######## design 1 ########
### Layout detail, design 1

Window x 0 to 50, y 59 to 109 um. Cells in gray, sequential cells in the stronger gray; small squares are vias.
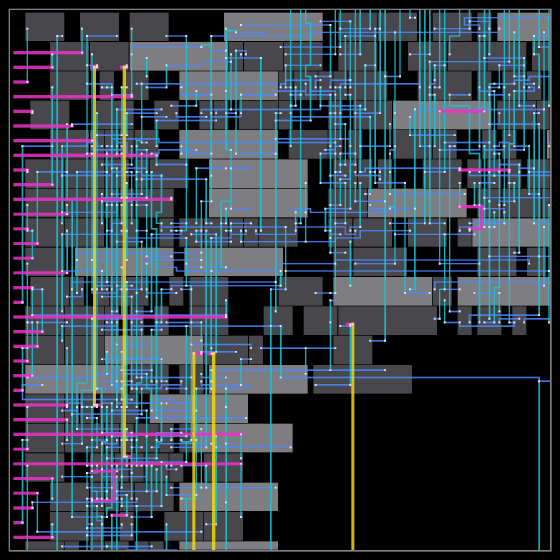

**src/rtl/mem_arbiter.sv**
```systemverilog
// Two-port round-robin arbiter in front of the unified memory: latches one winner,
// issues it to memory, and returns registered read data after RD_LAT cycles.
//
// state | meaning
// IDLE  | no transaction in flight; sample requests and pick a winner
// ISSUE | drive latched command to memory; winner's gnt high
// WAIT  | read in flight; count down from RD_LAT, capture mem_rd at count 1
module mem_arbiter #(
  parameter int WIDTH  = 32,
  parameter int RD_LAT = 0
) (
  input  logic             clk,
  input  logic             reset,
  input  logic             m0_req,
  input  logic             m1_req,
  input  logic             m0_we,
  input  logic             m1_we,
  input  logic [WIDTH-1:0] m0_adr,
  input  logic [WIDTH-1:0] m1_adr,
  input  logic [WIDTH-1:0] m0_wd,
  input  logic [WIDTH-1:0] m1_wd,
  output logic             m0_gnt,
  output logic             m1_gnt,
  output logic             m0_rvalid,
  output logic             m1_rvalid,
  output logic [WIDTH-1:0] rdata,
  output logic [WIDTH-1:0] mem_adr,
  output logic [WIDTH-1:0] mem_wd,
  output logic             mem_we,
  input  logic [WIDTH-1:0] mem_rd,
  output logic             busy
);

  typedef enum logic [1:0] {IDLE, ISSUE, WAIT} state_t;

  localparam logic [2:0] LAT = 3'(RD_LAT);

  state_t           state_q, state_d;
  logic             last_q, last_d;
  logic             win_q, win_d;
  logic             we_q, we_d;
  logic [WIDTH-1:0] adr_q, adr_d;
  logic [WIDTH-1:0] wd_q, wd_d;
  logic [WIDTH-1:0] rdata_q, rdata_d;
  logic [2:0]       cnt_q, cnt_d;
  logic             rv0_q, rv0_d;
  logic             rv1_q, rv1_d;
  logic             pick;

  always_comb begin
    state_d = state_q;
    last_d  = last_q;
    win_d   = win_q;
    we_d    = we_q;
    adr_d   = adr_q;
    wd_d    = wd_q;
    rdata_d = rdata_q;
    cnt_d   = cnt_q;
    rv0_d   = 1'b0;
    rv1_d   = 1'b0;
    // on a tie the port that did not win last time goes first
    pick    = (m0_req && m1_req) ? ~last_q : m1_req;

    case (state_q)
      IDLE: begin
        if (m0_req || m1_req) begin
          win_d   = pick;
          last_d  = pick;
          we_d    = pick ? m1_we  : m0_we;
          adr_d   = pick ? m1_adr : m0_adr;
          wd_d    = pick ? m1_wd  : m0_wd;
          state_d = ISSUE;
        end
      end
      ISSUE: begin
        if (we_q) begin
          state_d = IDLE;
        end else if (LAT == 3'd0) begin
          rdata_d = mem_rd;
          rv0_d   = ~win_q;
          rv1_d   = win_q;
          state_d = IDLE;
        end else begin
          cnt_d   = LAT;
          state_d = WAIT;
        end
      end
      WAIT: begin
        if (cnt_q == 3'd1) begin
          rdata_d = mem_rd;
          rv0_d   = ~win_q;
          rv1_d   = win_q;
          state_d = IDLE;
        end else begin
          cnt_d = cnt_q - 3'd1;
        end
      end
      default: state_d = IDLE;
    endcase
  end

  always_ff @(posedge clk or negedge reset) begin
    if (!reset) begin
      state_q <= IDLE;
      last_q  <= 1'b1;
      win_q   <= 1'b0;
      we_q    <= 1'b0;
      adr_q   <= '0;
      wd_q    <= '0;
      rdata_q <= '0;
      cnt_q   <= 3'd0;
      rv0_q   <= 1'b0;
      rv1_q   <= 1'b0;
    end else begin
      state_q <= state_d;
      last_q  <= last_d;
      win_q   <= win_d;
      we_q    <= we_d;
      adr_q   <= adr_d;
      wd_q    <= wd_d;
      rdata_q <= rdata_d;
      cnt_q   <= cnt_d;
      rv0_q   <= rv0_d;
      rv1_q   <= rv1_d;
    end
  end

  // mem_we is decoded from state so an async reset removes it without a clock
  assign mem_we    = (state_q == ISSUE) && we_q;
  assign m0_gnt    = (state_q == ISSUE) && !win_q;
  assign m1_gnt    = (state_q == ISSUE) && win_q;
  assign busy      = (state_q != IDLE);
  assign mem_adr   = adr_q;
  assign mem_wd    = wd_q;
  assign rdata     = rdata_q;
  assign m0_rvalid = rv0_q;
  assign m1_rvalid = rv1_q;

endmodule

```
**config.mk**
```make
export PLATFORM = sky130hd
export DESIGN_NAME = mem_arbiter
export DESIGN_NICKNAME = d
export VERILOG_FILES = /design/src/rtl/mem_arbiter.sv
export SDC_FILE = /design/constraint.sdc
export NUM_CORES = 1
export LEC_CHECK = 0
export CORE_ASPECT_RATIO = 1.1
export CORE_UTILIZATION = 40
export CTS_CLUSTER_DIAMETER = 150
export DETAILED_ROUTE_END_ITERATION = 8
export GPL_TIMING_DRIVEN = 0
export PLACE_DENSITY = 0.95
export SYNTH_ARGS = -nofsm -noshare
export SYNTH_HDL_FRONTEND = slang
export SYNTH_SLANG_ARGS = --single-unit
```
**constraint.sdc**
```tcl
create_clock -name clk -period 3.95 [get_ports clk]
set_input_delay 0.395 -clock clk [delete_from_list [all_inputs] [get_ports clk]]
set_output_delay 0.395 -clock clk [all_outputs]
set_load 0.02 [all_outputs]
```
######## design 2 ########
$ cat config.mk
export PLATFORM = sky130hd
export DESIGN_NAME = ram_burst_master
export DESIGN_NICKNAME = d
export VERILOG_FILES = /design/src/rtl/ram_burst_master.sv
export SDC_FILE = /design/constraint.sdc
export NUM_CORES = 1
export LEC_CHECK = 0
export CAP_MARGIN = 25
export CORE_MARGIN = 4
export CORE_UTILIZATION = 38
export DETAILED_ROUTE_END_ITERATION = 10
export PLACE_DENSITY = 0.83
export REMOVE_ABC_BUFFERS = 1
export SLEW_MARGIN = 20
export SYNTH_ARGS = -nofsm -noshare
export SYNTH_HDL_FRONTEND = slang
export SYNTH_SLANG_ARGS = --single-unit
export TNS_END_PERCENT = 30
$ cat constraint.sdc
create_clock -name clk -period 1.78 [get_ports clk]
set_input_delay 0.356 -clock clk [delete_from_list [all_inputs] [get_ports clk]]
set_output_delay 0.356 -clock clk [all_outputs]
set_load 0.02 [all_outputs]
$ cat src/rtl/ram_burst_master.sv
// ram_burst_master: valid/ready burst controller for a single-port synchronous RAM; optional full-RAM clear under RAM_BURST_MASTER_CLEAR_EN
module ram_burst_master #(
  parameter int DATA_WIDTH = 8,
  parameter int ADDR_WIDTH = 4
) (
  input  logic                  clk,
  input  logic                  rst,
`ifdef RAM_BURST_MASTER_CLEAR_EN
  input  logic                  clr_start,
  output logic                  clr_busy,
`endif
  input  logic                  req_valid,
  output logic                  req_ready,
  input  logic                  req_write,
  input  logic [ADDR_WIDTH-1:0] req_addr,
  input  logic [ADDR_WIDTH-1:0] req_len,
  input  logic                  wr_valid,
  output logic                  wr_ready,
  input  logic [DATA_WIDTH-1:0] wr_data,
  output logic                  rd_valid,
  input  logic                  rd_ready,
  output logic [DATA_WIDTH-1:0] rd_data,
  output logic                  rd_last,
  output logic                  done,
  output logic                  ram_we,
  output logic [ADDR_WIDTH-1:0] ram_addr,
  output logic [DATA_WIDTH-1:0] ram_din,
  input  logic [DATA_WIDTH-1:0] ram_dout
);
  typedef enum logic [2:0] {
    IDLE, WR, RD_ISSUE, RD_WAIT, RD_OUT
`ifdef RAM_BURST_MASTER_CLEAR_EN
    , CLR
`endif
  } state_t;
  state_t                  state_q, state_d;
  logic [ADDR_WIDTH-1:0]   cur_addr_q, cur_addr_d;
  logic [ADDR_WIDTH-1:0]   beat_cnt_q, beat_cnt_d;
  logic [ADDR_WIDTH-1:0]   len_q, len_d;
  logic                    write_q, write_d;
  logic [DATA_WIDTH-1:0]   rd_data_q, rd_data_d;
  logic                    rd_valid_q, rd_valid_d;
  logic                    rd_last_q, rd_last_d;
  logic                    done_q, done_d;
  logic                    last_beat;
  assign last_beat = beat_cnt_q == len_q;
  assign ram_addr  = cur_addr_q;
  assign wr_ready  = (state_q == WR) && !rst;
  assign rd_valid  = rd_valid_q;
  assign rd_data   = rd_data_q;
  assign rd_last   = rd_last_q;
  assign done      = done_q;
`ifdef RAM_BURST_MASTER_CLEAR_EN
  assign clr_busy  = state_q == CLR;
  assign req_ready = (state_q == IDLE) && !rst && !clr_start;
  assign ram_we    = !rst && (((state_q == WR) && write_q && wr_valid) || (state_q == CLR));
  assign ram_din   = (state_q == CLR) ? '0 : wr_data;
`else
  assign req_ready = (state_q == IDLE) && !rst;
  assign ram_we    = !rst && (state_q == WR) && write_q && wr_valid;
  assign ram_din   = wr_data;
`endif
  // next-state and register updates for the burst sequencer
  always_comb begin
    state_d    = state_q;
    cur_addr_d = cur_addr_q;
    beat_cnt_d = beat_cnt_q;
    len_d      = len_q;
    write_d    = write_q;
    rd_data_d  = rd_data_q;
    rd_valid_d = rd_valid_q;
    rd_last_d  = rd_last_q;
    done_d     = 1'b0;
    case (state_q)
      IDLE: begin
`ifdef RAM_BURST_MASTER_CLEAR_EN
        if (clr_start) begin
          state_d    = CLR;
          cur_addr_d = '0;
        end else
`endif
        if (req_valid) begin
          cur_addr_d = req_addr;
          len_d      = req_len;
          beat_cnt_d = '0;
          write_d    = req_write;
          state_d    = req_write ? WR : RD_ISSUE;
        end
      end
      WR: begin
        if (wr_valid) begin
          cur_addr_d = cur_addr_q + ADDR_WIDTH'(1);
          beat_cnt_d = beat_cnt_q + ADDR_WIDTH'(1);
          state_d    = last_beat ? IDLE : WR;
          done_d     = last_beat;
        end
      end
      RD_ISSUE: state_d = RD_WAIT;
      RD_WAIT: begin
        rd_data_d  = ram_dout;
        rd_valid_d = 1'b1;
        rd_last_d  = last_beat;
        state_d    = RD_OUT;
      end
      RD_OUT: begin
        if (rd_ready) begin
          rd_valid_d = 1'b0;
          done_d     = rd_last_q;
          state_d    = rd_last_q ? IDLE : RD_ISSUE;
          cur_addr_d = rd_last_q ? cur_addr_q : cur_addr_q + ADDR_WIDTH'(1);
          beat_cnt_d = rd_last_q ? beat_cnt_q : beat_cnt_q + ADDR_WIDTH'(1);
        end
      end
`ifdef RAM_BURST_MASTER_CLEAR_EN
      CLR: begin
        cur_addr_d = cur_addr_q + ADDR_WIDTH'(1);
        state_d    = (&cur_addr_q) ? IDLE : CLR;
        done_d     = &cur_addr_q;
      end
`endif
      default: state_d = IDLE;
    endcase
  end
  // state register with synchronous reset
  always_ff @(posedge clk) begin
    if (rst) begin
      state_q    <= IDLE;
      cur_addr_q <= '0;
      beat_cnt_q <= '0;
      len_q      <= '0;
      write_q    <= 1'b0;
      rd_data_q  <= '0;
      rd_valid_q <= 1'b0;
      rd_last_q  <= 1'b0;
      done_q     <= 1'b0;
    end else begin
      state_q    <= state_d;
      cur_addr_q <= cur_addr_d;
      beat_cnt_q <= beat_cnt_d;
      len_q      <= len_d;
      write_q    <= write_d;
      rd_data_q  <= rd_data_d;
      rd_valid_q <= rd_valid_d;
      rd_last_q  <= rd_last_d;
      done_q     <= done_d;
    end
  end
endmodule

######## design 3 ########
[src/rtl/enb_monitor.sv]
// Receiving-end checker for periodic single-cycle enable strobes: measures the
// rising-edge spacing, compares it to EXPECTED +/- TOL, and reports lock/err/timeout.
module enb_monitor #(
  parameter int CLKFREQ  = 100_000_000,
  parameter int DIVFREQ  = 100,
  parameter int EXPECTED = CLKFREQ / DIVFREQ,
  parameter int TOL      = 0,
  parameter int LOCKCNT  = 4,
  parameter int CNTBITS  = $clog2(2*EXPECTED+1)
) (
  input  logic               clk,
  input  logic               reset,
  input  logic               enb_in,
  output logic [CNTBITS-1:0] period,
  output logic               period_valid,
  output logic               locked,
  output logic               err,
  output logic               timeout,
  output logic [7:0]         err_count
);

  localparam int RUNBITS = (LOCKCNT < 1) ? 1 : $clog2(LOCKCNT+1);
  localparam logic [CNTBITS-1:0] EXP_C  = CNTBITS'(EXPECTED);
  localparam logic [CNTBITS-1:0] MAX_C  = CNTBITS'(2*EXPECTED);
  localparam logic [RUNBITS-1:0] LOCK_C = RUNBITS'(LOCKCNT);

  typedef enum logic [1:0] {IDLE, ACQUIRE, LOCKED} state_t;

  state_t               state_q, state_d;
  logic                 enb_q;
  logic [CNTBITS-1:0]   cnt_q, cnt_d;
  logic [RUNBITS-1:0]   run_q, run_d;
  logic [CNTBITS-1:0]   period_q, period_d;
  logic                 pv_q, pv_d;
  logic                 locked_q, locked_d;
  logic                 err_q, err_d;
  logic                 to_q, to_d;
  logic [7:0]           ecnt_q, ecnt_d;

  logic                 ev;
  logic [CNTBITS-1:0]   diff;
  logic                 good;
  logic                 expired;
  logic [RUNBITS-1:0]   run_inc;

  // cnt_q equals cycles elapsed since the last event, so at an event it is the period.
  assign ev      = enb_in & ~enb_q;
  assign diff    = (cnt_q >= EXP_C) ? (cnt_q - EXP_C) : (EXP_C - cnt_q);
  assign good    = (int'(diff) <= TOL);
  assign expired = (cnt_q == MAX_C);
  assign run_inc = run_q + RUNBITS'(1);

  always_ff @(posedge clk) begin
    if (reset) begin
      state_q  <= IDLE;
      enb_q    <= 1'b0;
      cnt_q    <= '0;
      run_q    <= '0;
      period_q <= '0;
      pv_q     <= 1'b0;
      locked_q <= 1'b0;
      err_q    <= 1'b0;
      to_q     <= 1'b0;
      ecnt_q   <= '0;
    end else begin
      state_q  <= state_d;
      enb_q    <= enb_in;
      cnt_q    <= cnt_d;
      run_q    <= run_d;
      period_q <= period_d;
      pv_q     <= pv_d;
      locked_q <= locked_d;
      err_q    <= err_d;
      to_q     <= to_d;
      ecnt_q   <= ecnt_d;
    end
  end

  // An event landing exactly on the 2*EXPECTED cycle is a measurement, not a timeout.
  always_comb begin
    state_d = state_q;
    case (state_q)
      IDLE:    if (ev) state_d = ACQUIRE;
      ACQUIRE: begin
        if (ev) begin
          if (good && run_inc == LOCK_C) state_d = LOCKED;
        end else if (expired) begin
          state_d = IDLE;
        end
      end
      LOCKED: begin
        if (ev) begin
          if (!good) state_d = ACQUIRE;
        end else if (expired) begin
          state_d = IDLE;
        end
      end
      default: state_d = IDLE;
    endcase
  end

  always_comb begin
    cnt_d    = cnt_q;
    run_d    = run_q;
    period_d = period_q;
    pv_d     = 1'b0;
    err_d    = 1'b0;
    to_d     = to_q;
    if (ev)                 cnt_d = CNTBITS'(1);
    else if (cnt_q != MAX_C) cnt_d = cnt_q + CNTBITS'(1);
    case (state_q)
      IDLE: if (ev) to_d = 1'b0;
      ACQUIRE, LOCKED: begin
        if (ev) begin
          period_d = cnt_q;
          pv_d     = 1'b1;
          if (!good) begin
            err_d = 1'b1;
            run_d = '0;
          end else if (state_q == ACQUIRE) begin
            run_d = run_inc;
          end
        end else if (expired) begin
          to_d  = 1'b1;
          err_d = 1'b1;
          run_d = '0;
        end
      end
      default: ;
    endcase
    locked_d = (state_d == LOCKED);
    ecnt_d   = (err_d && ecnt_q != 8'hFF) ? ecnt_q + 8'd1 : ecnt_q;
  end

  assign period       = period_q;
  assign period_valid = pv_q;
  assign locked       = locked_q;
  assign err          = err_q;
  assign timeout      = to_q;
  assign err_count    = ecnt_q;

endmodule
[config.mk]
export PLATFORM = sky130hd
export DESIGN_NAME = enb_monitor
export DESIGN_NICKNAME = d
export VERILOG_FILES = /design/src/rtl/enb_monitor.sv
export SDC_FILE = /design/constraint.sdc
export NUM_CORES = 1
export LEC_CHECK = 0
export CORE_UTILIZATION = 55
export CTS_CLUSTER_SIZE = 24
export DETAILED_ROUTE_END_ITERATION = 10
export HOLD_SLACK_MARGIN = 0.1
export PLACE_DENSITY = 0.85
export SETUP_SLACK_MARGIN = 0.3
export SYNTH_ARGS = -nofsm -noshare
export SYNTH_HDL_FRONTEND = slang
export SYNTH_SLANG_ARGS = --single-unit
[constraint.sdc]
create_clock -name clk -period 4.45 [get_ports clk]
set_input_delay 0.89 -clock clk [delete_from_list [all_inputs] [get_ports clk]]
set_output_delay 0.89 -clock clk [all_outputs]
set_load 0.01 [all_outputs]
######## design 4 ########
`config.mk`:
```
export PLATFORM = sky130hd
export DESIGN_NAME = write_back_pipe
export DESIGN_NICKNAME = d
export VERILOG_FILES = /design/src/rtl/write_back_pipe.sv
export SDC_FILE = /design/constraint.sdc
export NUM_CORES = 1
export LEC_CHECK = 0
export CAP_MARGIN = 0
export CORE_ASPECT_RATIO = 1.1
export CORE_MARGIN = 3
export CORE_UTILIZATION = 49
export DETAILED_ROUTE_END_ITERATION = 6
export GPL_ROUTABILITY_DRIVEN = 0
export PLACE_DENSITY_LB_ADDON = 0.12
export REMOVE_ABC_BUFFERS = 1
export SLEW_MARGIN = 10
export SYNTH_ARGS = -nofsm -noshare
export SYNTH_HDL_FRONTEND = slang
export SYNTH_SLANG_ARGS = --single-unit
export TNS_END_PERCENT = 20
```
`constraint.sdc`:
```
create_clock -name clk -period 5.7 [get_ports clk]
set_input_delay 0.57 -clock clk [delete_from_list [all_inputs] [get_ports clk]]
set_output_delay 0.57 -clock clk [all_outputs]
set_load 0.02 [all_outputs]
```
`src/rtl/write_back_pipe.sv`:
```
// Write-back stage: formats ALU/memory results and queues them in front of the register-file port.
// Define WB_FORWARD_EN to build the forwarding lookup over buffered entries.
module write_back_pipe #(
  parameter int unsigned DATA_W = 16,
  parameter int unsigned ADDR_W = 3,
  parameter int unsigned DEPTH  = 2
) (
  input  logic                     clk,
  input  logic                     reset,
  input  logic                     in_valid,
  output logic                     in_ready,
  input  logic [ADDR_W-1:0]        in_rd,
  input  logic                     in_we,
  input  logic                     in_sel,
  input  logic [1:0]               in_mode,
  input  logic [DATA_W-1:0]        in_alu,
  input  logic [DATA_W-1:0]        in_mem,
  input  logic                     flush,
  input  logic                     rf_ready,
  output logic                     rf_we,
  output logic [ADDR_W-1:0]        rf_addr,
  output logic [DATA_W-1:0]        rf_data,
  output logic [DATA_W-1:0]        ans_wb,
  output logic [$clog2(DEPTH):0]   count,
  output logic [15:0]              retired,
  input  logic [ADDR_W-1:0]        fwd_rd,
  output logic                     fwd_hit,
  output logic [DATA_W-1:0]        fwd_data
);

  localparam int unsigned PtrW = $clog2(DEPTH);
  localparam int unsigned CntW = PtrW + 1;

  logic [DEPTH-1:0]  we_q, we_d;
  logic [ADDR_W-1:0] rd_q   [DEPTH];
  logic [ADDR_W-1:0] rd_d   [DEPTH];
  logic [DATA_W-1:0] data_q [DEPTH];
  logic [DATA_W-1:0] data_d [DEPTH];
  logic [PtrW-1:0]   wr_ptr_q, wr_ptr_d;
  logic [PtrW-1:0]   rd_ptr_q, rd_ptr_d;
  logic [CntW-1:0]   count_q, count_d;
  logic [DATA_W-1:0] ans_q, ans_d;
  logic [15:0]       retired_q, retired_d;

  logic [DATA_W-1:0] raw, fmt;
  logic              empty, head_we, push, pop, commit;

  // Result selection and low-byte extension happen before enqueue.
  always_comb begin
    raw = in_sel ? in_mem : in_alu;
    fmt = raw;
    case (in_mode)
      2'b01: begin
        fmt      = {DATA_W{raw[7]}};
        fmt[7:0] = raw[7:0];
      end
      2'b10: begin
        fmt      = '0;
        fmt[7:0] = raw[7:0];
      end
      default: fmt = raw;
    endcase
  end

  always_comb begin
    empty    = (count_q == '0);
    head_we  = empty ? 1'b0 : we_q[rd_ptr_q];
    in_ready = (count_q < CntW'(DEPTH));
    push     = in_valid & in_ready & ~flush;
    // Non-writing entries drain without waiting for the register file.
    pop      = ~empty & (rf_ready | ~head_we);
    commit   = pop & head_we;
  end

  always_comb begin
    we_d      = we_q;
    rd_d      = rd_q;
    data_d    = data_q;
    wr_ptr_d  = wr_ptr_q;
    rd_ptr_d  = rd_ptr_q;
    count_d   = count_q;
    ans_d     = ans_q;
    retired_d = retired_q;

    if (push) begin
      we_d[wr_ptr_q]   = in_we & (in_rd != '0);
      rd_d[wr_ptr_q]   = in_rd;
      data_d[wr_ptr_q] = fmt;
    end

    if (flush) begin
      wr_ptr_d = '0;
      rd_ptr_d = '0;
      count_d  = '0;
    end else begin
      wr_ptr_d = wr_ptr_q + PtrW'(push);
      rd_ptr_d = rd_ptr_q + PtrW'(pop);
      count_d  = count_q + CntW'(push) - CntW'(pop);
    end

    // A head write presented during flush still commits.
    if (commit) begin
      ans_d     = data_q[rd_ptr_q];
      retired_d = retired_q + 16'd1;
    end
  end

  always_ff @(posedge clk or posedge reset) begin
    if (reset) begin
      we_q      <= '0;
      wr_ptr_q  <= '0;
      rd_ptr_q  <= '0;
      count_q   <= '0;
      ans_q     <= '0;
      retired_q <= '0;
      for (int i = 0; i < DEPTH; i++) begin
        rd_q[i]   <= '0;
        data_q[i] <= '0;
      end
    end else begin
      we_q      <= we_d;
      rd_q      <= rd_d;
      data_q    <= data_d;
      wr_ptr_q  <= wr_ptr_d;
      rd_ptr_q  <= rd_ptr_d;
      count_q   <= count_d;
      ans_q     <= ans_d;
      retired_q <= retired_d;
    end
  end

  always_comb begin
    rf_we   = head_we;
    rf_addr = empty ? '0 : rd_q[rd_ptr_q];
    rf_data = empty ? '0 : data_q[rd_ptr_q];
    ans_wb  = ans_q;
    count   = count_q;
    retired = retired_q;
  end

`ifdef WB_FORWARD_EN
  logic [PtrW-1:0] fwd_idx;

  // Scan oldest to youngest so the youngest matching entry wins.
  always_comb begin
    fwd_hit  = 1'b0;
    fwd_data = '0;
    fwd_idx  = rd_ptr_q;
    for (int unsigned i = 0; i < DEPTH; i++) begin
      fwd_idx = rd_ptr_q + PtrW'(i);
      if ((CntW'(i) < count_q) && we_q[fwd_idx] && (rd_q[fwd_idx] == fwd_rd)
          && (fwd_rd != '0)) begin
        fwd_hit  = 1'b1;
        fwd_data = data_q[fwd_idx];
      end
    end
  end
`else
  logic unused_fwd_rd;
  assign unused_fwd_rd = ^fwd_rd;
  assign fwd_hit       = 1'b0;
  assign fwd_data      = '0;
`endif

endmodule
```
### Sequential cells colored by netlist name, design 4

Other sequential cells in the stronger gray, the rest of the logic in the fainter gray.
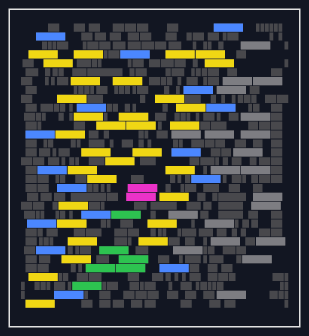
`ans_wb`: in blue, sequential cells 16. `we_q`: in magenta, sequential cells 2. `data_q`: in yellow, sequential cells 32. `rd_q`: in green, sequential cells 6.
Another 20 sequential cells are not colored.
sequential power: 0.879 mW
final core occ: 0.680
Flop area: 1900 um2
sequential share of cell area: 0.393

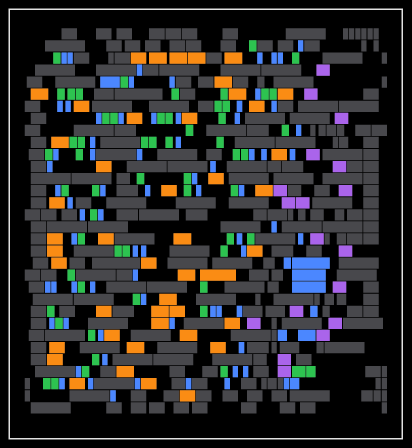
*Gate-type map, design 4*
aoi and oai cells: in green, cells 58, most used a21oi_1. xor and xnor cells: in purple, cells 18, most used xnor2_1. nor cells: in blue, cells 80, most used nor2_1. mux cells: in orange, cells 45, most used mux2i_1.
fin cells: 531
Top cell excl fill/tap: clkdlybuf4s50_1
Comb/total area: 0.324

==> flow_summary.json, design 4 <==
{
  "holdWs_ns": 0.471,
  "area_growth_syn_to_layout_pct": 32.7,
  "overflow": 0,
  "power_clock_mw": 0.459,
  "antenna_cells": 0,
  "ys_warn_count": 0,
  "crit_path_end_kind": "primary output",
  "ant_nets": 0,
  "dp.cells": 515,
  "maxPowerGroup": "combinational cells",
  "ys_cells": 348,
  "swShare": 0.385,
  "finalSetupViolCount": 0,
  "dp_hpwl_um": 5310,
  "path_delay_family": "simple AND/OR/NAND/NOR gates",
  "drv_slew": 0,
  "final_cell_mix": "clkdlybuf4s50_1 (98), dfrtp_1 (76), nor2_1 (71)",
  "fmax_mhz": 343,
  "powerComb_mw": 1.11,
  "status": "completed",
  "crit_cells": 3
}
design 4: per-layer routing:
layer	track usage	up-vias	share of wire
met5	0	-	0
met4	0.0945	0	0.020
met3	0.0416	15	0.050
met2	0.324	87	0.49
met1	0.244	1304	0.44
li1	-	1326	-
design 4: cell usage after synthesis (2+ instances only):
library cell / instances
a21oi_1: 56
and3_1: 3
and4_1: 2
buf_1: 2
buf_2: 7
buf_4: 18
clkbuf_1: 9
dfrtp_1: 76
ha_1: 6
inv_1: 8
mux2_2: 17
mux2i_1: 27
nand2_1: 5
nand3_1: 5
nand4_1: 3
nor2_1: 72
nor3_1: 2
nor4_4: 2
xnor2_1: 12
xor2_1: 6
design 4: cell type report:
| cell class | count | area (um2) |
|---|---|---|
| Tap cell | 85 | 106 |
| Sequential cell | 76 | 1900 |
| Inverter | 8 | 31.3 |
| Timing Repair Buffer | 102 | 1010 |
| Clock inverter | 7 | 100 |
| Fill cell | 592 | 2280 |
| Multi-Input combinational cell | 244 | 1570 |
| Clock buffer | 9 | 124 |
design 4: sequential cells by signal, indices dropped and copies added (netlist names):
register,cells
count,2
ans_wb,16
rd_ptr_q,1
we_q,2
data_q,32
wr_ptr_q,1
rd_q,6
retired,16
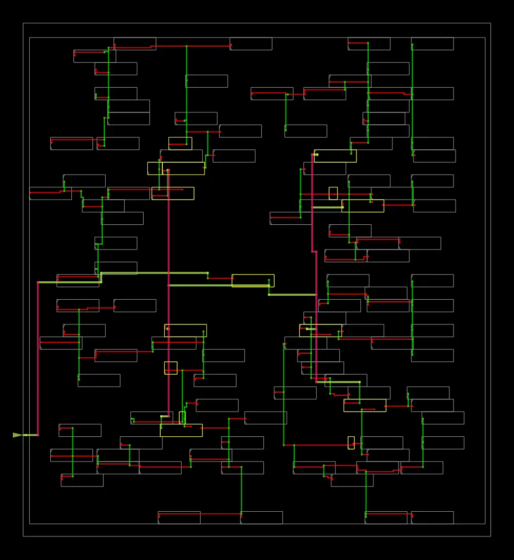
*Clock routing, design 1*
Skew-Pair Late Insertion Delay: 0.33 ns
CLK BUF: 12
TritonCTS buffer count: 9
P_clk: 0.812 mW

Notes on 'Layout detail' of design 1 above:
M4: in yellow. M3: in magenta. M1: in blue. M2: in cyan.
Netlist names of flops here include `mem_wd` (15), `mem_adr` (5). Sequential cells in the window: 20. Most frequent: clkdlybuf4s50_1 (60), nand2_1 (40). 170 logic cells have their middle in the window.

==> flow_summary.json, design 1 <==
{
  "layout_setup_ws_ns": 1.89,
  "yosysTopAreaCell": "dfrtp_1",
  "dp.cells": 851,
  "top_cells_by_area": "dfrtp_1 (58%), nand2_1 (11%), a31oi_1 (9.4%)",
  "track_usage": 0.269,
  "worstPathCellList": "inv_1 > nor2_1 > clkdlybuf4s50_1",
  "dp_slack_ns": 1.89,
  "met3_usage": 0.0885,
  "post_cts_resized": 0,
  "slew-limit-headroom": 0.601,
  "clk_pin_slew_ns": 0.07,
  "wl_met2_um": 7440,
  "wl_met1_um": 5370,
  "simple_gate_share": 0.174,
  "synth_cell_types": 21,
  "synth_top_flop_cell": "dfrtp_1",
  "grt_pass1_vias": 4662,
  "rsz0062_at_grt": "false",
  "crit_path_top_delay_cell": "clkdlybuf4s50_1",
  "std_cell_rows": 39,
  "cts_tree": "done",
  "chip_area_um2": 11400,
  "hp-class": "primary input to async pin",
  "overflow": 0,
  "finalHoldViolCount": 0,
  "status": "completed",
  "grt_start_max_net_pins": 60,
  "cts_sinks": 102,
  "mappedNetlistArea_um2": 4400,
  "coreArea_um2": 10500
}
design 1: worst paths after layout:
kind	slack, ns	depth (start not counted)	endpoint	from
max	1.89	3	m0_gnt	state_q[0]
min	0.06	1	mem_adr[12]	reset
min reg2reg	0.48	1	m0_rvalid	win_q
max in group asynchronous	3.19	2	mem_wd[8]	reset
min in group clk	0.48	1	m0_rvalid	win_q
max reg2reg	2.33	5	mem_wd[7]	state_q[0]
design 1: final cells by class:
type / instances / area, um2
Timing Repair Buffer: 268 / 2700
Buffer: 32 / 251
Clock buffer: 12 / 246
Clock inverter: 3 / 21.3
Multi-Input combinational cell: 304 / 1580
Sequential cell: 102 / 2550
Fill cell: 752 / 3000
Inverter: 2 / 7.51
Tap cell: 143 / 179
design 1: sequential cells by signal, summed over array words and instances, names as in the netlist:
signal     count
state_q        1
last_q         1
mem_adr       32
rdata         32
m0_rvalid      1
mem_wd        32
m1_rvalid      1
win_q          1
we_q           1
design 1: worst register-to-register path: stages, from the launching register on:
cell	delay [ns]
dfrtp_1	0.42
o21ba_1	0.24
buf_4	0.16
buf_6	0.17
buf_2	0.29
a31oi_1	0.19
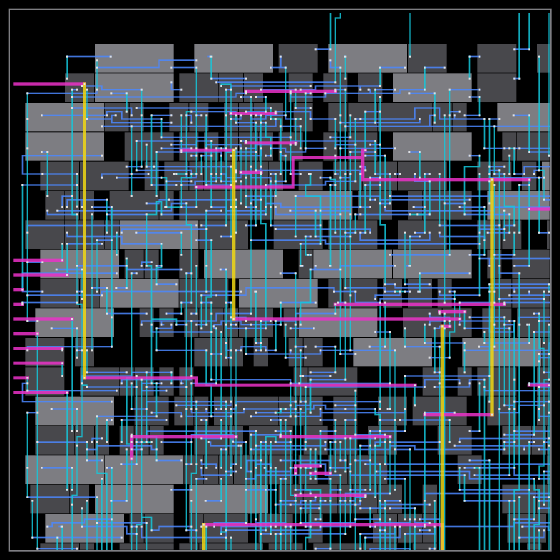
*Layout detail, design 3*
Window x 0 to 50, y 32 to 82 um. Cells in gray, sequential cells in the stronger gray; small squares are vias.
M4: in yellow. M3: in magenta. M1: in blue. M2: in cyan.
200 logic cells have their middle in the window. Sequential cells in the window: 28. Netlist names of flops here include `period` (12), `cnt_q` (6), `run_q` (3). Most frequent: nand2_1 (29), dfxtp_1 (28), nor2_1 (19).

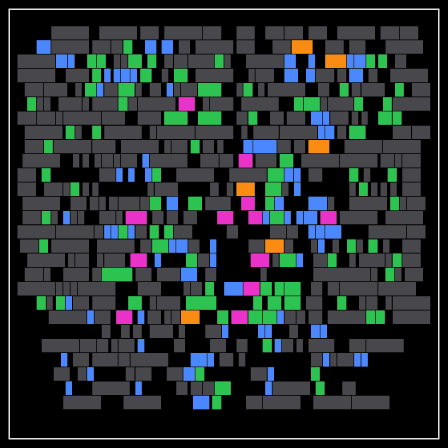
*Gate-type map, design 3*
non-inverting ao/oa cells: in magenta, cells 12, most used o31a_1, where center. mux cells: in orange, cells 6. aoi and oai cells: in green, cells 84, most used a21oi_1. nor cells: in blue, cells 78, most used nor2_1.
Comb/total area: 0.526
Top cell excl fill/tap: nand2_1
fin cells: 546

==> flow_summary.json, design 3 <==
{
  "synth_flops": 60,
  "final_core_util": 0.670,
  "pg_seq_mw": 0.547,
  "yosys-stat-area_um2": 3510,
  "final_cell_area_um2": 4040,
  "logic_area_um2": 2130,
  "top_cell": "nand2_1",
  "viasPerCell": 5.91,
  "fp_nets": 467,
  "status": "completed",
  "worstPathCellList": "inv_1 > ha_1 > and4b_1 > nand4_1 > a32oi_1 > or2_2 > or4_1 > a21o_1 > nor4_2 > buf_4 > nor3_1 > mux2_2",
  "simple_gate_share": 0.300,
  "cts_tree": "done",
  "antenna_cells": 0,
  "cts_buffer_depth": 2,
  "worstMarginPinSlew_ns": 1.12,
  "inverters": 12,
  "p_leak_nw": 1.32,
  "n_fill_cell": 508,
  "ios": 36
}
design 3: layer usage:
| metal | track usage | vias to the layer above | routed length, um |
|---|---|---|---|
| met2 | 0.441 | 83 | 4060 |
| met3 | 0.0756 | 13 | 407 |
| li1 | - | 1613 | - |
| met4 | 0.0912 | 0 | 118 |
| met1 | 0.340 | 1517 | 3900 |
| met5 | 0 | - | 0 |
design 3: state kept, by name, indices dropped and copies added, names as in the netlist:
register and count:
period_valid 1, err_count 8, run_q 3, err 1, period 21, state_q 2, enb_q 1, locked 1
timeout 1, cnt_q 21
design 3: logic make-up after synthesis:
group	count (synthesis)
XOR/XNOR	22
AND-OR/OR-AND	96
adder cells (fa/ha/maj)	14
flip-flops	60
multiplexers	6
buffers and inverters	46
AND/OR/NAND/NOR	206
design 3: worst max path at each step:
stage	start	end	slack, ns
floorplan	cnt_q[7]	err_count[3]	0.96
global placement	cnt_q[7]	err_count[3]	1.07
detailed placement	cnt_q[7]	err_count[4]	0.92
CTS	cnt_q[7]	err_count[4]	0.90
global route	cnt_q[14]	err_count[7]	0.64
finish	cnt_q[7]	err_count[4]	0.88
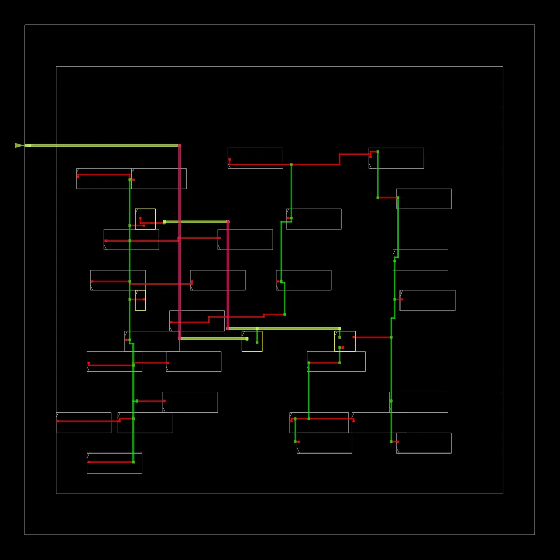
*Clock routing, design 2*
clock skew: 0.0172 ns
P_clk: 0.273 mW

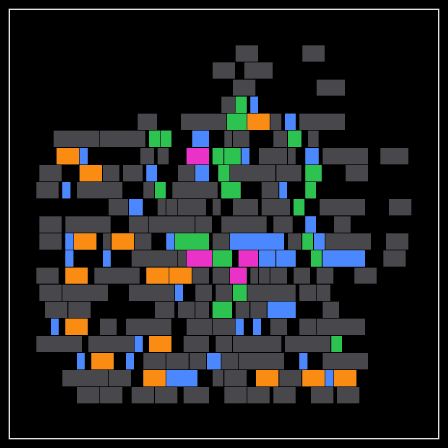
*Gate-type map, design 2*
nor cells: in blue, cells 33, most used nor2_1. aoi and oai cells: in green, cells 20, most used a21oi_1. mux cells: in orange, cells 15, most used mux2i_1. non-inverting ao/oa cells: in magenta, cells 4, where center.
Comb/total area: 0.388
fin cells: 240
Top cell excl fill/tap: clkdlybuf4s50_1

==> flow_summary.json, design 2 <==
{
  "status": "completed",
  "clkPwrFrac": 0.169,
  "synth-edff-count": 0,
  "finalHoldViolCount": 0,
  "ant_nets": 0,
  "area_growth_syn_to_layout_pct": 40.1,
  "ir_drop_mv": 0.585,
  "hold_depth": 2,
  "ios": 56,
  "final_cell_mix": "clkdlybuf4s50_1 (32), dfxtp_1 (24), buf_4 (19)",
  "p_leak_nw": 0.870,
  "drc": 0,
  "pg_seq_mw": 0.705,
  "wl_met1_um": 1410,
  "die_y_um": 68.1,
  "hold_end": "ram_addr[3]",
  "chip_area_um2": 4640,
  "dp.cells": 234,
  "dp_hpwl_um": 2370,
  "htreeDepth": 1,
  "power_density_nw_per_um2": 842,
  "postCtsSetupBuffers": 3,
  "worstPathMaxFanout": 2,
  "comb_power_share": 0.397,
  "synth_cell_types": 42,
  "n_fill_cell": 305,
  "final_cell_area_um2": 1920
}
design 2: cell type report:
cell class,count,area share
tap,46,0.0299
timing repair buffer,58,0.282
sequential,27,0.283
inverter,2,0.00390
clock buffer,4,0.0137
multi-input combinational,103,0.388
design 2: state kept, by name, indices dropped and copies added (netlist names):
name        count
done            1
write_q         1
state_q         3
len_q           4
ram_addr        4
rd_data         8
beat_cnt_q      4
rd_valid        1
rd_last         1
design 2: critical path, stage by stage, from the launching register on:
cell and delay [ns]:
dfxtp_2 0.37, nor3b_4 0.23, nor2b_4 0.18, and3_4 0.18, buf_6 0.11
design 2: worst max path at each step:
stage	end	from	depth (start not counted)
after floorplan	ram_we	state_q[0]	3
after global placement	req_ready	rst	3
after detailed placement	req_ready	rst	3
after CTS	ram_we	state_q[1]	4
after global routing	ram_we	state_q[2]	4
final	ram_we	state_q[2]	4
design 2: cell families (layout without fill, tap and decap cells):
group,Yosys count,count (layout),share of synthesized area
adders and majority gates,2,2,0.0182
xor gates and xnor gates,5,5,0.0319
buffers and inverters,19,64,0.0883
DFF,27,27,0.393
AOI/OAI and AO/OA,24,24,0.121
and+or+nand+nor,57,57,0.238
muxes,15,15,0.109

==> screenshots <==
Supply network.
Pins as bars on the die edge.
Plate I
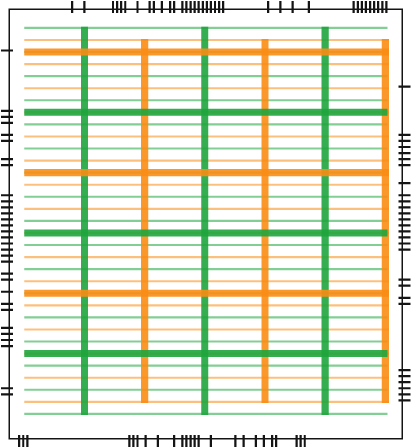
Plate II
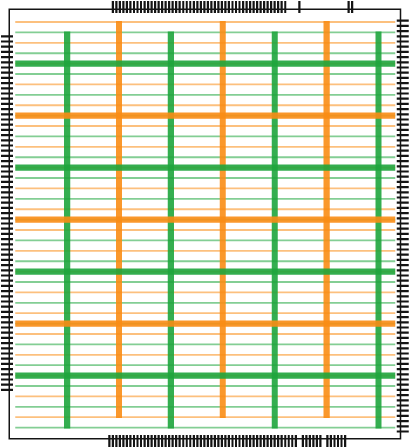
Plate III
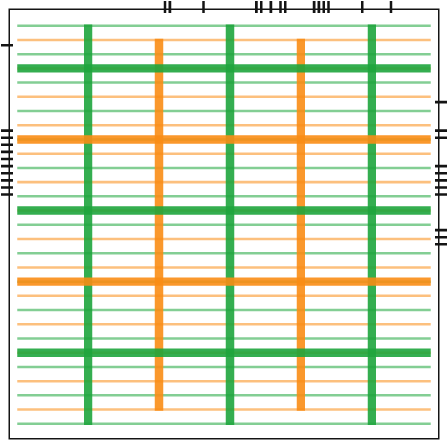
Plate IV
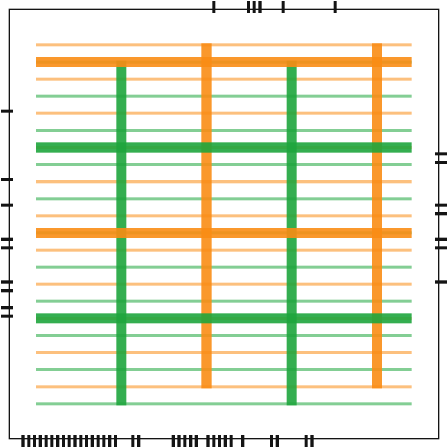
Plate II is design 1.
Plate I is design 4.
Plate IV is design 2.
Plate III is design 3.
The one with the largest die is Plate II.
The one with the fewest pins is Plate III.


######## design 5 ########
[src/rtl/uart_tx.sv]
// 8N1 UART transmitter, LSB first, one idle-high cycle between frames.
// Optional macro UART_TX_PARITY_EN inserts an even-parity bit after data bit 7.
module uart_tx #(
   parameter int CLKS_PER_BIT = 521
) (
   input  logic       tx_clk,
   input  logic       tx_rst,
   input  logic       tx_start,
   input  logic [7:0] tx_in,
   output logic       tx_out,
   output logic       tx_busy,
   output logic       tx_done
);

   // Handshake: tx_start is the valid, !tx_busy is the ready; a byte is taken
   // only on a cycle where both are high, and nothing else is ever sampled.
   typedef enum logic [2:0] {
      IDLE,
      START,
      DATA_BURST,
`ifdef UART_TX_PARITY_EN
      PARITY,
`endif
      STOP
   } state_t;

   localparam logic [15:0] LAST = 16'(CLKS_PER_BIT - 1);

   state_t      state, state_n;
   logic [15:0] cnt, cnt_n;
   logic [2:0]  bit_idx, bit_n;
   logic [7:0]  shreg, shreg_n;
   logic        out_n, busy_n, done_n;
   logic        bit_end;

   assign bit_end = (cnt == LAST);

   always_ff @(posedge tx_clk) begin
      if (tx_rst) begin
         state   <= IDLE;
         cnt     <= 16'd0;
         bit_idx <= 3'd0;
         shreg   <= 8'h00;
         tx_out  <= 1'b1;
         tx_busy <= 1'b0;
         tx_done <= 1'b0;
      end else begin
         state   <= state_n;
         cnt     <= cnt_n;
         bit_idx <= bit_n;
         shreg   <= shreg_n;
         tx_out  <= out_n;
         tx_busy <= busy_n;
         tx_done <= done_n;
      end
   end

   // Outputs are computed one cycle ahead so they leave the block registered.
   always_comb begin
      state_n = state;
      cnt_n   = cnt;
      bit_n   = bit_idx;
      shreg_n = shreg;
      out_n   = tx_out;
      busy_n  = tx_busy;
      done_n  = 1'b0;
      case (state)
         IDLE: begin
            out_n  = 1'b1;
            busy_n = 1'b0;
            if (tx_start) begin
               shreg_n = tx_in;
               state_n = START;
               cnt_n   = 16'd0;
               bit_n   = 3'd0;
               out_n   = 1'b0;
               busy_n  = 1'b1;
            end
         end
         START: begin
            if (bit_end) begin
               cnt_n   = 16'd0;
               state_n = DATA_BURST;
               out_n   = shreg[0];
            end else begin
               cnt_n = cnt + 16'd1;
            end
         end
         DATA_BURST: begin
            if (bit_end) begin
               cnt_n = 16'd0;
               if (bit_idx == 3'd7) begin
                  bit_n = 3'd0;
`ifdef UART_TX_PARITY_EN
                  state_n = PARITY;
                  out_n   = ^shreg;
`else
                  state_n = STOP;
                  out_n   = 1'b1;
`endif
               end else begin
                  bit_n = bit_idx + 3'd1;
                  out_n = shreg[bit_idx + 3'd1];
               end
            end else begin
               cnt_n = cnt + 16'd1;
            end
         end
`ifdef UART_TX_PARITY_EN
         PARITY: begin
            if (bit_end) begin
               cnt_n   = 16'd0;
               state_n = STOP;
               out_n   = 1'b1;
            end else begin
               cnt_n = cnt + 16'd1;
            end
         end
`endif
         STOP: begin
            if (bit_end) begin
               cnt_n   = 16'd0;
               state_n = IDLE;
               out_n   = 1'b1;
               busy_n  = 1'b0;
               done_n  = 1'b1;
            end else begin
               cnt_n = cnt + 16'd1;
            end
         end
         default: begin
            state_n = IDLE;
            cnt_n   = 16'd0;
            bit_n   = 3'd0;
            out_n   = 1'b1;
            busy_n  = 1'b0;
         end
      endcase
   end

endmodule

[config.mk]
export PLATFORM = sky130hd
export DESIGN_NAME = uart_tx
export DESIGN_NICKNAME = d
export VERILOG_FILES = /design/src/rtl/uart_tx.sv
export SDC_FILE = /design/constraint.sdc
export NUM_CORES = 1
export LEC_CHECK = 0
export CORE_MARGIN = 4
export CORE_UTILIZATION = 30
export DETAILED_ROUTE_END_ITERATION = 6
export GPL_TIMING_DRIVEN = 0
export PLACE_DENSITY = 0.5
export SYNTH_ARGS = -nofsm -noshare
export SYNTH_HDL_FRONTEND = slang
export SYNTH_SLANG_ARGS = --single-unit
[constraint.sdc]
create_clock -name tx_clk -period 2.9 [get_ports tx_clk]
set_clock_uncertainty 0.1 [all_clocks]
set_input_delay 0.87 -clock tx_clk [delete_from_list [all_inputs] [get_ports tx_clk]]
set_output_delay 0.87 -clock tx_clk [all_outputs]
set_load 0.05 [all_outputs]
######## design 6 ########
## config.mk

```make
export PLATFORM = sky130hd
export DESIGN_NAME = memory_port_arbiter
export DESIGN_NICKNAME = d
export VERILOG_FILES = /design/src/rtl/mem_arb_pkg.sv /design/src/rtl/mem_timeout_counter.sv /design/src/rtl/memory_port_arbiter.sv
export SDC_FILE = /design/constraint.sdc
export NUM_CORES = 1
export LEC_CHECK = 0
export ABC_CLOCK_PERIOD_IN_PS = 14100
export CAP_MARGIN = 30
export CORE_ASPECT_RATIO = 1.4
export CORE_UTILIZATION = 45
export DETAILED_ROUTE_END_ITERATION = 6
export GPL_ROUTABILITY_DRIVEN = 0
export PLACE_DENSITY = 0.84
export SYNTH_ARGS = -nofsm -noshare
export SYNTH_HDL_FRONTEND = slang
export SYNTH_SLANG_ARGS = --single-unit
```

## constraint.sdc

```tcl
create_clock -name clk -period 14.1 [get_ports clk]
set_input_delay 3.525 -clock clk [delete_from_list [all_inputs] [get_ports clk]]
set_output_delay 3.525 -clock clk [all_outputs]
set_load 0.02 [all_outputs]
```

## src/rtl/mem_arb_pkg.sv

```systemverilog
// Shared definitions for the memory port arbiter slice.
//
// Contents:
//   arb_state_t   : transaction sequencer states (IDLE, BUSY, ACK)
//   owner_t       : which requester currently owns the memory port
//   DEFAULT_*     : default address/data widths and timeout
//   counter_width : width of a counter that must be able to hold TIMEOUT
package mem_arb_pkg;

    localparam int DEFAULT_AW      = 32;
    localparam int DEFAULT_DW      = 32;
    localparam int DEFAULT_TIMEOUT = 255;

    typedef enum logic [1:0] {
        IDLE,
        BUSY,
        ACK
    } arb_state_t;

    typedef enum logic {
        OWN_INSTR,
        OWN_DATA
    } owner_t;

    // A disabled timeout (0) still gets a one-bit counter so that no
    // zero-width vectors appear anywhere.
    function automatic int counter_width(input int timeout);
        if (timeout < 1) begin
            return 1;
        end
        return $clog2(timeout + 1);
    endfunction

endpackage

```

## src/rtl/mem_timeout_counter.sv

```systemverilog
// Saturating cycle counter that flags a memory transaction that has waited
// too long for its response.
//
// Ports:
//   clk     : system clock
//   reset   : asynchronous, active-high reset
//   clear   : synchronous clear, wins over enable
//   enable  : count one cycle of waiting
//   expired : high during the last allowed waiting cycle, i.e. the cycle in
//             which the count is about to reach TIMEOUT; never asserted when
//             TIMEOUT is 0
module mem_timeout_counter
    import mem_arb_pkg::*;
#(
    parameter int TIMEOUT = DEFAULT_TIMEOUT
) (
    input  logic clk,
    input  logic reset,
    input  logic clear,
    input  logic enable,
    output logic expired
);

    localparam int CW = counter_width(TIMEOUT);

    // The counter stops at TIMEOUT so that it can never wrap and re-fire.
    localparam logic [CW-1:0] SAT_VALUE = CW'(TIMEOUT);

    // Expiry is flagged one count early: the cycle holding TIMEOUT-1 is the
    // TIMEOUT-th waiting cycle, so the owner gets exactly TIMEOUT cycles.
    localparam logic [CW-1:0] LAST_WAIT = CW'((TIMEOUT == 0) ? 0 : TIMEOUT - 1);

    logic [CW-1:0] count;

    // Counter register: cleared whenever no transaction is waiting, then
    // advances once per waiting cycle until it saturates.
    always_ff @(posedge clk or posedge reset) begin
        if (reset) begin
            count <= '0;
        end else if (clear) begin
            count <= '0;
        end else if (enable && (count != SAT_VALUE)) begin
            count <= count + 1'b1;
        end
    end

    // A zero TIMEOUT turns the comparison off entirely.
    assign expired = (TIMEOUT != 0) && enable && (count >= LAST_WAIT);

endmodule

```

## src/rtl/memory_port_arbiter.sv

```systemverilog
// Shares one external memory port between the instruction-fetch and the
// data-memory requesters. One transaction runs at a time; the winner gets
// its read data and a one-cycle ack, and a hung memory is cut off by a
// timeout that finishes the transaction with err.
//
// Ports:
//   clk, reset                 : clock, asynchronous active-high reset
//   i_req/i_addr               : instruction read request (held until i_ack)
//   i_rdata/i_ack              : instruction read data and completion pulse
//   d_req/d_we/d_addr/d_wdata  : data request (held until d_ack)
//   d_rdata/d_ack              : data read data and completion pulse
//   err                        : pulses with the ack of a timed-out access
//   mem_addr/mem_wdata         : memory address and write data
//   mem_rden/mem_wren          : memory strobes, held until mem_response
//   mem_read_val/mem_response  : memory read data and completion
module memory_port_arbiter
    import mem_arb_pkg::*;
#(
    parameter int AW      = DEFAULT_AW,
    parameter int DW      = DEFAULT_DW,
    parameter int TIMEOUT = DEFAULT_TIMEOUT
) (
    input  logic          clk,
    input  logic          reset,
    input  logic          i_req,
    input  logic [AW-1:0] i_addr,
    output logic [DW-1:0] i_rdata,
    output logic          i_ack,
    input  logic          d_req,
    input  logic          d_we,
    input  logic [AW-1:0] d_addr,
    input  logic [DW-1:0] d_wdata,
    output logic [DW-1:0] d_rdata,
    output logic          d_ack,
    output logic          err,
    output logic [AW-1:0] mem_addr,
    output logic          mem_rden,
    output logic          mem_wren,
    output logic [DW-1:0] mem_wdata,
    input  logic [DW-1:0] mem_read_val,
    input  logic          mem_response
);

    arb_state_t state;
    arb_state_t state_next;
    owner_t     owner;
    owner_t     last_grant;
    owner_t     grant_side;
    logic       any_req;
    logic       op_we;
    logic       timed_out;
    logic       expired;

    // The counter only runs while a transaction waits in BUSY; leaving BUSY
    // clears it, so every grant starts from zero.
    mem_timeout_counter #(
        .TIMEOUT (TIMEOUT)
    ) u_timeout (
        .clk     (clk),
        .reset   (reset),
        .clear   (state != BUSY),
        .enable  (state == BUSY),
        .expired (expired)
    );

    // Round-robin choice: a lone request wins outright, and on a tie the
    // side that did not win last time goes first. last_grant resets to the
    // instruction side so data wins the very first tie.
    always_comb begin
        any_req    = i_req | d_req;
        grant_side = OWN_INSTR;
        if (d_req && (!i_req || (last_grant == OWN_INSTR))) begin
            grant_side = OWN_DATA;
        end
    end

    // State register.
    always_ff @(posedge clk or posedge reset) begin
        if (reset) begin
            state <= IDLE;
        end else begin
            state <= state_next;
        end
    end

    // Next-state logic. ACK always falls back to IDLE without looking at the
    // requests, which forces a one-cycle bubble between transactions and
    // lets the finished requester drop its request in time.
    always_comb begin
        state_next = state;
        case (state)
            IDLE: begin
                if (any_req) begin
                    state_next = BUSY;
                end
            end
            BUSY: begin
                if (mem_response || expired) begin
                    state_next = ACK;
                end
            end
            ACK: begin
                state_next = IDLE;
            end
            default: begin
                state_next = IDLE;
            end
        endcase
    end

    // Transaction datapath. The request is captured only at the grant, so
    // requester inputs can change freely while BUSY. A response beats a
    // timeout arriving in the same cycle, and a write never touches the
    // read-data registers. Responses outside BUSY are stray and ignored.
    always_ff @(posedge clk or posedge reset) begin
        if (reset) begin
            owner      <= OWN_INSTR;
            last_grant <= OWN_INSTR;
            op_we      <= 1'b0;
            timed_out  <= 1'b0;
            mem_addr   <= '0;
            mem_wdata  <= '0;
            i_rdata    <= '0;
            d_rdata    <= '0;
        end else begin
            case (state)
                IDLE: begin
                    if (any_req) begin
                        owner      <= grant_side;
                        last_grant <= grant_side;
                        timed_out  <= 1'b0;
                        if (grant_side == OWN_DATA) begin
                            mem_addr  <= d_addr;
                            mem_wdata <= d_wdata;
                            op_we     <= d_we;
                        end else begin
                            mem_addr  <= i_addr;
                            op_we     <= 1'b0;
                        end
                    end
                end
                BUSY: begin
                    if (mem_response) begin
                        timed_out <= 1'b0;
                        if (!op_we) begin
                            if (owner == OWN_DATA) begin
                                d_rdata <= mem_read_val;
                            end else begin
                                i_rdata <= mem_read_val;
                            end
                        end
                    end else if (expired) begin
                        timed_out <= 1'b1;
                    end
                end
                default: begin
                end
            endcase
        end
    end

    // Outputs decoded from the state. Because they follow the asynchronously
    // reset state register, strobes, acks and err drop the moment reset
    // rises, abandoning any transaction in flight.
    always_comb begin
        mem_rden = (state == BUSY) && !op_we;
        mem_wren = (state == BUSY) && op_we;
        i_ack    = (state == ACK) && (owner == OWN_INSTR);
        d_ack    = (state == ACK) && (owner == OWN_DATA);
        err      = (state == ACK) && timed_out;
    end

endmodule
```


==> notes/layouts.md <==
Pictures saved along the way, in no particular order.

Gate-type map.
shot_01.png
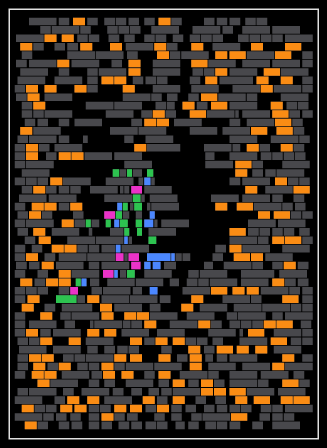
shot_02.png
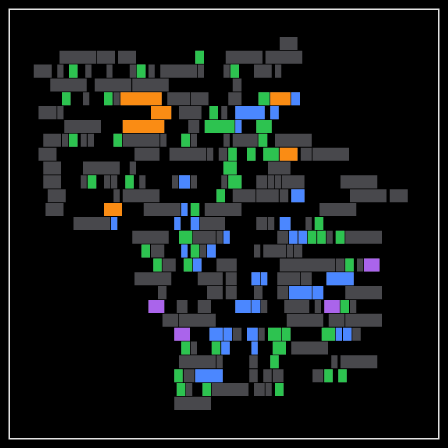
shot_01.png: design 6
shot_02.png: design 5

Key to shot_01.png:
aoi and oai cells: in green, cells 17, most used o21ai_0. mux cells: in orange, cells 160, most used mux2_2, where widely spread. nor cells: in blue, cells 14, most used nor3_1, where center. non-inverting ao/oa cells: in magenta, cells 7.

### Layout detail, design 5

Window x 0 to 50, y 34 to 84 um. Cells in gray, sequential cells in the stronger gray; small squares are vias.
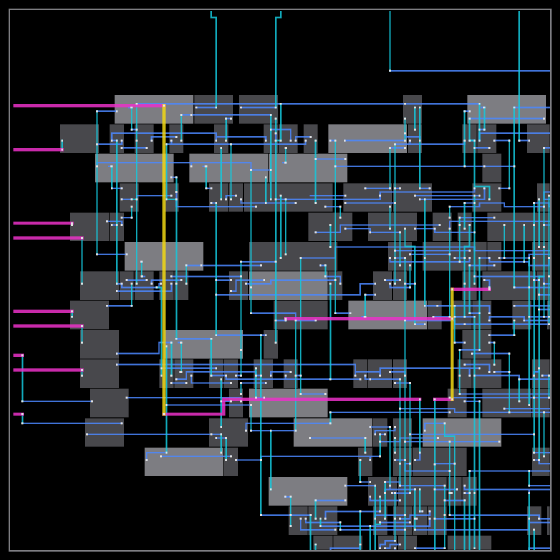
M3: in magenta. M2: in cyan. M1: in blue. M4: in yellow.
Most frequent: nand2_1 (24), a21oi_1 (17), dfxtp_1 (15). Netlist names of flops here include `shreg` (8), `bit_idx` (3), `cnt` (3). 115 logic cells have their middle in the window. Sequential cells in the window: 15.

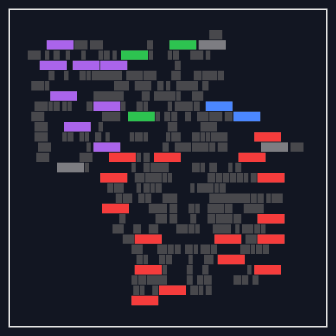
*Sequential cells colored by netlist name, design 5*
Other sequential cells in the stronger gray, the rest of the logic in the fainter gray.
`bit_idx`: in green, sequential cells 3. `shreg`: in purple, sequential cells 8, where north-west. `cnt`: in red, sequential cells 16. `state`: in blue, sequential cells 2.
Another 3 sequential cells are not colored.
Flop area: 641 um2
sequential power: 0.535 mW
sequential share of cell area: 0.310
final core occ: 0.371

==> flow_summary.json, design 5 <==
{
  "status": "completed",
  "p_switching_mw": 0.561,
  "hold_depth": 2,
  "grt_pass1_vias": 1445,
  "dp_hpwl_um": 2900,
  "fmax_mhz": 372,
  "clk_pin_slew_ns": 0.07,
  "netlist_logic_family_top": "simple AND/OR/NAND/NOR gates",
  "warnings": 30,
  "antenna_found_initial": 0,
  "arrival_ns": 2.80,
  "drc": 0,
  "cts_buffer_depth": 2,
  "clkLatencyLatePin_ns": 0.28,
  "wl_met3_um": 130,
  "reg2reg_depth": 9,
  "maxCapViolCount": 0,
  "crit_end": "cnt[3]",
  "synth_flops": 32,
  "holdWs_ns": 0.353,
  "drtIter0Drc": 120
}
-- design 5: metrics by stage --
stage / area (um2) / util
after floorplan: 1740 / -
after global placement: 1960 / 0.351
after detailed placement: 1960 / 0.351
after CTS: 2070 / 0.371
after global routing: 2070 / 0.371
final: 2070 / 0.371
-- design 5: kinds of logic (layout without fill, tap and decap cells) --
family	Yosys count	in the layout
compound gates	49	49
xor+xnor	4	4
fa+ha+maj	8	8
buf+inv	18	39
flops	32	32
mux	6	6
simple gates	93	93
-- design 5: layout make-up --
| type | count | area (um2) |
|---|---|---|
| multi-input combinational | 160 | 1020 |
| clock inverter | 3 | 42.5 |
| inverter | 9 | 33.8 |
| timing repair buffer | 13 | 130 |
| tap | 72 | 90.1 |
| clock buffer | 5 | 68.8 |
| buffer | 9 | 45.0 |
| sequential | 32 | 641 |
| fill | 589 | 3510 |
-- design 5: power by group through the flow --
stage          clock [mW]  combinational [mW]  sequential (mW)
2_1_floorplan           0               0.394            0.575
3_3_place_gp            0               0.573            0.545
3_5_place_dp            0               0.565            0.545
4_1_cts             0.442               0.573            0.535
5_1_grt             0.460               0.641            0.542
6_report            0.429               0.571            0.535
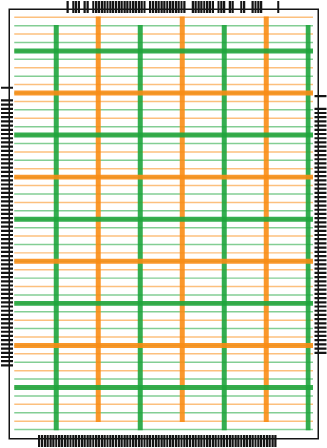
*Supply network, design 6*
Pins as bars on the die edge.
VSS: in green. VDD: in orange.
50 met1 rails follow the rows. 9 straps on met5. 7 straps on met4. 267 signal pins sit on the boundary. The core has 49 rows.
Max VDD drop: 0.117 mV
die span in y: 138 um
Core Area: 12900 um2
DIE WIDTH: 99.4 um

==> flow_summary.json, design 6 <==
{
  "worstPathMaxFanout": 8,
  "logic_area_um2": 2300,
  "finalSetupViolCount": 0,
  "finalHoldViolCount": 0,
  "period_minus_slack_ns": 5.77,
  "status": "completed",
  "grt_start_max_net_pins": 73,
  "via_count": 4254,
  "routed_wirelength_um": 15000,
  "netlist.area_leader.share": 0.590,
  "nets": 787,
  "crit_path_start": "state[0]",
  "final_cell_mix": "clkdlybuf4s50_1 (266), dfrtp_1 (141), mux2_2 (128)",
  "wl_per_cell_um": 18.4,
  "arrival_ns": 2.24
}
-- design 6: where the power goes --
| part | switching, mW | total, mW | internal [mW] | leakage, nW |
|---|---|---|---|---|
| Sequential | 0.116 | 0.719 | 0.603 | 1.69 |
| Combinational | 0.482 | 1.08 | 0.594 | 1.99 |
| Clock | 0.171 | 0.451 | 0.280 | 0.282 |
| Total | 0.769 | 2.25 | 1.48 | 3.96 |
-- design 6: cells by family (layout without fill, tap and decap cells) --
family | count (synthesis) | count (layout)
simple gates | 29 | 29
fa+ha+maj | 2 | 2
buf+inv | 24 | 308
flops | 141 | 141
mux | 160 | 160
compound gates | 24 | 24
-- design 6: layer usage --
metal,vias to the layer above,track usage,wire [um]
met1,2143,0.254,5750
met4,0,0.0875,306
met5,-,0,0
li1,1922,-,-
met3,20,0.0571,798
met2,169,0.414,8180
-- design 6: through the flow --
step / power (mW) / cells / utilization / cell area (um2)
finish: 2.25 / 817 / 0.727 / 9360
global route: 2.35 / 817 / 0.727 / 9360
CTS: 2.27 / 817 / 0.727 / 9360
detailed placement: 1.81 / 785 / 0.681 / 8770
global placement: 1.77 / 784 / 0.679 / 8740
floorplan: 1.30 / 380 / - / 5980

######## design 7 ########
### src/rtl/mips_lsu_if.sv
// Memory-side handshake bundle for mips_lsu: request channel (Address/MemRead/MemWrite/strobes)
// and the data-response channel (Read_data/Valid/Ack).
interface mips_lsu_if #(
  parameter int unsigned ADDR_W = 32
);
  logic [ADDR_W-1:0] Address;
  logic              MemWrite;
  logic [31:0]       Write_data;
  logic [3:0]        Write_strb;
  logic              MemRead;
  logic              Mem_Req_Ack;
  logic [31:0]       Read_data;
  logic              Read_data_Valid;
  logic              Read_data_Ack;

  modport master (
    output Address, MemWrite, Write_data, Write_strb, MemRead, Read_data_Ack,
    input  Mem_Req_Ack, Read_data, Read_data_Valid
  );

  modport slave (
    input  Address, MemWrite, Write_data, Write_strb, MemRead, Read_data_Ack,
    output Mem_Req_Ack, Read_data, Read_data_Valid
  );
endinterface

### src/rtl/mips_lsu.sv
// Multi-cycle MIPS load/store unit: lane steering, LWL/LWR merge, misalignment check, timeout.
// Optional performance counters are enabled by defining LSU_PERF_EN.
module mips_lsu #(
  parameter int unsigned ADDR_W      = 32,
  parameter int unsigned ALIGN_CHECK = 1,
  parameter int unsigned TIMEOUT     = 0,
  parameter int unsigned TO_W        = 16
) (
  input  logic              clk,
  input  logic              rst,
  input  logic              start,
  input  logic [3:0]        op,
  input  logic [ADDR_W-1:0] addr,
  input  logic [31:0]       rt_value,
  output logic              busy,
  output logic              done,
  output logic [1:0]        err,
  output logic [31:0]       result,
`ifdef LSU_PERF_EN
  output logic [31:0]       perf_ld_cnt,
  output logic [31:0]       perf_st_cnt,
  output logic [31:0]       perf_stall_cnt,
`endif
  mips_lsu_if.master        mem
);

  typedef enum logic [3:0] {
    StIdle = 4'b0001,
    StReq  = 4'b0010,
    StResp = 4'b0100,
    StDone = 4'b1000
  } state_e;

  state_e            state_q;
  logic [3:0]        op_q;
  logic [ADDR_W-1:0] addr_q;
  logic [31:0]       rt_q;
  logic [31:0]       result_q;
  logic [1:0]        err_q;
  logic              busy_q, done_q, mem_rd_q, mem_wr_q, rd_ack_q;
  logic [TO_W-1:0]   cnt_q;

  logic [1:0]  b;
  logic [4:0]  bsh, rsh;
  logic [7:0]  ld_byte;
  logic [15:0] ld_half;
  logic [31:0] ld_val, wr_data;
  logic [3:0]  wr_strb;
  logic        misaligned, timed_out;

  assign b   = addr_q[1:0];
  assign bsh = {b, 3'b000};
  // 8*(3-b) for a 2-bit b is just the inverted lane index scaled by 8.
  assign rsh = {~b, 3'b000};

  assign ld_byte = 8'(mem.Read_data >> bsh);
  assign ld_half = addr_q[1] ? mem.Read_data[31:16] : mem.Read_data[15:0];

  assign misaligned = ((op[1:0] == 2'b01) && addr[0]) ||
                      ((op[2:0] == 3'b011) && (addr[1:0] != 2'b00));
  assign timed_out  = (TIMEOUT != 0) && (cnt_q == TO_W'(TIMEOUT - 1));

  always_comb begin
    ld_val = mem.Read_data;
    case (op_q[2:0])
      3'b000:  ld_val = {{24{ld_byte[7]}}, ld_byte};
      3'b100:  ld_val = {24'b0, ld_byte};
      3'b001:  ld_val = {{16{ld_half[15]}}, ld_half};
      3'b101:  ld_val = {16'b0, ld_half};
      3'b010:  ld_val = (mem.Read_data << rsh) | (rt_q & (32'h00FF_FFFF >> bsh));
      3'b110:  ld_val = (mem.Read_data >> bsh) | (rt_q & ~(32'hFFFF_FFFF >> bsh));
      default: ;
    endcase
  end

  always_comb begin
    wr_data = rt_q;
    wr_strb = 4'b1111;
    case (op_q[2:0])
      3'b000, 3'b100: begin
        wr_data = {4{rt_q[7:0]}};
        wr_strb = 4'b0001 << b;
      end
      3'b001, 3'b101: begin
        wr_data = {2{rt_q[15:0]}};
        wr_strb = b[1] ? 4'b1100 : 4'b0011;
      end
      3'b010: begin
        wr_data = rt_q >> rsh;
        wr_strb = 4'b1111 >> ~b;
      end
      3'b110: begin
        wr_data = rt_q << bsh;
        wr_strb = 4'b1111 << b;
      end
      default: ;
    endcase
  end

  always_ff @(posedge clk) begin
    if (rst) begin
      state_q  <= StIdle;
      op_q     <= '0;
      addr_q   <= '0;
      rt_q     <= '0;
      result_q <= '0;
      err_q    <= 2'b00;
      busy_q   <= 1'b0;
      done_q   <= 1'b0;
      mem_rd_q <= 1'b0;
      mem_wr_q <= 1'b0;
      rd_ack_q <= 1'b0;
      cnt_q    <= '0;
    end else begin
      done_q <= 1'b0;
      unique case (state_q)
        StIdle: begin
          if (start) begin
            op_q   <= op;
            addr_q <= addr;
            rt_q   <= rt_value;
            busy_q <= 1'b1;
            if ((ALIGN_CHECK != 0) && misaligned) begin
              state_q <= StDone;
              done_q  <= 1'b1;
              err_q   <= 2'b01;
            end else begin
              state_q  <= StReq;
              cnt_q    <= '0;
              mem_rd_q <= ~op[3];
              mem_wr_q <= op[3];
            end
          end
        end
        StReq: begin
          if (mem.Mem_Req_Ack) begin
            mem_rd_q <= 1'b0;
            mem_wr_q <= 1'b0;
            cnt_q    <= '0;
            if (op_q[3]) begin
              state_q <= StDone;
              done_q  <= 1'b1;
              err_q   <= 2'b00;
            end else begin
              state_q  <= StResp;
              rd_ack_q <= 1'b1;
            end
          end else if (timed_out) begin
            mem_rd_q <= 1'b0;
            mem_wr_q <= 1'b0;
            state_q  <= StDone;
            done_q   <= 1'b1;
            err_q    <= 2'b10;
          end else begin
            cnt_q <= cnt_q + TO_W'(1);
          end
        end
        StResp: begin
          if (mem.Read_data_Valid) begin
            rd_ack_q <= 1'b0;
            result_q <= ld_val;
            state_q  <= StDone;
            done_q   <= 1'b1;
            err_q    <= 2'b00;
          end else if (timed_out) begin
            rd_ack_q <= 1'b0;
            state_q  <= StDone;
            done_q   <= 1'b1;
            err_q    <= 2'b10;
          end else begin
            cnt_q <= cnt_q + TO_W'(1);
          end
        end
        StDone: begin
          state_q <= StIdle;
          busy_q  <= 1'b0;
        end
        default: state_q <= StIdle;
      endcase
    end
  end

  assign busy   = busy_q;
  assign done   = done_q;
  assign err    = err_q;
  assign result = result_q;

  assign mem.Address       = {addr_q[ADDR_W-1:2], 2'b00};
  assign mem.MemRead       = mem_rd_q;
  assign mem.MemWrite      = mem_wr_q;
  assign mem.Write_data    = wr_data;
  assign mem.Write_strb    = wr_strb;
  assign mem.Read_data_Ack = rd_ack_q;

`ifdef LSU_PERF_EN
  logic [31:0] perf_ld_q, perf_st_q, perf_stall_q;

  always_ff @(posedge clk) begin
    if (rst) begin
      perf_ld_q    <= '0;
      perf_st_q    <= '0;
      perf_stall_q <= '0;
    end else begin
      if (done_q && (err_q == 2'b00)) begin
        if (op_q[3]) perf_st_q <= perf_st_q + 32'd1;
        else         perf_ld_q <= perf_ld_q + 32'd1;
      end
      if ((state_q == StReq) || (state_q == StResp)) perf_stall_q <= perf_stall_q + 32'd1;
    end
  end

  assign perf_ld_cnt    = perf_ld_q;
  assign perf_st_cnt    = perf_st_q;
  assign perf_stall_cnt = perf_stall_q;
`endif

endmodule
### src/flat_wrapper.sv
// flat-port wrapper written by rule: the top's interface ports become plain ports
module mips_lsu_flat 
#(
  parameter int unsigned ADDR_W      = 32,
  parameter int unsigned ALIGN_CHECK = 1,
  parameter int unsigned TIMEOUT     = 0,
  parameter int unsigned TO_W        = 16
)
  (clk, rst, start, op, addr, rt_value, busy, done, err, result, mem_Address, mem_MemWrite, mem_Write_data, mem_Write_strb, mem_MemRead, mem_Read_data_Ack, mem_Mem_Req_Ack, mem_Read_data, mem_Read_data_Valid);
  mips_lsu_if #(.ADDR_W(ADDR_W)) mem_i ();
  input  logic clk;
  input  logic rst;
  input  logic start;
  input  logic [3:0] op;
  input  logic [ADDR_W-1:0] addr;
  input  logic [31:0] rt_value;
  output logic busy;
  output logic done;
  output logic [1:0] err;
  output logic [31:0] result;
  output wire logic [$bits(mem_i.Address)-1:0] mem_Address;
  output wire logic [$bits(mem_i.MemWrite)-1:0] mem_MemWrite;
  output wire logic [$bits(mem_i.Write_data)-1:0] mem_Write_data;
  output wire logic [$bits(mem_i.Write_strb)-1:0] mem_Write_strb;
  output wire logic [$bits(mem_i.MemRead)-1:0] mem_MemRead;
  output wire logic [$bits(mem_i.Read_data_Ack)-1:0] mem_Read_data_Ack;
  input wire logic [$bits(mem_i.Mem_Req_Ack)-1:0] mem_Mem_Req_Ack;
  input wire logic [$bits(mem_i.Read_data)-1:0] mem_Read_data;
  input wire logic [$bits(mem_i.Read_data_Valid)-1:0] mem_Read_data_Valid;
  assign mem_Address = mem_i.Address;
  assign mem_MemWrite = mem_i.MemWrite;
  assign mem_Write_data = mem_i.Write_data;
  assign mem_Write_strb = mem_i.Write_strb;
  assign mem_MemRead = mem_i.MemRead;
  assign mem_Read_data_Ack = mem_i.Read_data_Ack;
  assign mem_i.Mem_Req_Ack = mem_Mem_Req_Ack;
  assign mem_i.Read_data = mem_Read_data;
  assign mem_i.Read_data_Valid = mem_Read_data_Valid;
  mips_lsu #(.ADDR_W(ADDR_W), .ALIGN_CHECK(ALIGN_CHECK), .TIMEOUT(TIMEOUT), .TO_W(TO_W)) u_core (.clk(clk), .rst(rst), .start(start), .op(op), .addr(addr), .rt_value(rt_value), .busy(busy), .done(done), .err(err), .result(result), .mem(mem_i));
endmodule
### config.mk
export PLATFORM = sky130hd
export DESIGN_NAME = mips_lsu_flat
export DESIGN_NICKNAME = d
export VERILOG_FILES = /design/src/rtl/mips_lsu_if.sv /design/src/rtl/mips_lsu.sv /design/src/flat_wrapper.sv
export SDC_FILE = /design/constraint.sdc
export NUM_CORES = 1
export LEC_CHECK = 0
export ABC_AREA = 1
export CAP_MARGIN = 20
export CELL_PAD_IN_SITES_DETAIL_PLACEMENT = 0
export CELL_PAD_IN_SITES_GLOBAL_PLACEMENT = 1
export CORE_MARGIN = 1
export CORE_UTILIZATION = 30
export CTS_CLUSTER_SIZE = 10
export DETAILED_ROUTE_END_ITERATION = 12
export PLACE_DENSITY_LB_ADDON = 0.1
export SLEW_MARGIN = 20
export SYNTH_ARGS = -nofsm -noshare
export SYNTH_HDL_FRONTEND = slang
export SYNTH_SLANG_ARGS = --single-unit
### constraint.sdc
create_clock -name clk -period 1.6 [get_ports clk]
set_clock_uncertainty 0.05 [all_clocks]
set_input_delay 0.32 -clock clk [delete_from_list [all_inputs] [get_ports clk]]
set_output_delay 0.32 -clock clk [all_outputs]
set_load 0.1 [all_outputs]
######## design 8 ########
==> src/rtl/dmem_access_unit.sv <==
// Load/store front-end for the word-wide, byte-addressed data memory: extend, align-check, sub-word RMW.
// Latency accept->resp_valid: loads/SW 2 cycles, SB/SH 3 cycles, errors 1 cycle.
// Backpressure: response held stable until i_resp_ready; o_req_ready only in IDLE.
module dmem_access_unit #(
  parameter int MEM_BYTES   = 256,
  parameter bit ZERO_ON_ERR = 1'b1
) (
  input  logic        clk,
  input  logic        rst,
  input  logic        i_req_valid,
  output logic        o_req_ready,
  input  logic [3:0]  i_req_op,
  input  logic [31:0] i_req_addr,
  input  logic [31:0] i_req_wData,
  output logic        o_resp_valid,
  input  logic        i_resp_ready,
  output logic [31:0] o_resp_rData,
  output logic        o_resp_err,
  output logic        o_DMem_we,
  output logic [31:0] o_DMem_addr,
  output logic [31:0] o_DMem_wData,
  input  logic [31:0] i_DMem_rData
);

  typedef enum logic [1:0] {IDLE, ACCESS, WRITE, RESP} state_t;

  localparam logic [1:0] SZ_BYTE = 2'b00;
  localparam logic [1:0] SZ_HALF = 2'b01;
  localparam logic [1:0] SZ_WORD = 2'b10;
  localparam logic [1:0] SZ_RSVD = 2'b11;

  state_t      state, state_nxt;
  logic [3:0]  op_q;
  logic [31:0] addr_q;
  logic [31:0] wdata_q;
  logic [31:0] merged_q;
  logic [31:0] rdata_q;
  logic        err_q;

  logic        req_err;
  logic [32:0] end_addr;
  logic [7:0]  ld_byte;
  logic [15:0] ld_half;
  logic [31:0] load_ext;
  logic [31:0] merge_word;
  logic        dmem_we;
  logic [31:0] dmem_wdata;

  // Range check on the aligned base in 33 bits so a top-of-space address cannot wrap to "in range".
  always_comb begin
    end_addr = {1'b0, i_req_addr[31:2], 2'b00} + 33'd3;
    req_err  = (i_req_op[1:0] == SZ_RSVD)
            || ((i_req_op[1:0] == SZ_HALF) && i_req_addr[0])
            || ((i_req_op[1:0] == SZ_WORD) && (i_req_addr[1:0] != 2'b00))
            || (end_addr >= 33'(MEM_BYTES));
  end

  always_comb begin
    ld_byte = i_DMem_rData[{addr_q[1:0], 3'b000} +: 8];
    ld_half = addr_q[1] ? i_DMem_rData[31:16] : i_DMem_rData[15:0];
    case (op_q[1:0])
      SZ_BYTE: load_ext = {{24{~op_q[2] & ld_byte[7]}}, ld_byte};
      SZ_HALF: load_ext = {{16{~op_q[2] & ld_half[15]}}, ld_half};
      default: load_ext = i_DMem_rData;
    endcase
  end

  always_comb begin
    merge_word = i_DMem_rData;
    if (op_q[1:0] == SZ_BYTE) begin
      merge_word[{addr_q[1:0], 3'b000} +: 8] = wdata_q[7:0];
    end else if (addr_q[1]) begin
      merge_word[31:16] = wdata_q[15:0];
    end else begin
      merge_word[15:0] = wdata_q[15:0];
    end
  end

  always_comb begin
    state_nxt  = state;
    dmem_we    = 1'b0;
    dmem_wdata = 32'd0;
    case (state)
      IDLE: begin
        if (i_req_valid) state_nxt = req_err ? RESP : ACCESS;
      end
      ACCESS: begin
        if (op_q[3] && (op_q[1:0] == SZ_WORD)) begin
          dmem_we    = 1'b1;
          dmem_wdata = wdata_q;
          state_nxt  = RESP;
        end else if (op_q[3]) begin
          state_nxt  = WRITE;
        end else begin
          state_nxt  = RESP;
        end
      end
      WRITE: begin
        dmem_we    = 1'b1;
        dmem_wdata = merged_q;
        state_nxt  = RESP;
      end
      RESP: begin
        if (i_resp_ready) state_nxt = IDLE;
      end
      default: state_nxt = IDLE;
    endcase
  end

  always_ff @(posedge clk) begin
    if (rst) begin
      state    <= IDLE;
      op_q     <= 4'd0;
      addr_q   <= 32'd0;
      wdata_q  <= 32'd0;
      merged_q <= 32'd0;
      rdata_q  <= 32'd0;
      err_q    <= 1'b0;
    end else begin
      state <= state_nxt;
      case (state)
        IDLE: begin
          if (i_req_valid) begin
            op_q    <= i_req_op;
            addr_q  <= i_req_addr;
            wdata_q <= i_req_wData;
            err_q   <= req_err;
            if (req_err && ZERO_ON_ERR) rdata_q <= 32'd0;
          end
        end
        ACCESS: begin
          if (op_q[3]) begin
            rdata_q  <= 32'd0;
            merged_q <= merge_word;
          end else begin
            rdata_q  <= load_ext;
          end
        end
        default: ;
      endcase
    end
  end

  assign o_req_ready  = (state == IDLE);
  assign o_resp_valid = (state == RESP);
  assign o_resp_rData = rdata_q;
  assign o_resp_err   = err_q;
  assign o_DMem_addr  = {addr_q[31:2], 2'b00};
  assign o_DMem_wData = dmem_wdata;
  assign o_DMem_we    = dmem_we & ~rst;

endmodule

==> config.mk <==
export PLATFORM = sky130hd
export DESIGN_NAME = dmem_access_unit
export DESIGN_NICKNAME = d
export VERILOG_FILES = /design/src/rtl/dmem_access_unit.sv
export SDC_FILE = /design/constraint.sdc
export NUM_CORES = 1
export LEC_CHECK = 0
export ABC_AREA = 1
export CAP_MARGIN = 20
export CORE_AREA = 2 2 131 133
export DETAILED_ROUTE_END_ITERATION = 12
export DIE_AREA = 0 0 133 135
export GPL_ROUTABILITY_DRIVEN = 0
export PLACE_DENSITY_LB_ADDON = 0.12
export SETUP_SLACK_MARGIN = 0.05
export SLEW_MARGIN = 20
export SYNTH_ARGS = -nofsm -noshare
export SYNTH_HDL_FRONTEND = slang
export SYNTH_SLANG_ARGS = --single-unit
export TNS_END_PERCENT = 5
==> constraint.sdc <==
create_clock -name clk -period 1.97 [get_ports clk]
set_clock_uncertainty 0.15 [all_clocks]
set_input_delay 0.2955 -clock clk [delete_from_list [all_inputs] [get_ports clk]]
set_output_delay 0.2955 -clock clk [all_outputs]
set_load 0.01 [all_outputs]
### Sequential cells colored by netlist name, design 8

Other sequential cells in the stronger gray, the rest of the logic in the fainter gray.
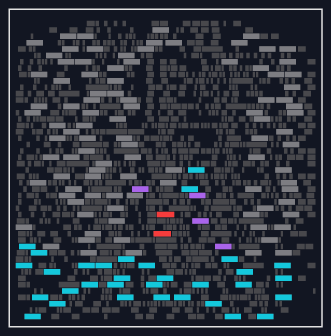
`addr_q`: in cyan, sequential cells 32, where a horizontal strip, bottom. `op_q`: in purple, sequential cells 4. `state`: in red, sequential cells 2.
Another 97 sequential cells are not colored.
final core occ: 0.613
Flop area: 2710 um2
sequential power: 3.75 mW
sequential share of cell area: 0.269

==> flow_summary.json, design 8 <==
{
  "failed_checks": "negative setup slack",
  "finalSetupViolCount": 33,
  "drive_gt1_frac": 0.161,
  "die_w_um": 133,
  "status": "complete, but fails checks",
  "area_growth_syn_to_layout_pct": 43.9,
  "drv_slew": 0,
  "antenna_found_initial": 0,
  "overflow": 0,
  "crit_path_end_kind": "primary output",
  "ys_seq_frac": 0.387,
  "std_cell_rows": 47,
  "routed_wirelength_um": 23000,
  "port_buffers": 201,
  "fmax_mhz": 447,
  "layout_setup_ws_ns": -0.265,
  "required_ns": 1.52,
  "n_fill_cell": 1531,
  "clkCellAreaFrac": 0.0611,
  "synthAoiAreaFrac": 0.240
}
## design 8: cell families (layout without fill, tap and decap cells)
kind of cell    count (synthesis)  in the layout
buf+inv                       165            363
simple gates                  416            416
fa+ha+maj                       9              9
flops                         135            135
other cells                     1              2
compound gates                291            291
## design 8: stage by stage
step	setup TNS, ns	setup slack [ns]	power [mW]
global placement	-12.78	-0.289	9.04
finish	-7.31	-0.265	12.6
CTS	-7.03	-0.253	12.5
detailed placement	-15.58	-0.353	9.08
floorplan	0	0.0167	7.13
global route	-10.38	-0.351	13.5
## design 8: worst reg2reg max path: cells and delay by family (launching register included)
kind	cells	cell delay (ns)
simple gates	2	0.18
buf+inv	4	0.54
flops	1	0.34
compound gates	3	0.55
## design 8: report_power, final
part | leakage [nW] | total [mW] | switching, mW | internal, mW
logic | 2.60 | 5.55 | 3.27 | 2.28
clock network | 0.296 | 3.34 | 1.32 | 2.02
registers | 1.11 | 3.75 | 0.390 | 3.36
total | 4.00 | 12.6 | 4.97 | 7.66
## design 8: layer usage
layer  track usage  part of all wire  up-vias
li1              -                 -     3765
met1         0.365              0.46     3335
met2         0.388              0.44      288
met3        0.0480             0.078       37
met4        0.0896             0.023        0
met5             0                 0        -
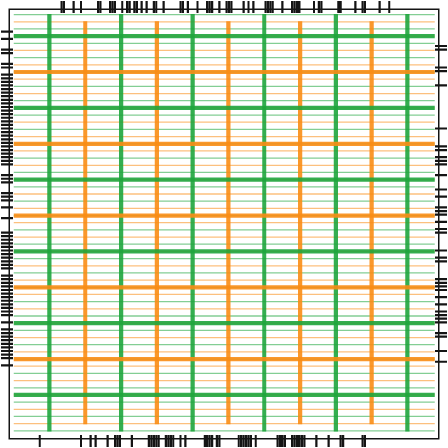
*Supply network, design 7*
Pins as bars on the die edge.
VDD: in orange. VSS: in green.
59 met1 rails follow the rows. 11 straps on met5. 212 signal pins sit on the boundary. 11 straps on met4. The core has 58 rows.
Core Area: 25200 um2
DIE WIDTH: 162 um
Max VDD drop: 0.831 mV

==> flow_summary.json, design 7 <==
{
  "syn_area_per_cell_um2": 6.07,
  "failed_checks": "negative setup slack",
  "final_cell_area_um2": 15500,
  "p_switching_mw": 8.61,
  "std_cell_rows": 58,
  "grt_pass1_vias": 9934,
  "worstPathMaxFanout": 15,
  "finalSetupViolCount": 70,
  "maxCapViolCount": 0,
  "ys_seq_frac": 0.286,
  "synth_top_flop_cell": "dfxtp_1",
  "period_used_share": 1.44,
  "layout_setup_ws_ns": -0.701,
  "postCtsSetupBuffers": 18,
  "p_seq_frac": 0.192,
  "status": "complete, but fails checks",
  "crit_path_frequent_cell": "buf_12"
}
-- design 7: cell families (layout without fill, tap and decap cells) --
group,after synthesis,count (layout),share of synthesized area
buffers and inverters,216,598,0.138
other,1,3,0.000487
AND/OR/NAND/NOR,650,651,0.358
AND-OR/OR-AND,291,291,0.217
flip-flops,110,110,0.286
-- design 7: placed cells by master (no fill, tap or decap), types with 23 or more instances in the layout --
| cell | n |
|---|---|
| buf_12 | 129 |
| inv_1 | 70 |
| nand4_1 | 23 |
| a21oi_1 | 78 |
| o21ai_2 | 25 |
| clkdlybuf4s50_1 | 103 |
| nor2_1 | 105 |
| nand3_2 | 40 |
| nand3_1 | 80 |
| nor2_2 | 23 |
| buf_6 | 50 |
| nand2_2 | 36 |
| a21oi_2 | 43 |
| dfxtp_1 | 103 |
| buf_4 | 181 |
| nand2_1 | 278 |
| o21ai_0 | 48 |
-- design 7: cell type report --
type	count	area (um2)	area share
clock buffers	10	229	0.0147
clock inverters	6	67.6	0.00435
inverters	94	427	0.0275
multi-input cells	945	6160	0.397
flip-flops and latches	110	2220	0.143
well taps	330	413	0.0266
repair buffers	488	6010	0.387

######## design 9 ########
### Supply network, design 9

Pins as bars on the die edge.
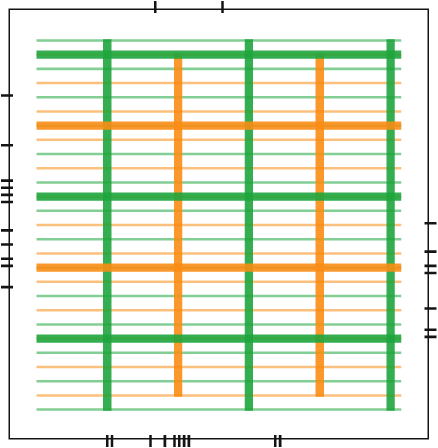

<file path="config.mk">
export PLATFORM = sky130hd
export DESIGN_NAME = seq_pattern_gen
export DESIGN_NICKNAME = d
export VERILOG_FILES = /design/src/rtl/seq_gen_pkg.sv /design/src/rtl/seq_gen_shreg.sv /design/src/rtl/seq_pattern_gen.sv
export SDC_FILE = /design/constraint.sdc
export NUM_CORES = 1
export LEC_CHECK = 0
export ABC_AREA = 1
export CORE_AREA = 5 5 75 77
export DETAILED_ROUTE_END_ITERATION = 12
export DIE_AREA = 0 0 80 82
export PLACE_DENSITY = 0.66
export SLEW_MARGIN = 10
export SYNTH_ARGS = -nofsm -noshare
export SYNTH_HDL_FRONTEND = slang
export SYNTH_SLANG_ARGS = --single-unit
</file>
<file path="constraint.sdc">
create_clock -name clk -period 3 [get_ports clk]
set_clock_uncertainty 0.2 [all_clocks]
set_input_delay 0.6 -clock clk [delete_from_list [all_inputs] [get_ports clk]]
set_output_delay 0.6 -clock clk [all_outputs]
set_load 0.02 [all_outputs]
</file>
<file path="src/rtl/seq_gen_pkg.sv">
// seq_gen_pkg: state encoding and default widths shared by the serial pattern generator
package seq_gen_pkg;
    typedef enum logic [1:0] {
        IDLE  = 2'b00,
        SHIFT = 2'b01,
        GAP   = 2'b10,
        DONE  = 2'b11
    } state_t;
    localparam int DEF_PAT_W = 4;
    localparam int DEF_CNT_W = 8;
endpackage

</file>
<file path="src/rtl/seq_gen_shreg.sv">
// seq_gen_shreg: parallel-load MSB-first shift register with first/last bit flags
module seq_gen_shreg import seq_gen_pkg::*; #(
    parameter int PAT_W = DEF_PAT_W
) (
    input  logic             clk,
    input  logic             rst,
    input  logic             load,
    input  logic             restart,
    input  logic             step,
    input  logic [PAT_W-1:0] pattern,
    output logic             msb,
    output logic             first_bit,
    output logic             last_bit
);
    localparam int IW = $clog2(PAT_W);
    logic [PAT_W-1:0] pat, sh;
    logic [IW-1:0] idx;
    // pat keeps the loaded pattern so every repetition can reload sh from it
    always_ff @(posedge clk) begin
        if (rst) begin
            pat <= '0;
            sh  <= '0;
            idx <= IW'(PAT_W-1);
        end else if (load) begin
            pat <= pattern;
            sh  <= pattern;
            idx <= IW'(PAT_W-1);
        end else if (restart) begin
            sh  <= pat;
            idx <= IW'(PAT_W-1);
        end else if (step) begin
            sh  <= {sh[PAT_W-2:0], 1'b0};
            idx <= idx - IW'(1);
        end
    end
    assign msb       = sh[PAT_W-1];
    assign first_bit = idx == IW'(PAT_W-1);
    assign last_bit  = idx == '0;
endmodule

</file>
<file path="src/rtl/seq_pattern_gen.sv">
// seq_pattern_gen: programmable serial bit-pattern generator with repeat count and inter-frame gap
module seq_pattern_gen import seq_gen_pkg::*; #(
    parameter int PAT_W = DEF_PAT_W,
    parameter int CNT_W = DEF_CNT_W
) (
    input  logic             clk,
    input  logic             rst,
    input  logic             load_valid,
    output logic             load_ready,
    input  logic [PAT_W-1:0] load_pattern,
    input  logic [CNT_W-1:0] load_repeat,
    input  logic [CNT_W-1:0] load_gap,
    input  logic             abort,
    output logic             ser_out,
    output logic             ser_valid,
    output logic             frame_start,
    output logic             busy,
    output logic             done
);
    state_t state;
    logic [CNT_W-1:0] reps, gap, gap_cnt;
    logic accept, more, restart, step, msb, first_bit, last_bit;
    assign accept  = state == IDLE && load_valid && !abort;
    assign more    = reps != CNT_W'(1);
    // a new repetition starts straight from the last bit when gap is zero, else at the end of GAP
    assign restart = (state == SHIFT && last_bit && more && gap == '0) ||
                     (state == GAP && gap_cnt == CNT_W'(1));
    assign step    = state == SHIFT && !last_bit;
    seq_gen_shreg #(.PAT_W(PAT_W)) u_shreg (
        .clk       (clk),
        .rst       (rst),
        .load      (accept),
        .restart   (restart),
        .step      (step),
        .pattern   (load_pattern),
        .msb       (msb),
        .first_bit (first_bit),
        .last_bit  (last_bit)
    );
    always_ff @(posedge clk) begin
        if (rst) begin
            state   <= IDLE;
            reps    <= '0;
            gap     <= '0;
            gap_cnt <= '0;
        end else if (abort && state != IDLE) begin
            state <= IDLE;
        end else begin
            case (state)
                IDLE: if (accept) begin
                    reps  <= load_repeat;
                    gap   <= load_gap;
                    state <= load_repeat == '0 ? DONE : SHIFT;
                end
                SHIFT: if (last_bit) begin
                    reps    <= reps - CNT_W'(1);
                    gap_cnt <= gap;
                    state   <= !more ? DONE : gap == '0 ? SHIFT : GAP;
                end
                GAP: begin
                    gap_cnt <= gap_cnt - CNT_W'(1);
                    if (gap_cnt == CNT_W'(1)) state <= SHIFT;
                end
                DONE: state <= IDLE;
            endcase
        end
    end
    // outputs are pure decodes of registered state and shift-register contents
    assign ser_valid   = state == SHIFT;
    assign ser_out     = ser_valid && msb;
    assign frame_start = ser_valid && first_bit;
    assign busy        = state != IDLE;
    assign done        = state == DONE;
    assign load_ready  = state == IDLE;
endmodule
</file>
######## design 10 ########
<file path="config.mk">
export PLATFORM = sky130hd
export DESIGN_NAME = decode_stage
export DESIGN_NICKNAME = d
export VERILOG_FILES = /design/src/rtl/decode_stage_pkg.sv /design/src/rtl/decode_stage_inst_decoder.sv /design/src/rtl/decode_stage.sv
export SDC_FILE = /design/constraint.sdc
export NUM_CORES = 1
export LEC_CHECK = 0
export ABC_AREA = 1
export CAP_MARGIN = 20
export CORE_UTILIZATION = 40
export CTS_BUF_LIST = sky130_fd_sc_hd__clkbuf_4 sky130_fd_sc_hd__clkbuf_8
export DETAILED_ROUTE_END_ITERATION = 10
export GPL_ROUTABILITY_DRIVEN = 0
export PLACE_DENSITY = 0.75
export REMOVE_ABC_BUFFERS = 1
export SLEW_MARGIN = 40
export SYNTH_ARGS = -nofsm -noshare
export SYNTH_HDL_FRONTEND = slang
export SYNTH_HIERARCHICAL = 1
export SYNTH_SLANG_ARGS = --single-unit
</file>
<file path="constraint.sdc">
create_clock -name i_clk -period 3 [get_ports i_clk]
set_input_delay 0.45 -clock i_clk [delete_from_list [all_inputs] [get_ports i_clk]]
set_output_delay 0.45 -clock i_clk [all_outputs]
set_load 0.01 [all_outputs]
</file>
<file path="src/rtl/decode_stage_pkg.sv">
// Shared decode types: immediate formats, RV32 major opcodes, control bundle and buffer states.
package decode_stage_pkg;

    typedef enum logic [2:0] {
        ENUM_IMM_NONE = 3'd0,
        ENUM_IMM_I    = 3'd1,
        ENUM_IMM_S    = 3'd2,
        ENUM_IMM_B    = 3'd3,
        ENUM_IMM_U    = 3'd4,
        ENUM_IMM_J    = 3'd5
    } imm_type_e;

    typedef enum logic [6:0] {
        OPC_LUI     = 7'b0110111,
        OPC_AUIPC   = 7'b0010111,
        OPC_JAL     = 7'b1101111,
        OPC_JALR    = 7'b1100111,
        OPC_BRANCH  = 7'b1100011,
        OPC_LOAD    = 7'b0000011,
        OPC_STORE   = 7'b0100011,
        OPC_OPIMM   = 7'b0010011,
        OPC_OP      = 7'b0110011,
        OPC_MISCMEM = 7'b0001111,
        OPC_SYSTEM  = 7'b1110011
    } opcode_e;

    typedef struct packed {
        imm_type_e immType;
        logic      regWrite;
        logic      memRead;
        logic      memWrite;
        logic      illegal;
    } dec_ctrl_t;

    localparam dec_ctrl_t CTRL_NONE = '{
        immType:  ENUM_IMM_NONE,
        regWrite: 1'b0,
        memRead:  1'b0,
        memWrite: 1'b0,
        illegal:  1'b0
    };

    typedef enum logic [1:0] {
        StEmpty = 2'd0,
        StBusy  = 2'd1,
        StFull  = 2'd2
    } buf_state_e;

endpackage

</file>
<file path="src/rtl/decode_stage_inst_decoder.sv">
// Combinational RV32 opcode decode: control bundle plus register/function fields.
module inst_decoder
    import decode_stage_pkg::*;
#(
    parameter int unsigned XLEN = 32
) (
    input  logic [XLEN-1:0] inst,
    output dec_ctrl_t       ctrl,
    output logic [4:0]      rd,
    output logic [4:0]      rs1,
    output logic [4:0]      rs2,
    output logic [2:0]      funct3,
    output logic            funct7b5
);

    assign rd       = inst[11:7];
    assign rs1      = inst[19:15];
    assign rs2      = inst[24:20];
    assign funct3   = inst[14:12];
    assign funct7b5 = inst[30];

    always_comb begin
        ctrl = CTRL_NONE;
        case (inst[6:0])
            OPC_LUI, OPC_AUIPC: begin
                ctrl.immType  = ENUM_IMM_U;
                ctrl.regWrite = 1'b1;
            end
            OPC_JAL: begin
                ctrl.immType  = ENUM_IMM_J;
                ctrl.regWrite = 1'b1;
            end
            OPC_JALR, OPC_OPIMM: begin
                ctrl.immType  = ENUM_IMM_I;
                ctrl.regWrite = 1'b1;
            end
            OPC_LOAD: begin
                ctrl.immType  = ENUM_IMM_I;
                ctrl.regWrite = 1'b1;
                ctrl.memRead  = 1'b1;
            end
            OPC_SYSTEM:  ctrl.immType = ENUM_IMM_I;
            OPC_STORE: begin
                ctrl.immType  = ENUM_IMM_S;
                ctrl.memWrite = 1'b1;
            end
            OPC_BRANCH:  ctrl.immType = ENUM_IMM_B;
            OPC_OP:      ctrl.regWrite = 1'b1;
            OPC_MISCMEM: ctrl.regWrite = 1'b0;
            default:     ctrl.illegal = 1'b1;
        endcase
        // x0 is hardwired; never request a write to it
        if (inst[11:7] == 5'd0) begin
            ctrl.regWrite = 1'b0;
        end
    end

endmodule

</file>
<file path="src/rtl/decode_stage.sv">
// Decode stage: combinational decode feeding a 2-entry skid buffer (output reg + skid reg).
module decode_stage
    import decode_stage_pkg::*;
#(
    parameter int unsigned XLEN = 32,
    parameter int unsigned PC_W = 32
) (
    input  logic            i_clk,
    input  logic            i_rstn,
    input  logic            i_flush,
    input  logic            i_valid,
    output logic            o_ready,
    input  logic [PC_W-1:0] i_pc,
    input  logic [XLEN-1:0] i_inst,
    output logic            o_valid,
    input  logic            i_ready,
    output logic [PC_W-1:0] o_pc,
    output logic [XLEN-1:0] o_inst,
    output imm_type_e       o_immType,
    output logic [4:0]      o_rd,
    output logic [4:0]      o_rs1,
    output logic [4:0]      o_rs2,
    output logic [2:0]      o_funct3,
    output logic            o_funct7b5,
    output logic            o_regWrite,
    output logic            o_memRead,
    output logic            o_memWrite,
    output logic            o_illegal
);

    typedef struct packed {
        logic [PC_W-1:0] pc;
        logic [XLEN-1:0] inst;
        dec_ctrl_t       ctrl;
        logic [4:0]      rd;
        logic [4:0]      rs1;
        logic [4:0]      rs2;
        logic [2:0]      funct3;
        logic            funct7b5;
    } entry_t;

    entry_t     dec_entry;
    entry_t     out_q;
    entry_t     skid_q;
    buf_state_e state_q, state_d;
    logic       ready_q;
    logic       in_hs, out_hs;
    logic       load_out_new, load_out_skid, load_skid;

    assign dec_entry.pc   = i_pc;
    assign dec_entry.inst = i_inst;

    inst_decoder #(
        .XLEN(XLEN)
    ) u_inst_decoder (
        .inst    (i_inst),
        .ctrl    (dec_entry.ctrl),
        .rd      (dec_entry.rd),
        .rs1     (dec_entry.rs1),
        .rs2     (dec_entry.rs2),
        .funct3  (dec_entry.funct3),
        .funct7b5(dec_entry.funct7b5)
    );

    assign o_valid = (state_q != StEmpty);
    assign o_ready = ready_q;
    assign in_hs   = i_valid & ready_q;
    assign out_hs  = o_valid & i_ready;

    always_comb begin
        state_d       = state_q;
        load_out_new  = 1'b0;
        load_out_skid = 1'b0;
        load_skid     = 1'b0;
        unique case (state_q)
            StEmpty: begin
                if (in_hs) begin
                    state_d      = StBusy;
                    load_out_new = 1'b1;
                end
            end
            StBusy: begin
                if (in_hs && out_hs) begin
                    load_out_new = 1'b1;
                end else if (in_hs) begin
                    state_d   = StFull;
                    load_skid = 1'b1;
                end else if (out_hs) begin
                    state_d = StEmpty;
                end
            end
            StFull: begin
                if (out_hs) begin
                    state_d       = StBusy;
                    load_out_skid = 1'b1;
                end
            end
            default: state_d = StEmpty;
        endcase
        if (i_flush) begin
            state_d = StEmpty;
        end
    end

    always_ff @(posedge i_clk or negedge i_rstn) begin
        if (!i_rstn) begin
            state_q <= StEmpty;
            ready_q <= 1'b0;
        end else begin
            state_q <= state_d;
            ready_q <= (state_d != StFull);
        end
    end

    // Payload carries no reset; visibility is governed by state_q alone.
    always_ff @(posedge i_clk) begin
        if (load_out_new) begin
            out_q <= dec_entry;
        end else if (load_out_skid) begin
            out_q <= skid_q;
        end
        if (load_skid) begin
            skid_q <= dec_entry;
        end
    end

    always_comb begin
        o_pc       = '0;
        o_inst     = '0;
        o_immType  = ENUM_IMM_NONE;
        o_rd       = '0;
        o_rs1      = '0;
        o_rs2      = '0;
        o_funct3   = '0;
        o_funct7b5 = 1'b0;
        o_regWrite = 1'b0;
        o_memRead  = 1'b0;
        o_memWrite = 1'b0;
        o_illegal  = 1'b0;
        if (o_valid) begin
            o_pc       = out_q.pc;
            o_inst     = out_q.inst;
            o_immType  = out_q.ctrl.immType;
            o_rd       = out_q.rd;
            o_rs1      = out_q.rs1;
            o_rs2      = out_q.rs2;
            o_funct3   = out_q.funct3;
            o_funct7b5 = out_q.funct7b5;
            o_regWrite = out_q.ctrl.regWrite;
            o_memRead  = out_q.ctrl.memRead;
            o_memWrite = out_q.ctrl.memWrite;
            o_illegal  = out_q.ctrl.illegal;
        end
    end

endmodule
</file>
### Sequential cells colored by netlist name, design 9

Other sequential cells in the stronger gray, the rest of the logic in the fainter gray.
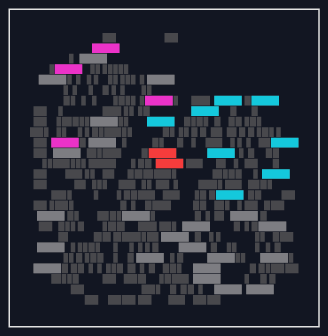
`state`: in red, sequential cells 2. `gap_cnt`: in cyan, sequential cells 8. `u_shreg.pat`: in magenta, sequential cells 4, where north-west.
Another 22 sequential cells are not colored.
sequential power: 0.724 mW
Flop area: 721 um2
final core occ: 0.512

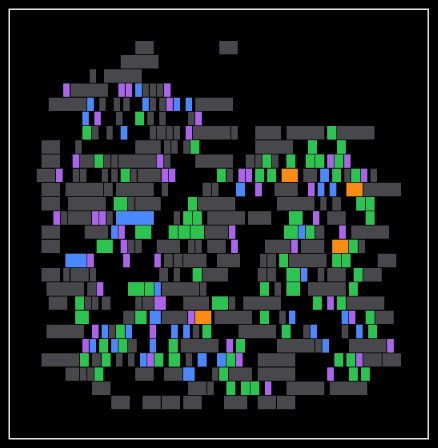
*Gate-type map, design 9*
xor and xnor cells: in orange, cells 4, most used xor2_1. inv cells: in purple, cells 48, most used inv_1. nor cells: in blue, cells 34, most used nor2_1. aoi and oai cells: in green, cells 75, most used a21oi_1.
Comb/total area: 0.450
Top cell excl fill/tap: nand2_1
fin cells: 409

About 'Supply network' of design 9:
VSS: in green. VDD: in orange.
27 met1 rails follow the rows. 30 signal pins sit on the boundary. 5 straps on met5. 5 straps on met4.
Core Area: 4940 um2
Max VDD drop: 0.546 mV
DIE WIDTH: 80 um
die span in y: 82 um

==> flow_summary.json, design 9 <==
{
  "netlist_instances": 309,
  "reg2reg_to": "gap_cnt[5]",
  "synthAoiAreaFrac": 0.201,
  "worstPathCellList": "inv_1 > ha_1 > inv_1 > clkdlybuf4s50_1",
  "yosys-stat-area_um2": 2080,
  "root_buffer": "clkbuf_8",
  "nets": 374,
  "ys_seq_frac": 0.346,
  "status": "completed",
  "maxPowerGroup": "combinational cells",
  "hold_end": "gap_cnt[4]",
  "power_density_nw_per_um2": 1030,
  "ys_cells": 309,
  "drtIter0Drc": 109,
  "final_cell_area_um2": 2530
}
[design 9: worst max-delay path, delay by kind of cell, from the launching register on]
kind	cells	cell delay [ns]
flops	1	0.40
buf+inv	3	0.96
fa+ha+maj	1	0.26
[design 9: area by class of cell]
class,instances,area [um2],share of cell area
tap,70,87.6,0.0346
inverter,48,183,0.0722
clock buffer,7,96.3,0.0381
timing repair buffer,31,305,0.121
sequential,36,721,0.285
multi-input combinational,217,1140,0.450
[design 9: layer usage]
layer | vias up | global-route usage | part of all wire | wire length (um)
li1 | 1057 | - | - | -
met1 | 924 | 0.216 | 0.48 | 2360
met2 | 42 | 0.256 | 0.44 | 2170
met3 | 9 | 0.0428 | 0.065 | 321
met4 | 0 | 0.0642 | 0.017 | 83
met5 | - | 0 | 0 | 0
[design 9: through the flow]
step                      hold WS (ns)  setup WS (ns)
after floorplan                  0.237          0.859
after global placement           0.256          0.597
after detailed placement         0.263          0.614
after CTS                        0.273          0.290
after global routing             0.299          0.188
final                            0.272          0.303
[design 9: flip-flops by register name, indices dropped and copies added, names as in the netlist]
signal	cells
gap	8
gap_cnt	8
reps	8
state	2
u_shreg.idx	2
u_shreg.pat	4
u_shreg.sh	4
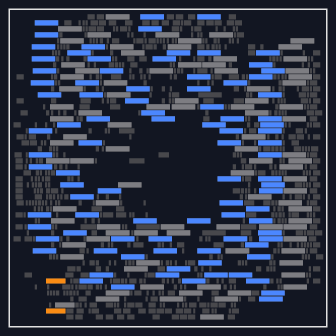
*Sequential cells colored by netlist name, design 10*
Other sequential cells in the stronger gray, the rest of the logic in the fainter gray.
`skid_q`: in blue, sequential cells 90, where widely spread. `state_q`: in orange, sequential cells 2.
Another 91 sequential cells are not colored.
sequential share of cell area: 0.540
final core occ: 0.520
Flop area: 5480 um2
sequential power: 3.02 mW

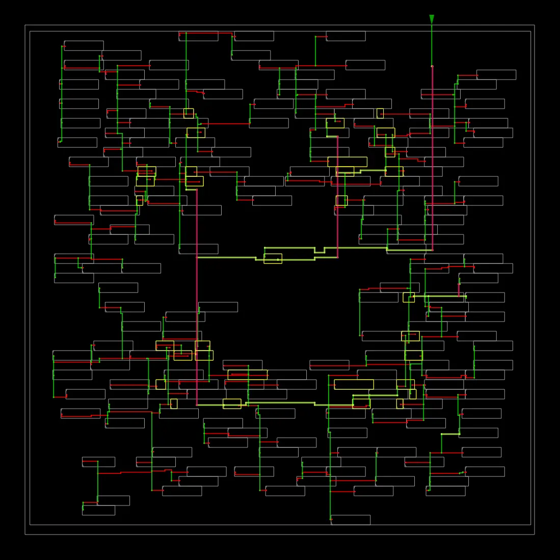
*Clock routing, design 10*
Skew-Pair Late Insertion Delay: 0.44 ns
TritonCTS buffer count: 17
P_clk: 1.72 mW
clock skew: 0.0171 ns

==> flow_summary.json, design 10 <==
{
  "warnings": 25,
  "yosys-stat-area_um2": 7970,
  "fmax_mhz": 360,
  "netlist.area_leader.share": 0.678,
  "period_minus_slack_ns": 2.77,
  "met3_usage": 0.0325,
  "grt.busiest_layer": "met2",
  "p_leak_nw": 4.27,
  "std_cell_rows": 51,
  "synth-edff-count": 180,
  "synth_top_flop_cell": "edfxtp_1",
  "track_usage": 0.162,
  "ys_seq_frac": 0.687,
  "rsz0062_at_grt": "false",
  "tns_ns": 0,
  "async_flop_share": 0.0164,
  "wl_met3_um": 812,
  "synth_flops": 183,
  "logic_area_um2": 1770,
  "nets": 970,
  "n_fill_cell": 1754,
  "reg2reg_to": "skid_q[3]",
  "status": "completed",
  "dp_slack_ns": 0.660,
  "synth_cell_types": 20,
  "dp.cells": 1147,
  "reg2reg_depth": 4,
  "yosysTopAreaCell": "edfxtp_1"
}
==> design 10: registers in the layout, summed over array words and instances, names as in the netlist <==
register / flops
skid_q: 90
o_ready: 1
state_q: 2
out_q: 90
==> design 10: cell type report <==
cell class,instances,area share
Multi-Input combinational cell,420,0.175
Clock inverter,15,0.0173
Clock buffer,17,0.0230
Sequential cell,183,0.540
Inverter,105,0.0391
Timing Repair Buffer,174,0.173
Tap cell,265,0.0327
==> design 10: report_power, final <==
part	switching, mW	internal [mW]	total, mW
clock	0.895	0.829	1.72
sequential	0.0374	2.98	3.02
combinational	0.428	0.344	0.772
==> design 10: Yosys cell counts, types with 2 or more instances <==
cell,n
nor2_2,3
edfxtp_1,180
nand4_1,2
clkbuf_4,2
nand3_1,96
dfrtp_1,3
buf_2,26
buf_4,28
a21oi_1,2
inv_1,102
nor2_1,106
nand2_1,203
inv_2,3
nand2_2,2
nand3_2,2
==> design 10: logic make-up after synthesis <==
kind of cell | count (synthesis) | synth area share
AND-OR/OR-AND | 2 | 0.00126
buffers and inverters | 162 | 0.0945
AND/OR/NAND/NOR | 418 | 0.217
flip-flops | 183 | 0.687

==> notes/layouts.md <==
Pictures saved along the way, in no particular order.

Layout detail.
picture 1
Window x 0 to 50, y 32 to 82 um. Cells in gray, sequential cells in the stronger gray; small squares are vias.
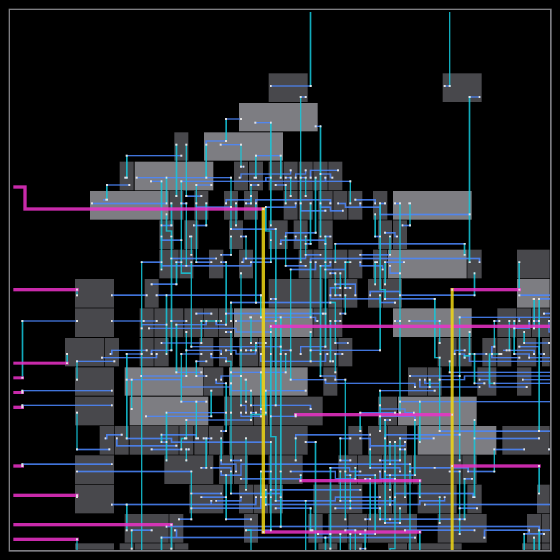
picture 2
Window x 11 to 61, y 82 to 132 um. Cells in gray, sequential cells in the stronger gray; small squares are vias.
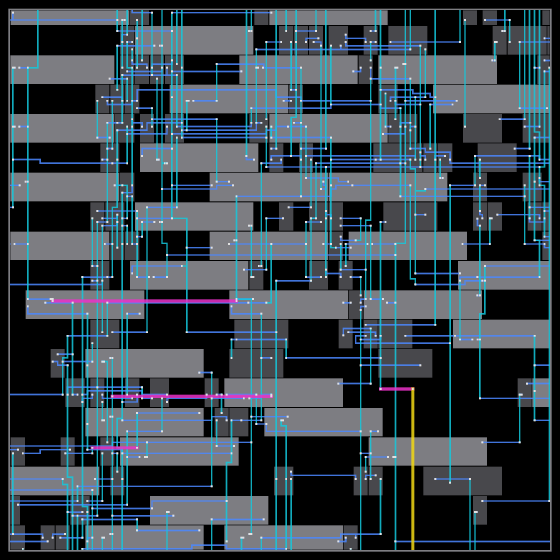
For design 10, see picture 2.
For design 9, see picture 1.


######## design 11 ########
### Sequential cells colored by netlist name, design 11

Other sequential cells in the stronger gray, the rest of the logic in the fainter gray.
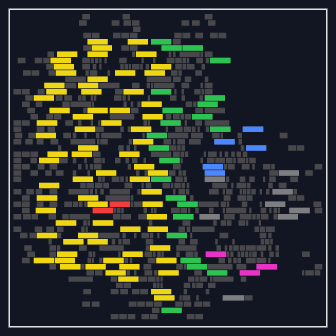
### Layout detail, design 11

Window x 9 to 59, y 78 to 128 um. Cells in gray, sequential cells in the stronger gray; small squares are vias.
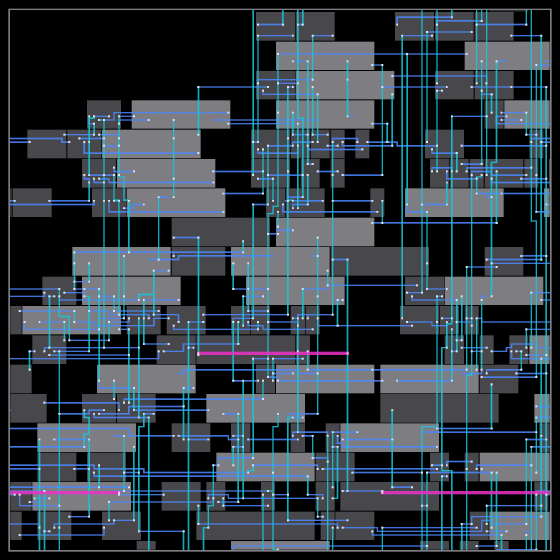
===== src/rtl/spi_dac_master.sv =====
// spi_dac_master
//   Multi-channel SPI master for serial DACs. A start request latches all
//   channel words, then each word is sent MSB first in its own chip-select
//   frame (channel 0 first). Optionally an LDAC strobe follows the last frame.
//
//   Parameters
//     DATA_W   bits per DAC word (8..32)
//     CH_NUM   words per transaction (1..8)
//     CLK_DIV  sys_clk_i cycles per SCL half-period (>=2)
//     SCL_IDLE scl_o level while idle; the return-to-idle edge is the sample edge
//
//   Ports
//     sys_clk_i  system clock
//     sys_rst_n  asynchronous active-low reset
//     start_i    transaction request (ignored while busy_o)
//     data_i     channel words, channel k at [k*DATA_W +: DATA_W]
//     busy_o     transaction in progress
//     done_o     one-cycle completion pulse
//     cs_o       chip select, active-low
//     scl_o      serial clock
//     mosi_o     serial data
//     ldac_o     DAC load strobe, active-low
//
//   Build option
//     SPI_DAC_LDAC_EN  when defined, an LDAC low pulse follows the last frame;
//                      when undefined, ldac_o is tied 0 and the DAC updates on
//                      the final cs_o rise.
module spi_dac_master #(
  parameter int DATA_W   = 24,
  parameter int CH_NUM   = 4,
  parameter int CLK_DIV  = 4,
  parameter bit SCL_IDLE = 1'b0
) (
  input  logic                     sys_clk_i,
  input  logic                     sys_rst_n,
  input  logic                     start_i,
  input  logic [CH_NUM*DATA_W-1:0] data_i,
  output logic                     busy_o,
  output logic                     done_o,
  output logic                     cs_o,
  output logic                     scl_o,
  output logic                     mosi_o,
  output logic                     ldac_o
);

  localparam int DIV_W = $clog2(2 * CLK_DIV);
  localparam int BIT_W = $clog2(DATA_W);
  localparam int CH_W  = (CH_NUM > 1) ? $clog2(CH_NUM) : 1;

  localparam logic [DIV_W-1:0] DIV_HALF = DIV_W'(CLK_DIV - 1);
  localparam logic [DIV_W-1:0] DIV_FULL = DIV_W'(2 * CLK_DIV - 1);
  localparam logic [BIT_W-1:0] BIT_LAST = BIT_W'(DATA_W - 1);
  localparam logic [CH_W-1:0]  CH_LAST  = CH_W'(CH_NUM - 1);

  typedef enum logic [2:0] {
    IDLE,
    CS_SETUP,
    SHIFT,
    CS_HOLD,
    GAP,
`ifdef SPI_DAC_LDAC_EN
    LDAC,
`endif
    DONE
  } state_e;

  state_e                   state_q, state_d;
  logic [DIV_W-1:0]         div_q, div_d;
  logic [BIT_W-1:0]         bit_q, bit_d;
  logic [CH_W-1:0]          ch_q, ch_d;
  logic [CH_NUM*DATA_W-1:0] data_q, data_d;
  logic [DATA_W-1:0]        sh_q, sh_d;
  logic [DATA_W-1:0]        sh_next;
  logic                     cs_q, cs_d;
  logic                     scl_q, scl_d;
  logic                     mosi_q, mosi_d;
  logic                     busy_q, busy_d;
  logic                     done_q, done_d;
`ifdef SPI_DAC_LDAC_EN
  logic                     ldac_q, ldac_d;
`endif

  assign sh_next = {sh_q[DATA_W-2:0], 1'b0};

  // Output values are computed for the state being entered, so every output
  // is a flop and changes on the same edge as the state register.
  // Pending channel words are kept in data_q and shifted down one word per
  // frame, so the next word is always at the bottom of the register.
  always_comb begin
    state_d = state_q;
    div_d   = div_q;
    bit_d   = bit_q;
    ch_d    = ch_q;
    data_d  = data_q;
    sh_d    = sh_q;
    cs_d    = cs_q;
    scl_d   = scl_q;
    mosi_d  = mosi_q;
    busy_d  = busy_q;
    done_d  = 1'b0;
`ifdef SPI_DAC_LDAC_EN
    ldac_d  = ldac_q;
`endif

    unique case (state_q)
      IDLE: begin
        if (start_i) begin
          state_d = CS_SETUP;
          busy_d  = 1'b1;
          cs_d    = 1'b0;
          scl_d   = SCL_IDLE;
          div_d   = '0;
          bit_d   = '0;
          ch_d    = '0;
          sh_d    = data_i[DATA_W-1:0];
          data_d  = data_i >> DATA_W;
          mosi_d  = data_i[DATA_W-1];
        end
      end

      CS_SETUP: begin
        if (div_q == DIV_HALF) begin
          div_d   = '0;
          scl_d   = ~SCL_IDLE;
          state_d = SHIFT;
        end else begin
          div_d = div_q + 1'b1;
        end
      end

      // One bit = 2*CLK_DIV cycles: active half, then idle half. mosi only
      // moves when the next bit's active half begins.
      SHIFT: begin
        if (div_q == DIV_HALF) begin
          scl_d = SCL_IDLE;
          div_d = div_q + 1'b1;
        end else if (div_q == DIV_FULL) begin
          div_d = '0;
          if (bit_q == BIT_LAST) begin
            state_d = CS_HOLD;
          end else begin
            bit_d  = bit_q + 1'b1;
            sh_d   = sh_next;
            mosi_d = sh_next[DATA_W-1];
            scl_d  = ~SCL_IDLE;
          end
        end else begin
          div_d = div_q + 1'b1;
        end
      end

      CS_HOLD: begin
        if (div_q == DIV_HALF) begin
          div_d = '0;
          cs_d  = 1'b1;
          if (ch_q == CH_LAST) begin
`ifdef SPI_DAC_LDAC_EN
            state_d = LDAC;
`else
            state_d = DONE;
`endif
          end else begin
            state_d = GAP;
          end
        end else begin
          div_d = div_q + 1'b1;
        end
      end

      GAP: begin
        if (div_q == DIV_HALF) begin
          div_d   = '0;
          bit_d   = '0;
          ch_d    = ch_q + 1'b1;
          cs_d    = 1'b0;
          sh_d    = data_q[DATA_W-1:0];
          data_d  = data_q >> DATA_W;
          mosi_d  = data_q[DATA_W-1];
          state_d = CS_SETUP;
        end else begin
          div_d = div_q + 1'b1;
        end
      end

`ifdef SPI_DAC_LDAC_EN
      // CLK_DIV cycles of wait after the cs_o rise, then CLK_DIV cycles low.
      LDAC: begin
        if (div_q == DIV_HALF) begin
          ldac_d = 1'b0;
          div_d  = div_q + 1'b1;
        end else if (div_q == DIV_FULL) begin
          ldac_d  = 1'b1;
          div_d   = '0;
          state_d = DONE;
        end else begin
          div_d = div_q + 1'b1;
        end
      end
`endif

      DONE: begin
        done_d  = 1'b1;
        busy_d  = 1'b0;
        mosi_d  = 1'b0;
        state_d = IDLE;
      end

      default: state_d = IDLE;
    endcase
  end

  always_ff @(posedge sys_clk_i or negedge sys_rst_n) begin
    if (!sys_rst_n) begin
      state_q <= IDLE;
      div_q   <= '0;
      bit_q   <= '0;
      ch_q    <= '0;
      data_q  <= '0;
      sh_q    <= '0;
      cs_q    <= 1'b1;
      scl_q   <= SCL_IDLE;
      mosi_q  <= 1'b0;
      busy_q  <= 1'b0;
      done_q  <= 1'b0;
`ifdef SPI_DAC_LDAC_EN
      ldac_q  <= 1'b1;
`endif
    end else begin
      state_q <= state_d;
      div_q   <= div_d;
      bit_q   <= bit_d;
      ch_q    <= ch_d;
      data_q  <= data_d;
      sh_q    <= sh_d;
      cs_q    <= cs_d;
      scl_q   <= scl_d;
      mosi_q  <= mosi_d;
      busy_q  <= busy_d;
      done_q  <= done_d;
`ifdef SPI_DAC_LDAC_EN
      ldac_q  <= ldac_d;
`endif
    end
  end

  assign busy_o = busy_q;
  assign done_o = done_q;
  assign cs_o   = cs_q;
  assign scl_o  = scl_q;
  assign mosi_o = mosi_q;
`ifdef SPI_DAC_LDAC_EN
  assign ldac_o = ldac_q;
`else
  assign ldac_o = 1'b0;
`endif

endmodule


===== config.mk =====
export PLATFORM = sky130hd
export DESIGN_NAME = spi_dac_master
export DESIGN_NICKNAME = d
export VERILOG_FILES = /design/src/rtl/spi_dac_master.sv
export SDC_FILE = /design/constraint.sdc
export NUM_CORES = 1
export LEC_CHECK = 0
export CORE_UTILIZATION = 30
export DETAILED_ROUTE_END_ITERATION = 7
export GPL_TIMING_DRIVEN = 0
export SLEW_MARGIN = 20
export SYNTH_ARGS = -nofsm -noshare
export SYNTH_HDL_FRONTEND = slang
export SYNTH_SLANG_ARGS = --single-unit

===== constraint.sdc =====
create_clock -name sys_clk_i -period 2.78 [get_ports sys_clk_i]
set_clock_uncertainty 0.2 [all_clocks]
set_input_delay 0.556 -clock sys_clk_i [delete_from_list [all_inputs] [get_ports sys_clk_i]]
set_output_delay 0.556 -clock sys_clk_i [all_outputs]
set_load 0.05 [all_outputs]

==> flow_summary.json <==
{
  "synth_top_flop_cell": "dfrtp_1",
  "worst_setup_path_start_kind": "flip-flop",
  "chip_area_um2": 18900,
  "top_layer_used": "met4",
  "tns_ns": 0,
  "final_core_util": 0.423,
  "drtIter0Drc": 226,
  "reg2reg_depth": 9,
  "antenna_cells": 0,
  "area_growth_syn_to_layout_pct": 37.7,
  "synth-edff-count": 0,
  "dp.cells": 849,
  "crit_path_top_delay_cell": "dfrtp_1",
  "yosys-stat-area_um2": 5520,
  "wl_met1_um": 6660,
  "status": "completed"
}
Notes on 'Sequential cells colored by netlist name' of design 11 above:
`sh_q`: in green, sequential cells 23. `bit_q`: in blue, sequential cells 5. `div_q`: in magenta, sequential cells 3. `data_q`: in yellow, sequential cells 72. `ch_q`: in red, sequential cells 2.
Another 8 sequential cells are not colored.
Flop area: 2830 um2
sequential share of cell area: 0.372

Notes on 'Layout detail' of design 11 above:
M2: in cyan. M3: in magenta. M1: in blue.
Netlist names of flops here include `data_q` (26). 111 logic cells have their middle in the window. Most frequent: dfrtp_1 (26), mux2i_1 (20), o21ai_0 (19). Sequential cells in the window: 26.

## layout make-up
class / count / share of cell area
buffer: 39 / 0.0310
timing repair buffer: 105 / 0.141
inverter: 30 / 0.0148
multi-input combinational: 334 / 0.308
clock buffer: 18 / 0.0578
tap: 229 / 0.0377
sequential: 113 / 0.372
clock inverter: 14 / 0.0372
## sequential cells by signal, summed over array words and instances (netlist names), 2 cells and up
name and cells:
data_q 72, state_q 3, bit_q 5, sh_q 23, div_q 3, ch_q 2
## logic make-up after synthesis
logic type               share of synthesized area
other                                     0.000680
buffers and inverters                       0.0626
AND/OR/NAND/NOR                             0.0776
AND-OR/OR-AND                                0.190
adder cells (fa/ha/maj)                     0.0159
flip-flops                                   0.513
XOR/XNOR                                   0.00159
multiplexers                                 0.139
## worst max-delay path by stage
stage,startpoint,endpoint,slack [ns],depth (start not counted)
2_1_floorplan,div_q[0],bit_q[0],0.58,8
3_3_place_gp,sys_rst_n,data_q[65],-3.40,1
3_5_place_dp,start_i,data_q[3],-0.02,5
4_1_cts,div_q[0],data_q[3],0.14,8
5_1_grt,div_q[0],data_q[27],0.006,9
6_report,div_q[0],data_q[19],0.21,9


==> layout pictures side by side <==
Layout detail.
image #1
Window x 16 to 66, y 97 to 147 um. Cells in gray, sequential cells in the stronger gray; small squares are vias.
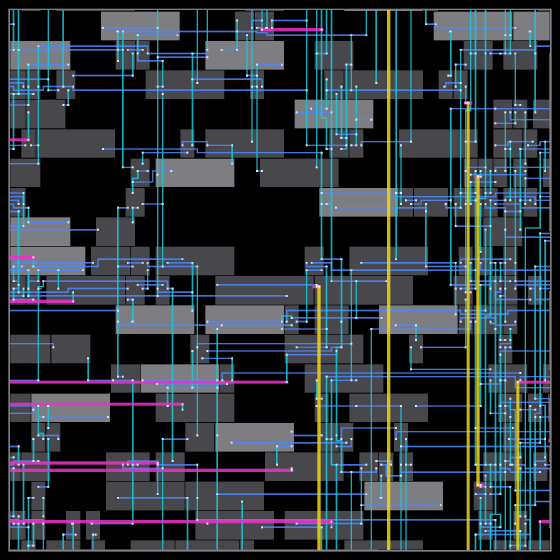
image #2
Window x 8 to 58, y 76 to 126 um. Cells in gray, sequential cells in the stronger gray; small squares are vias.
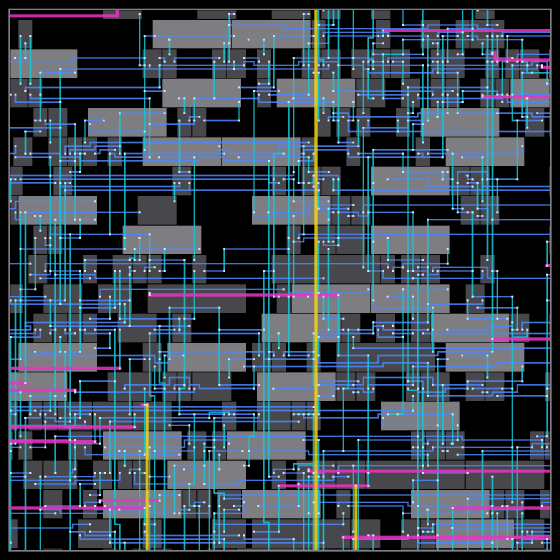
image #3
Window x 0 to 50, y 47 to 97 um. Cells in gray, sequential cells in the stronger gray; small squares are vias.
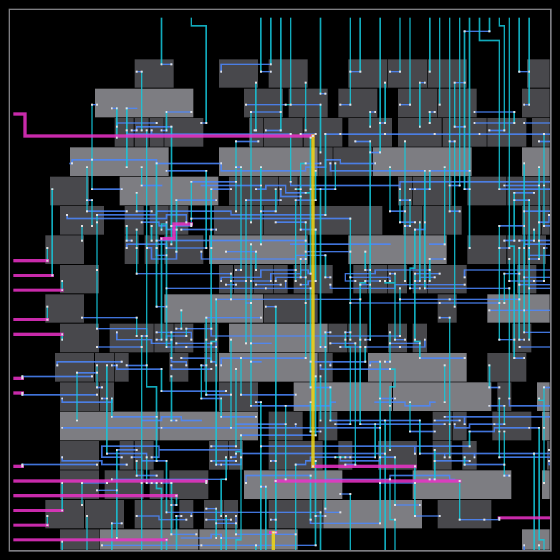
image #4
Window x 0 to 50, y 79 to 129 um. Cells in gray, sequential cells in the stronger gray; small squares are vias.
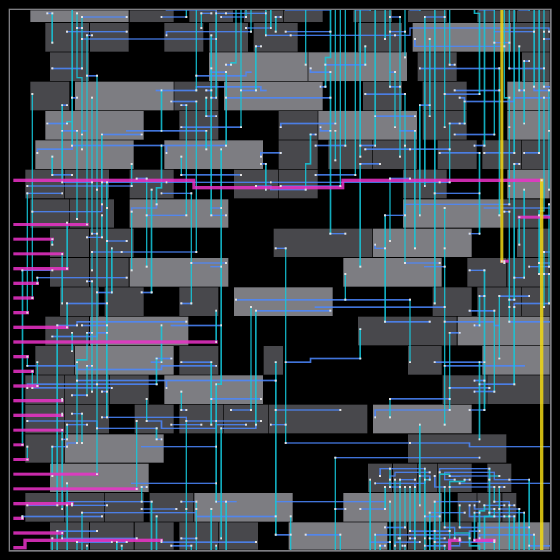
Design 7 is image #1.
Design 4 is image #3.
Design 6 is image #4.
Design 8 is image #2.

Key to image #1:
M2: in cyan. M3: in magenta. M4: in yellow. M1: in blue.
Most frequent: nor2_1 (25), nand2_1 (21), buf_12 (19). Sequential cells in the window: 16. Netlist names of flops here include `u_core.addr_q` (8), `u_core.result` (7). 131 logic cells have their middle in the window.


==> notes/layouts.md <==
Pictures saved along the way, in no particular order.

Gate-type map.
panel A
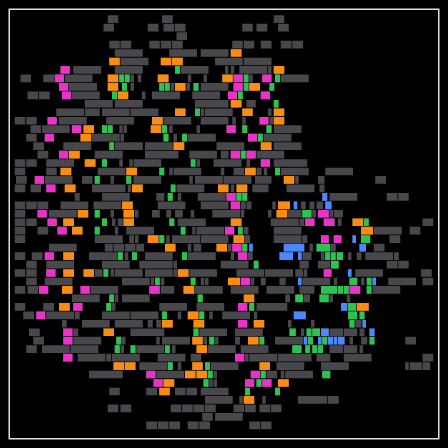
panel B
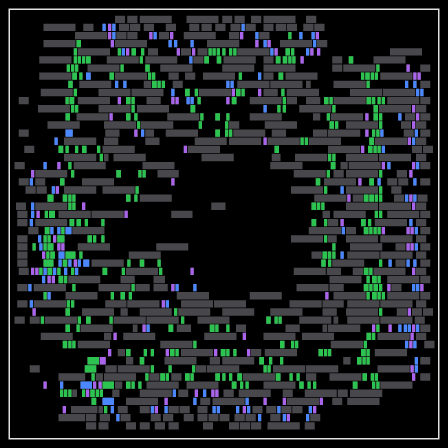
panel C
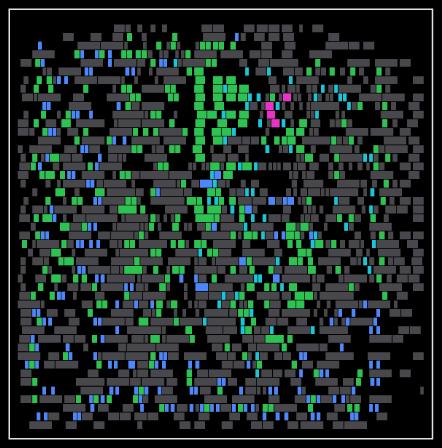
panel D
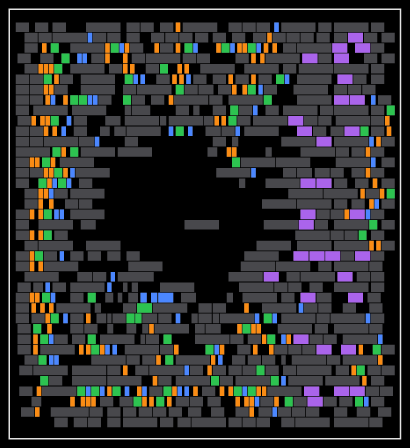
panel E
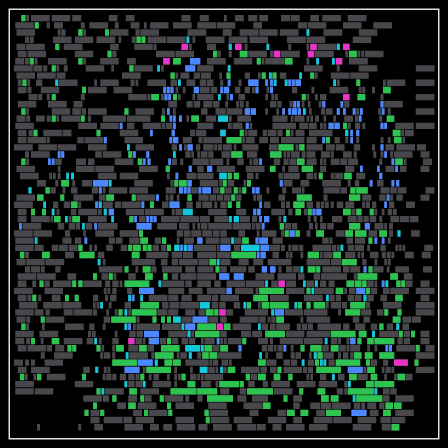
design 1 -> panel D
design 7 -> panel E
design 10 -> panel B
design 11 -> panel A
design 8 -> panel C
Of these, most cells: panel E

Power figures rest on the tool's default switching activity, not on a simulated workload.
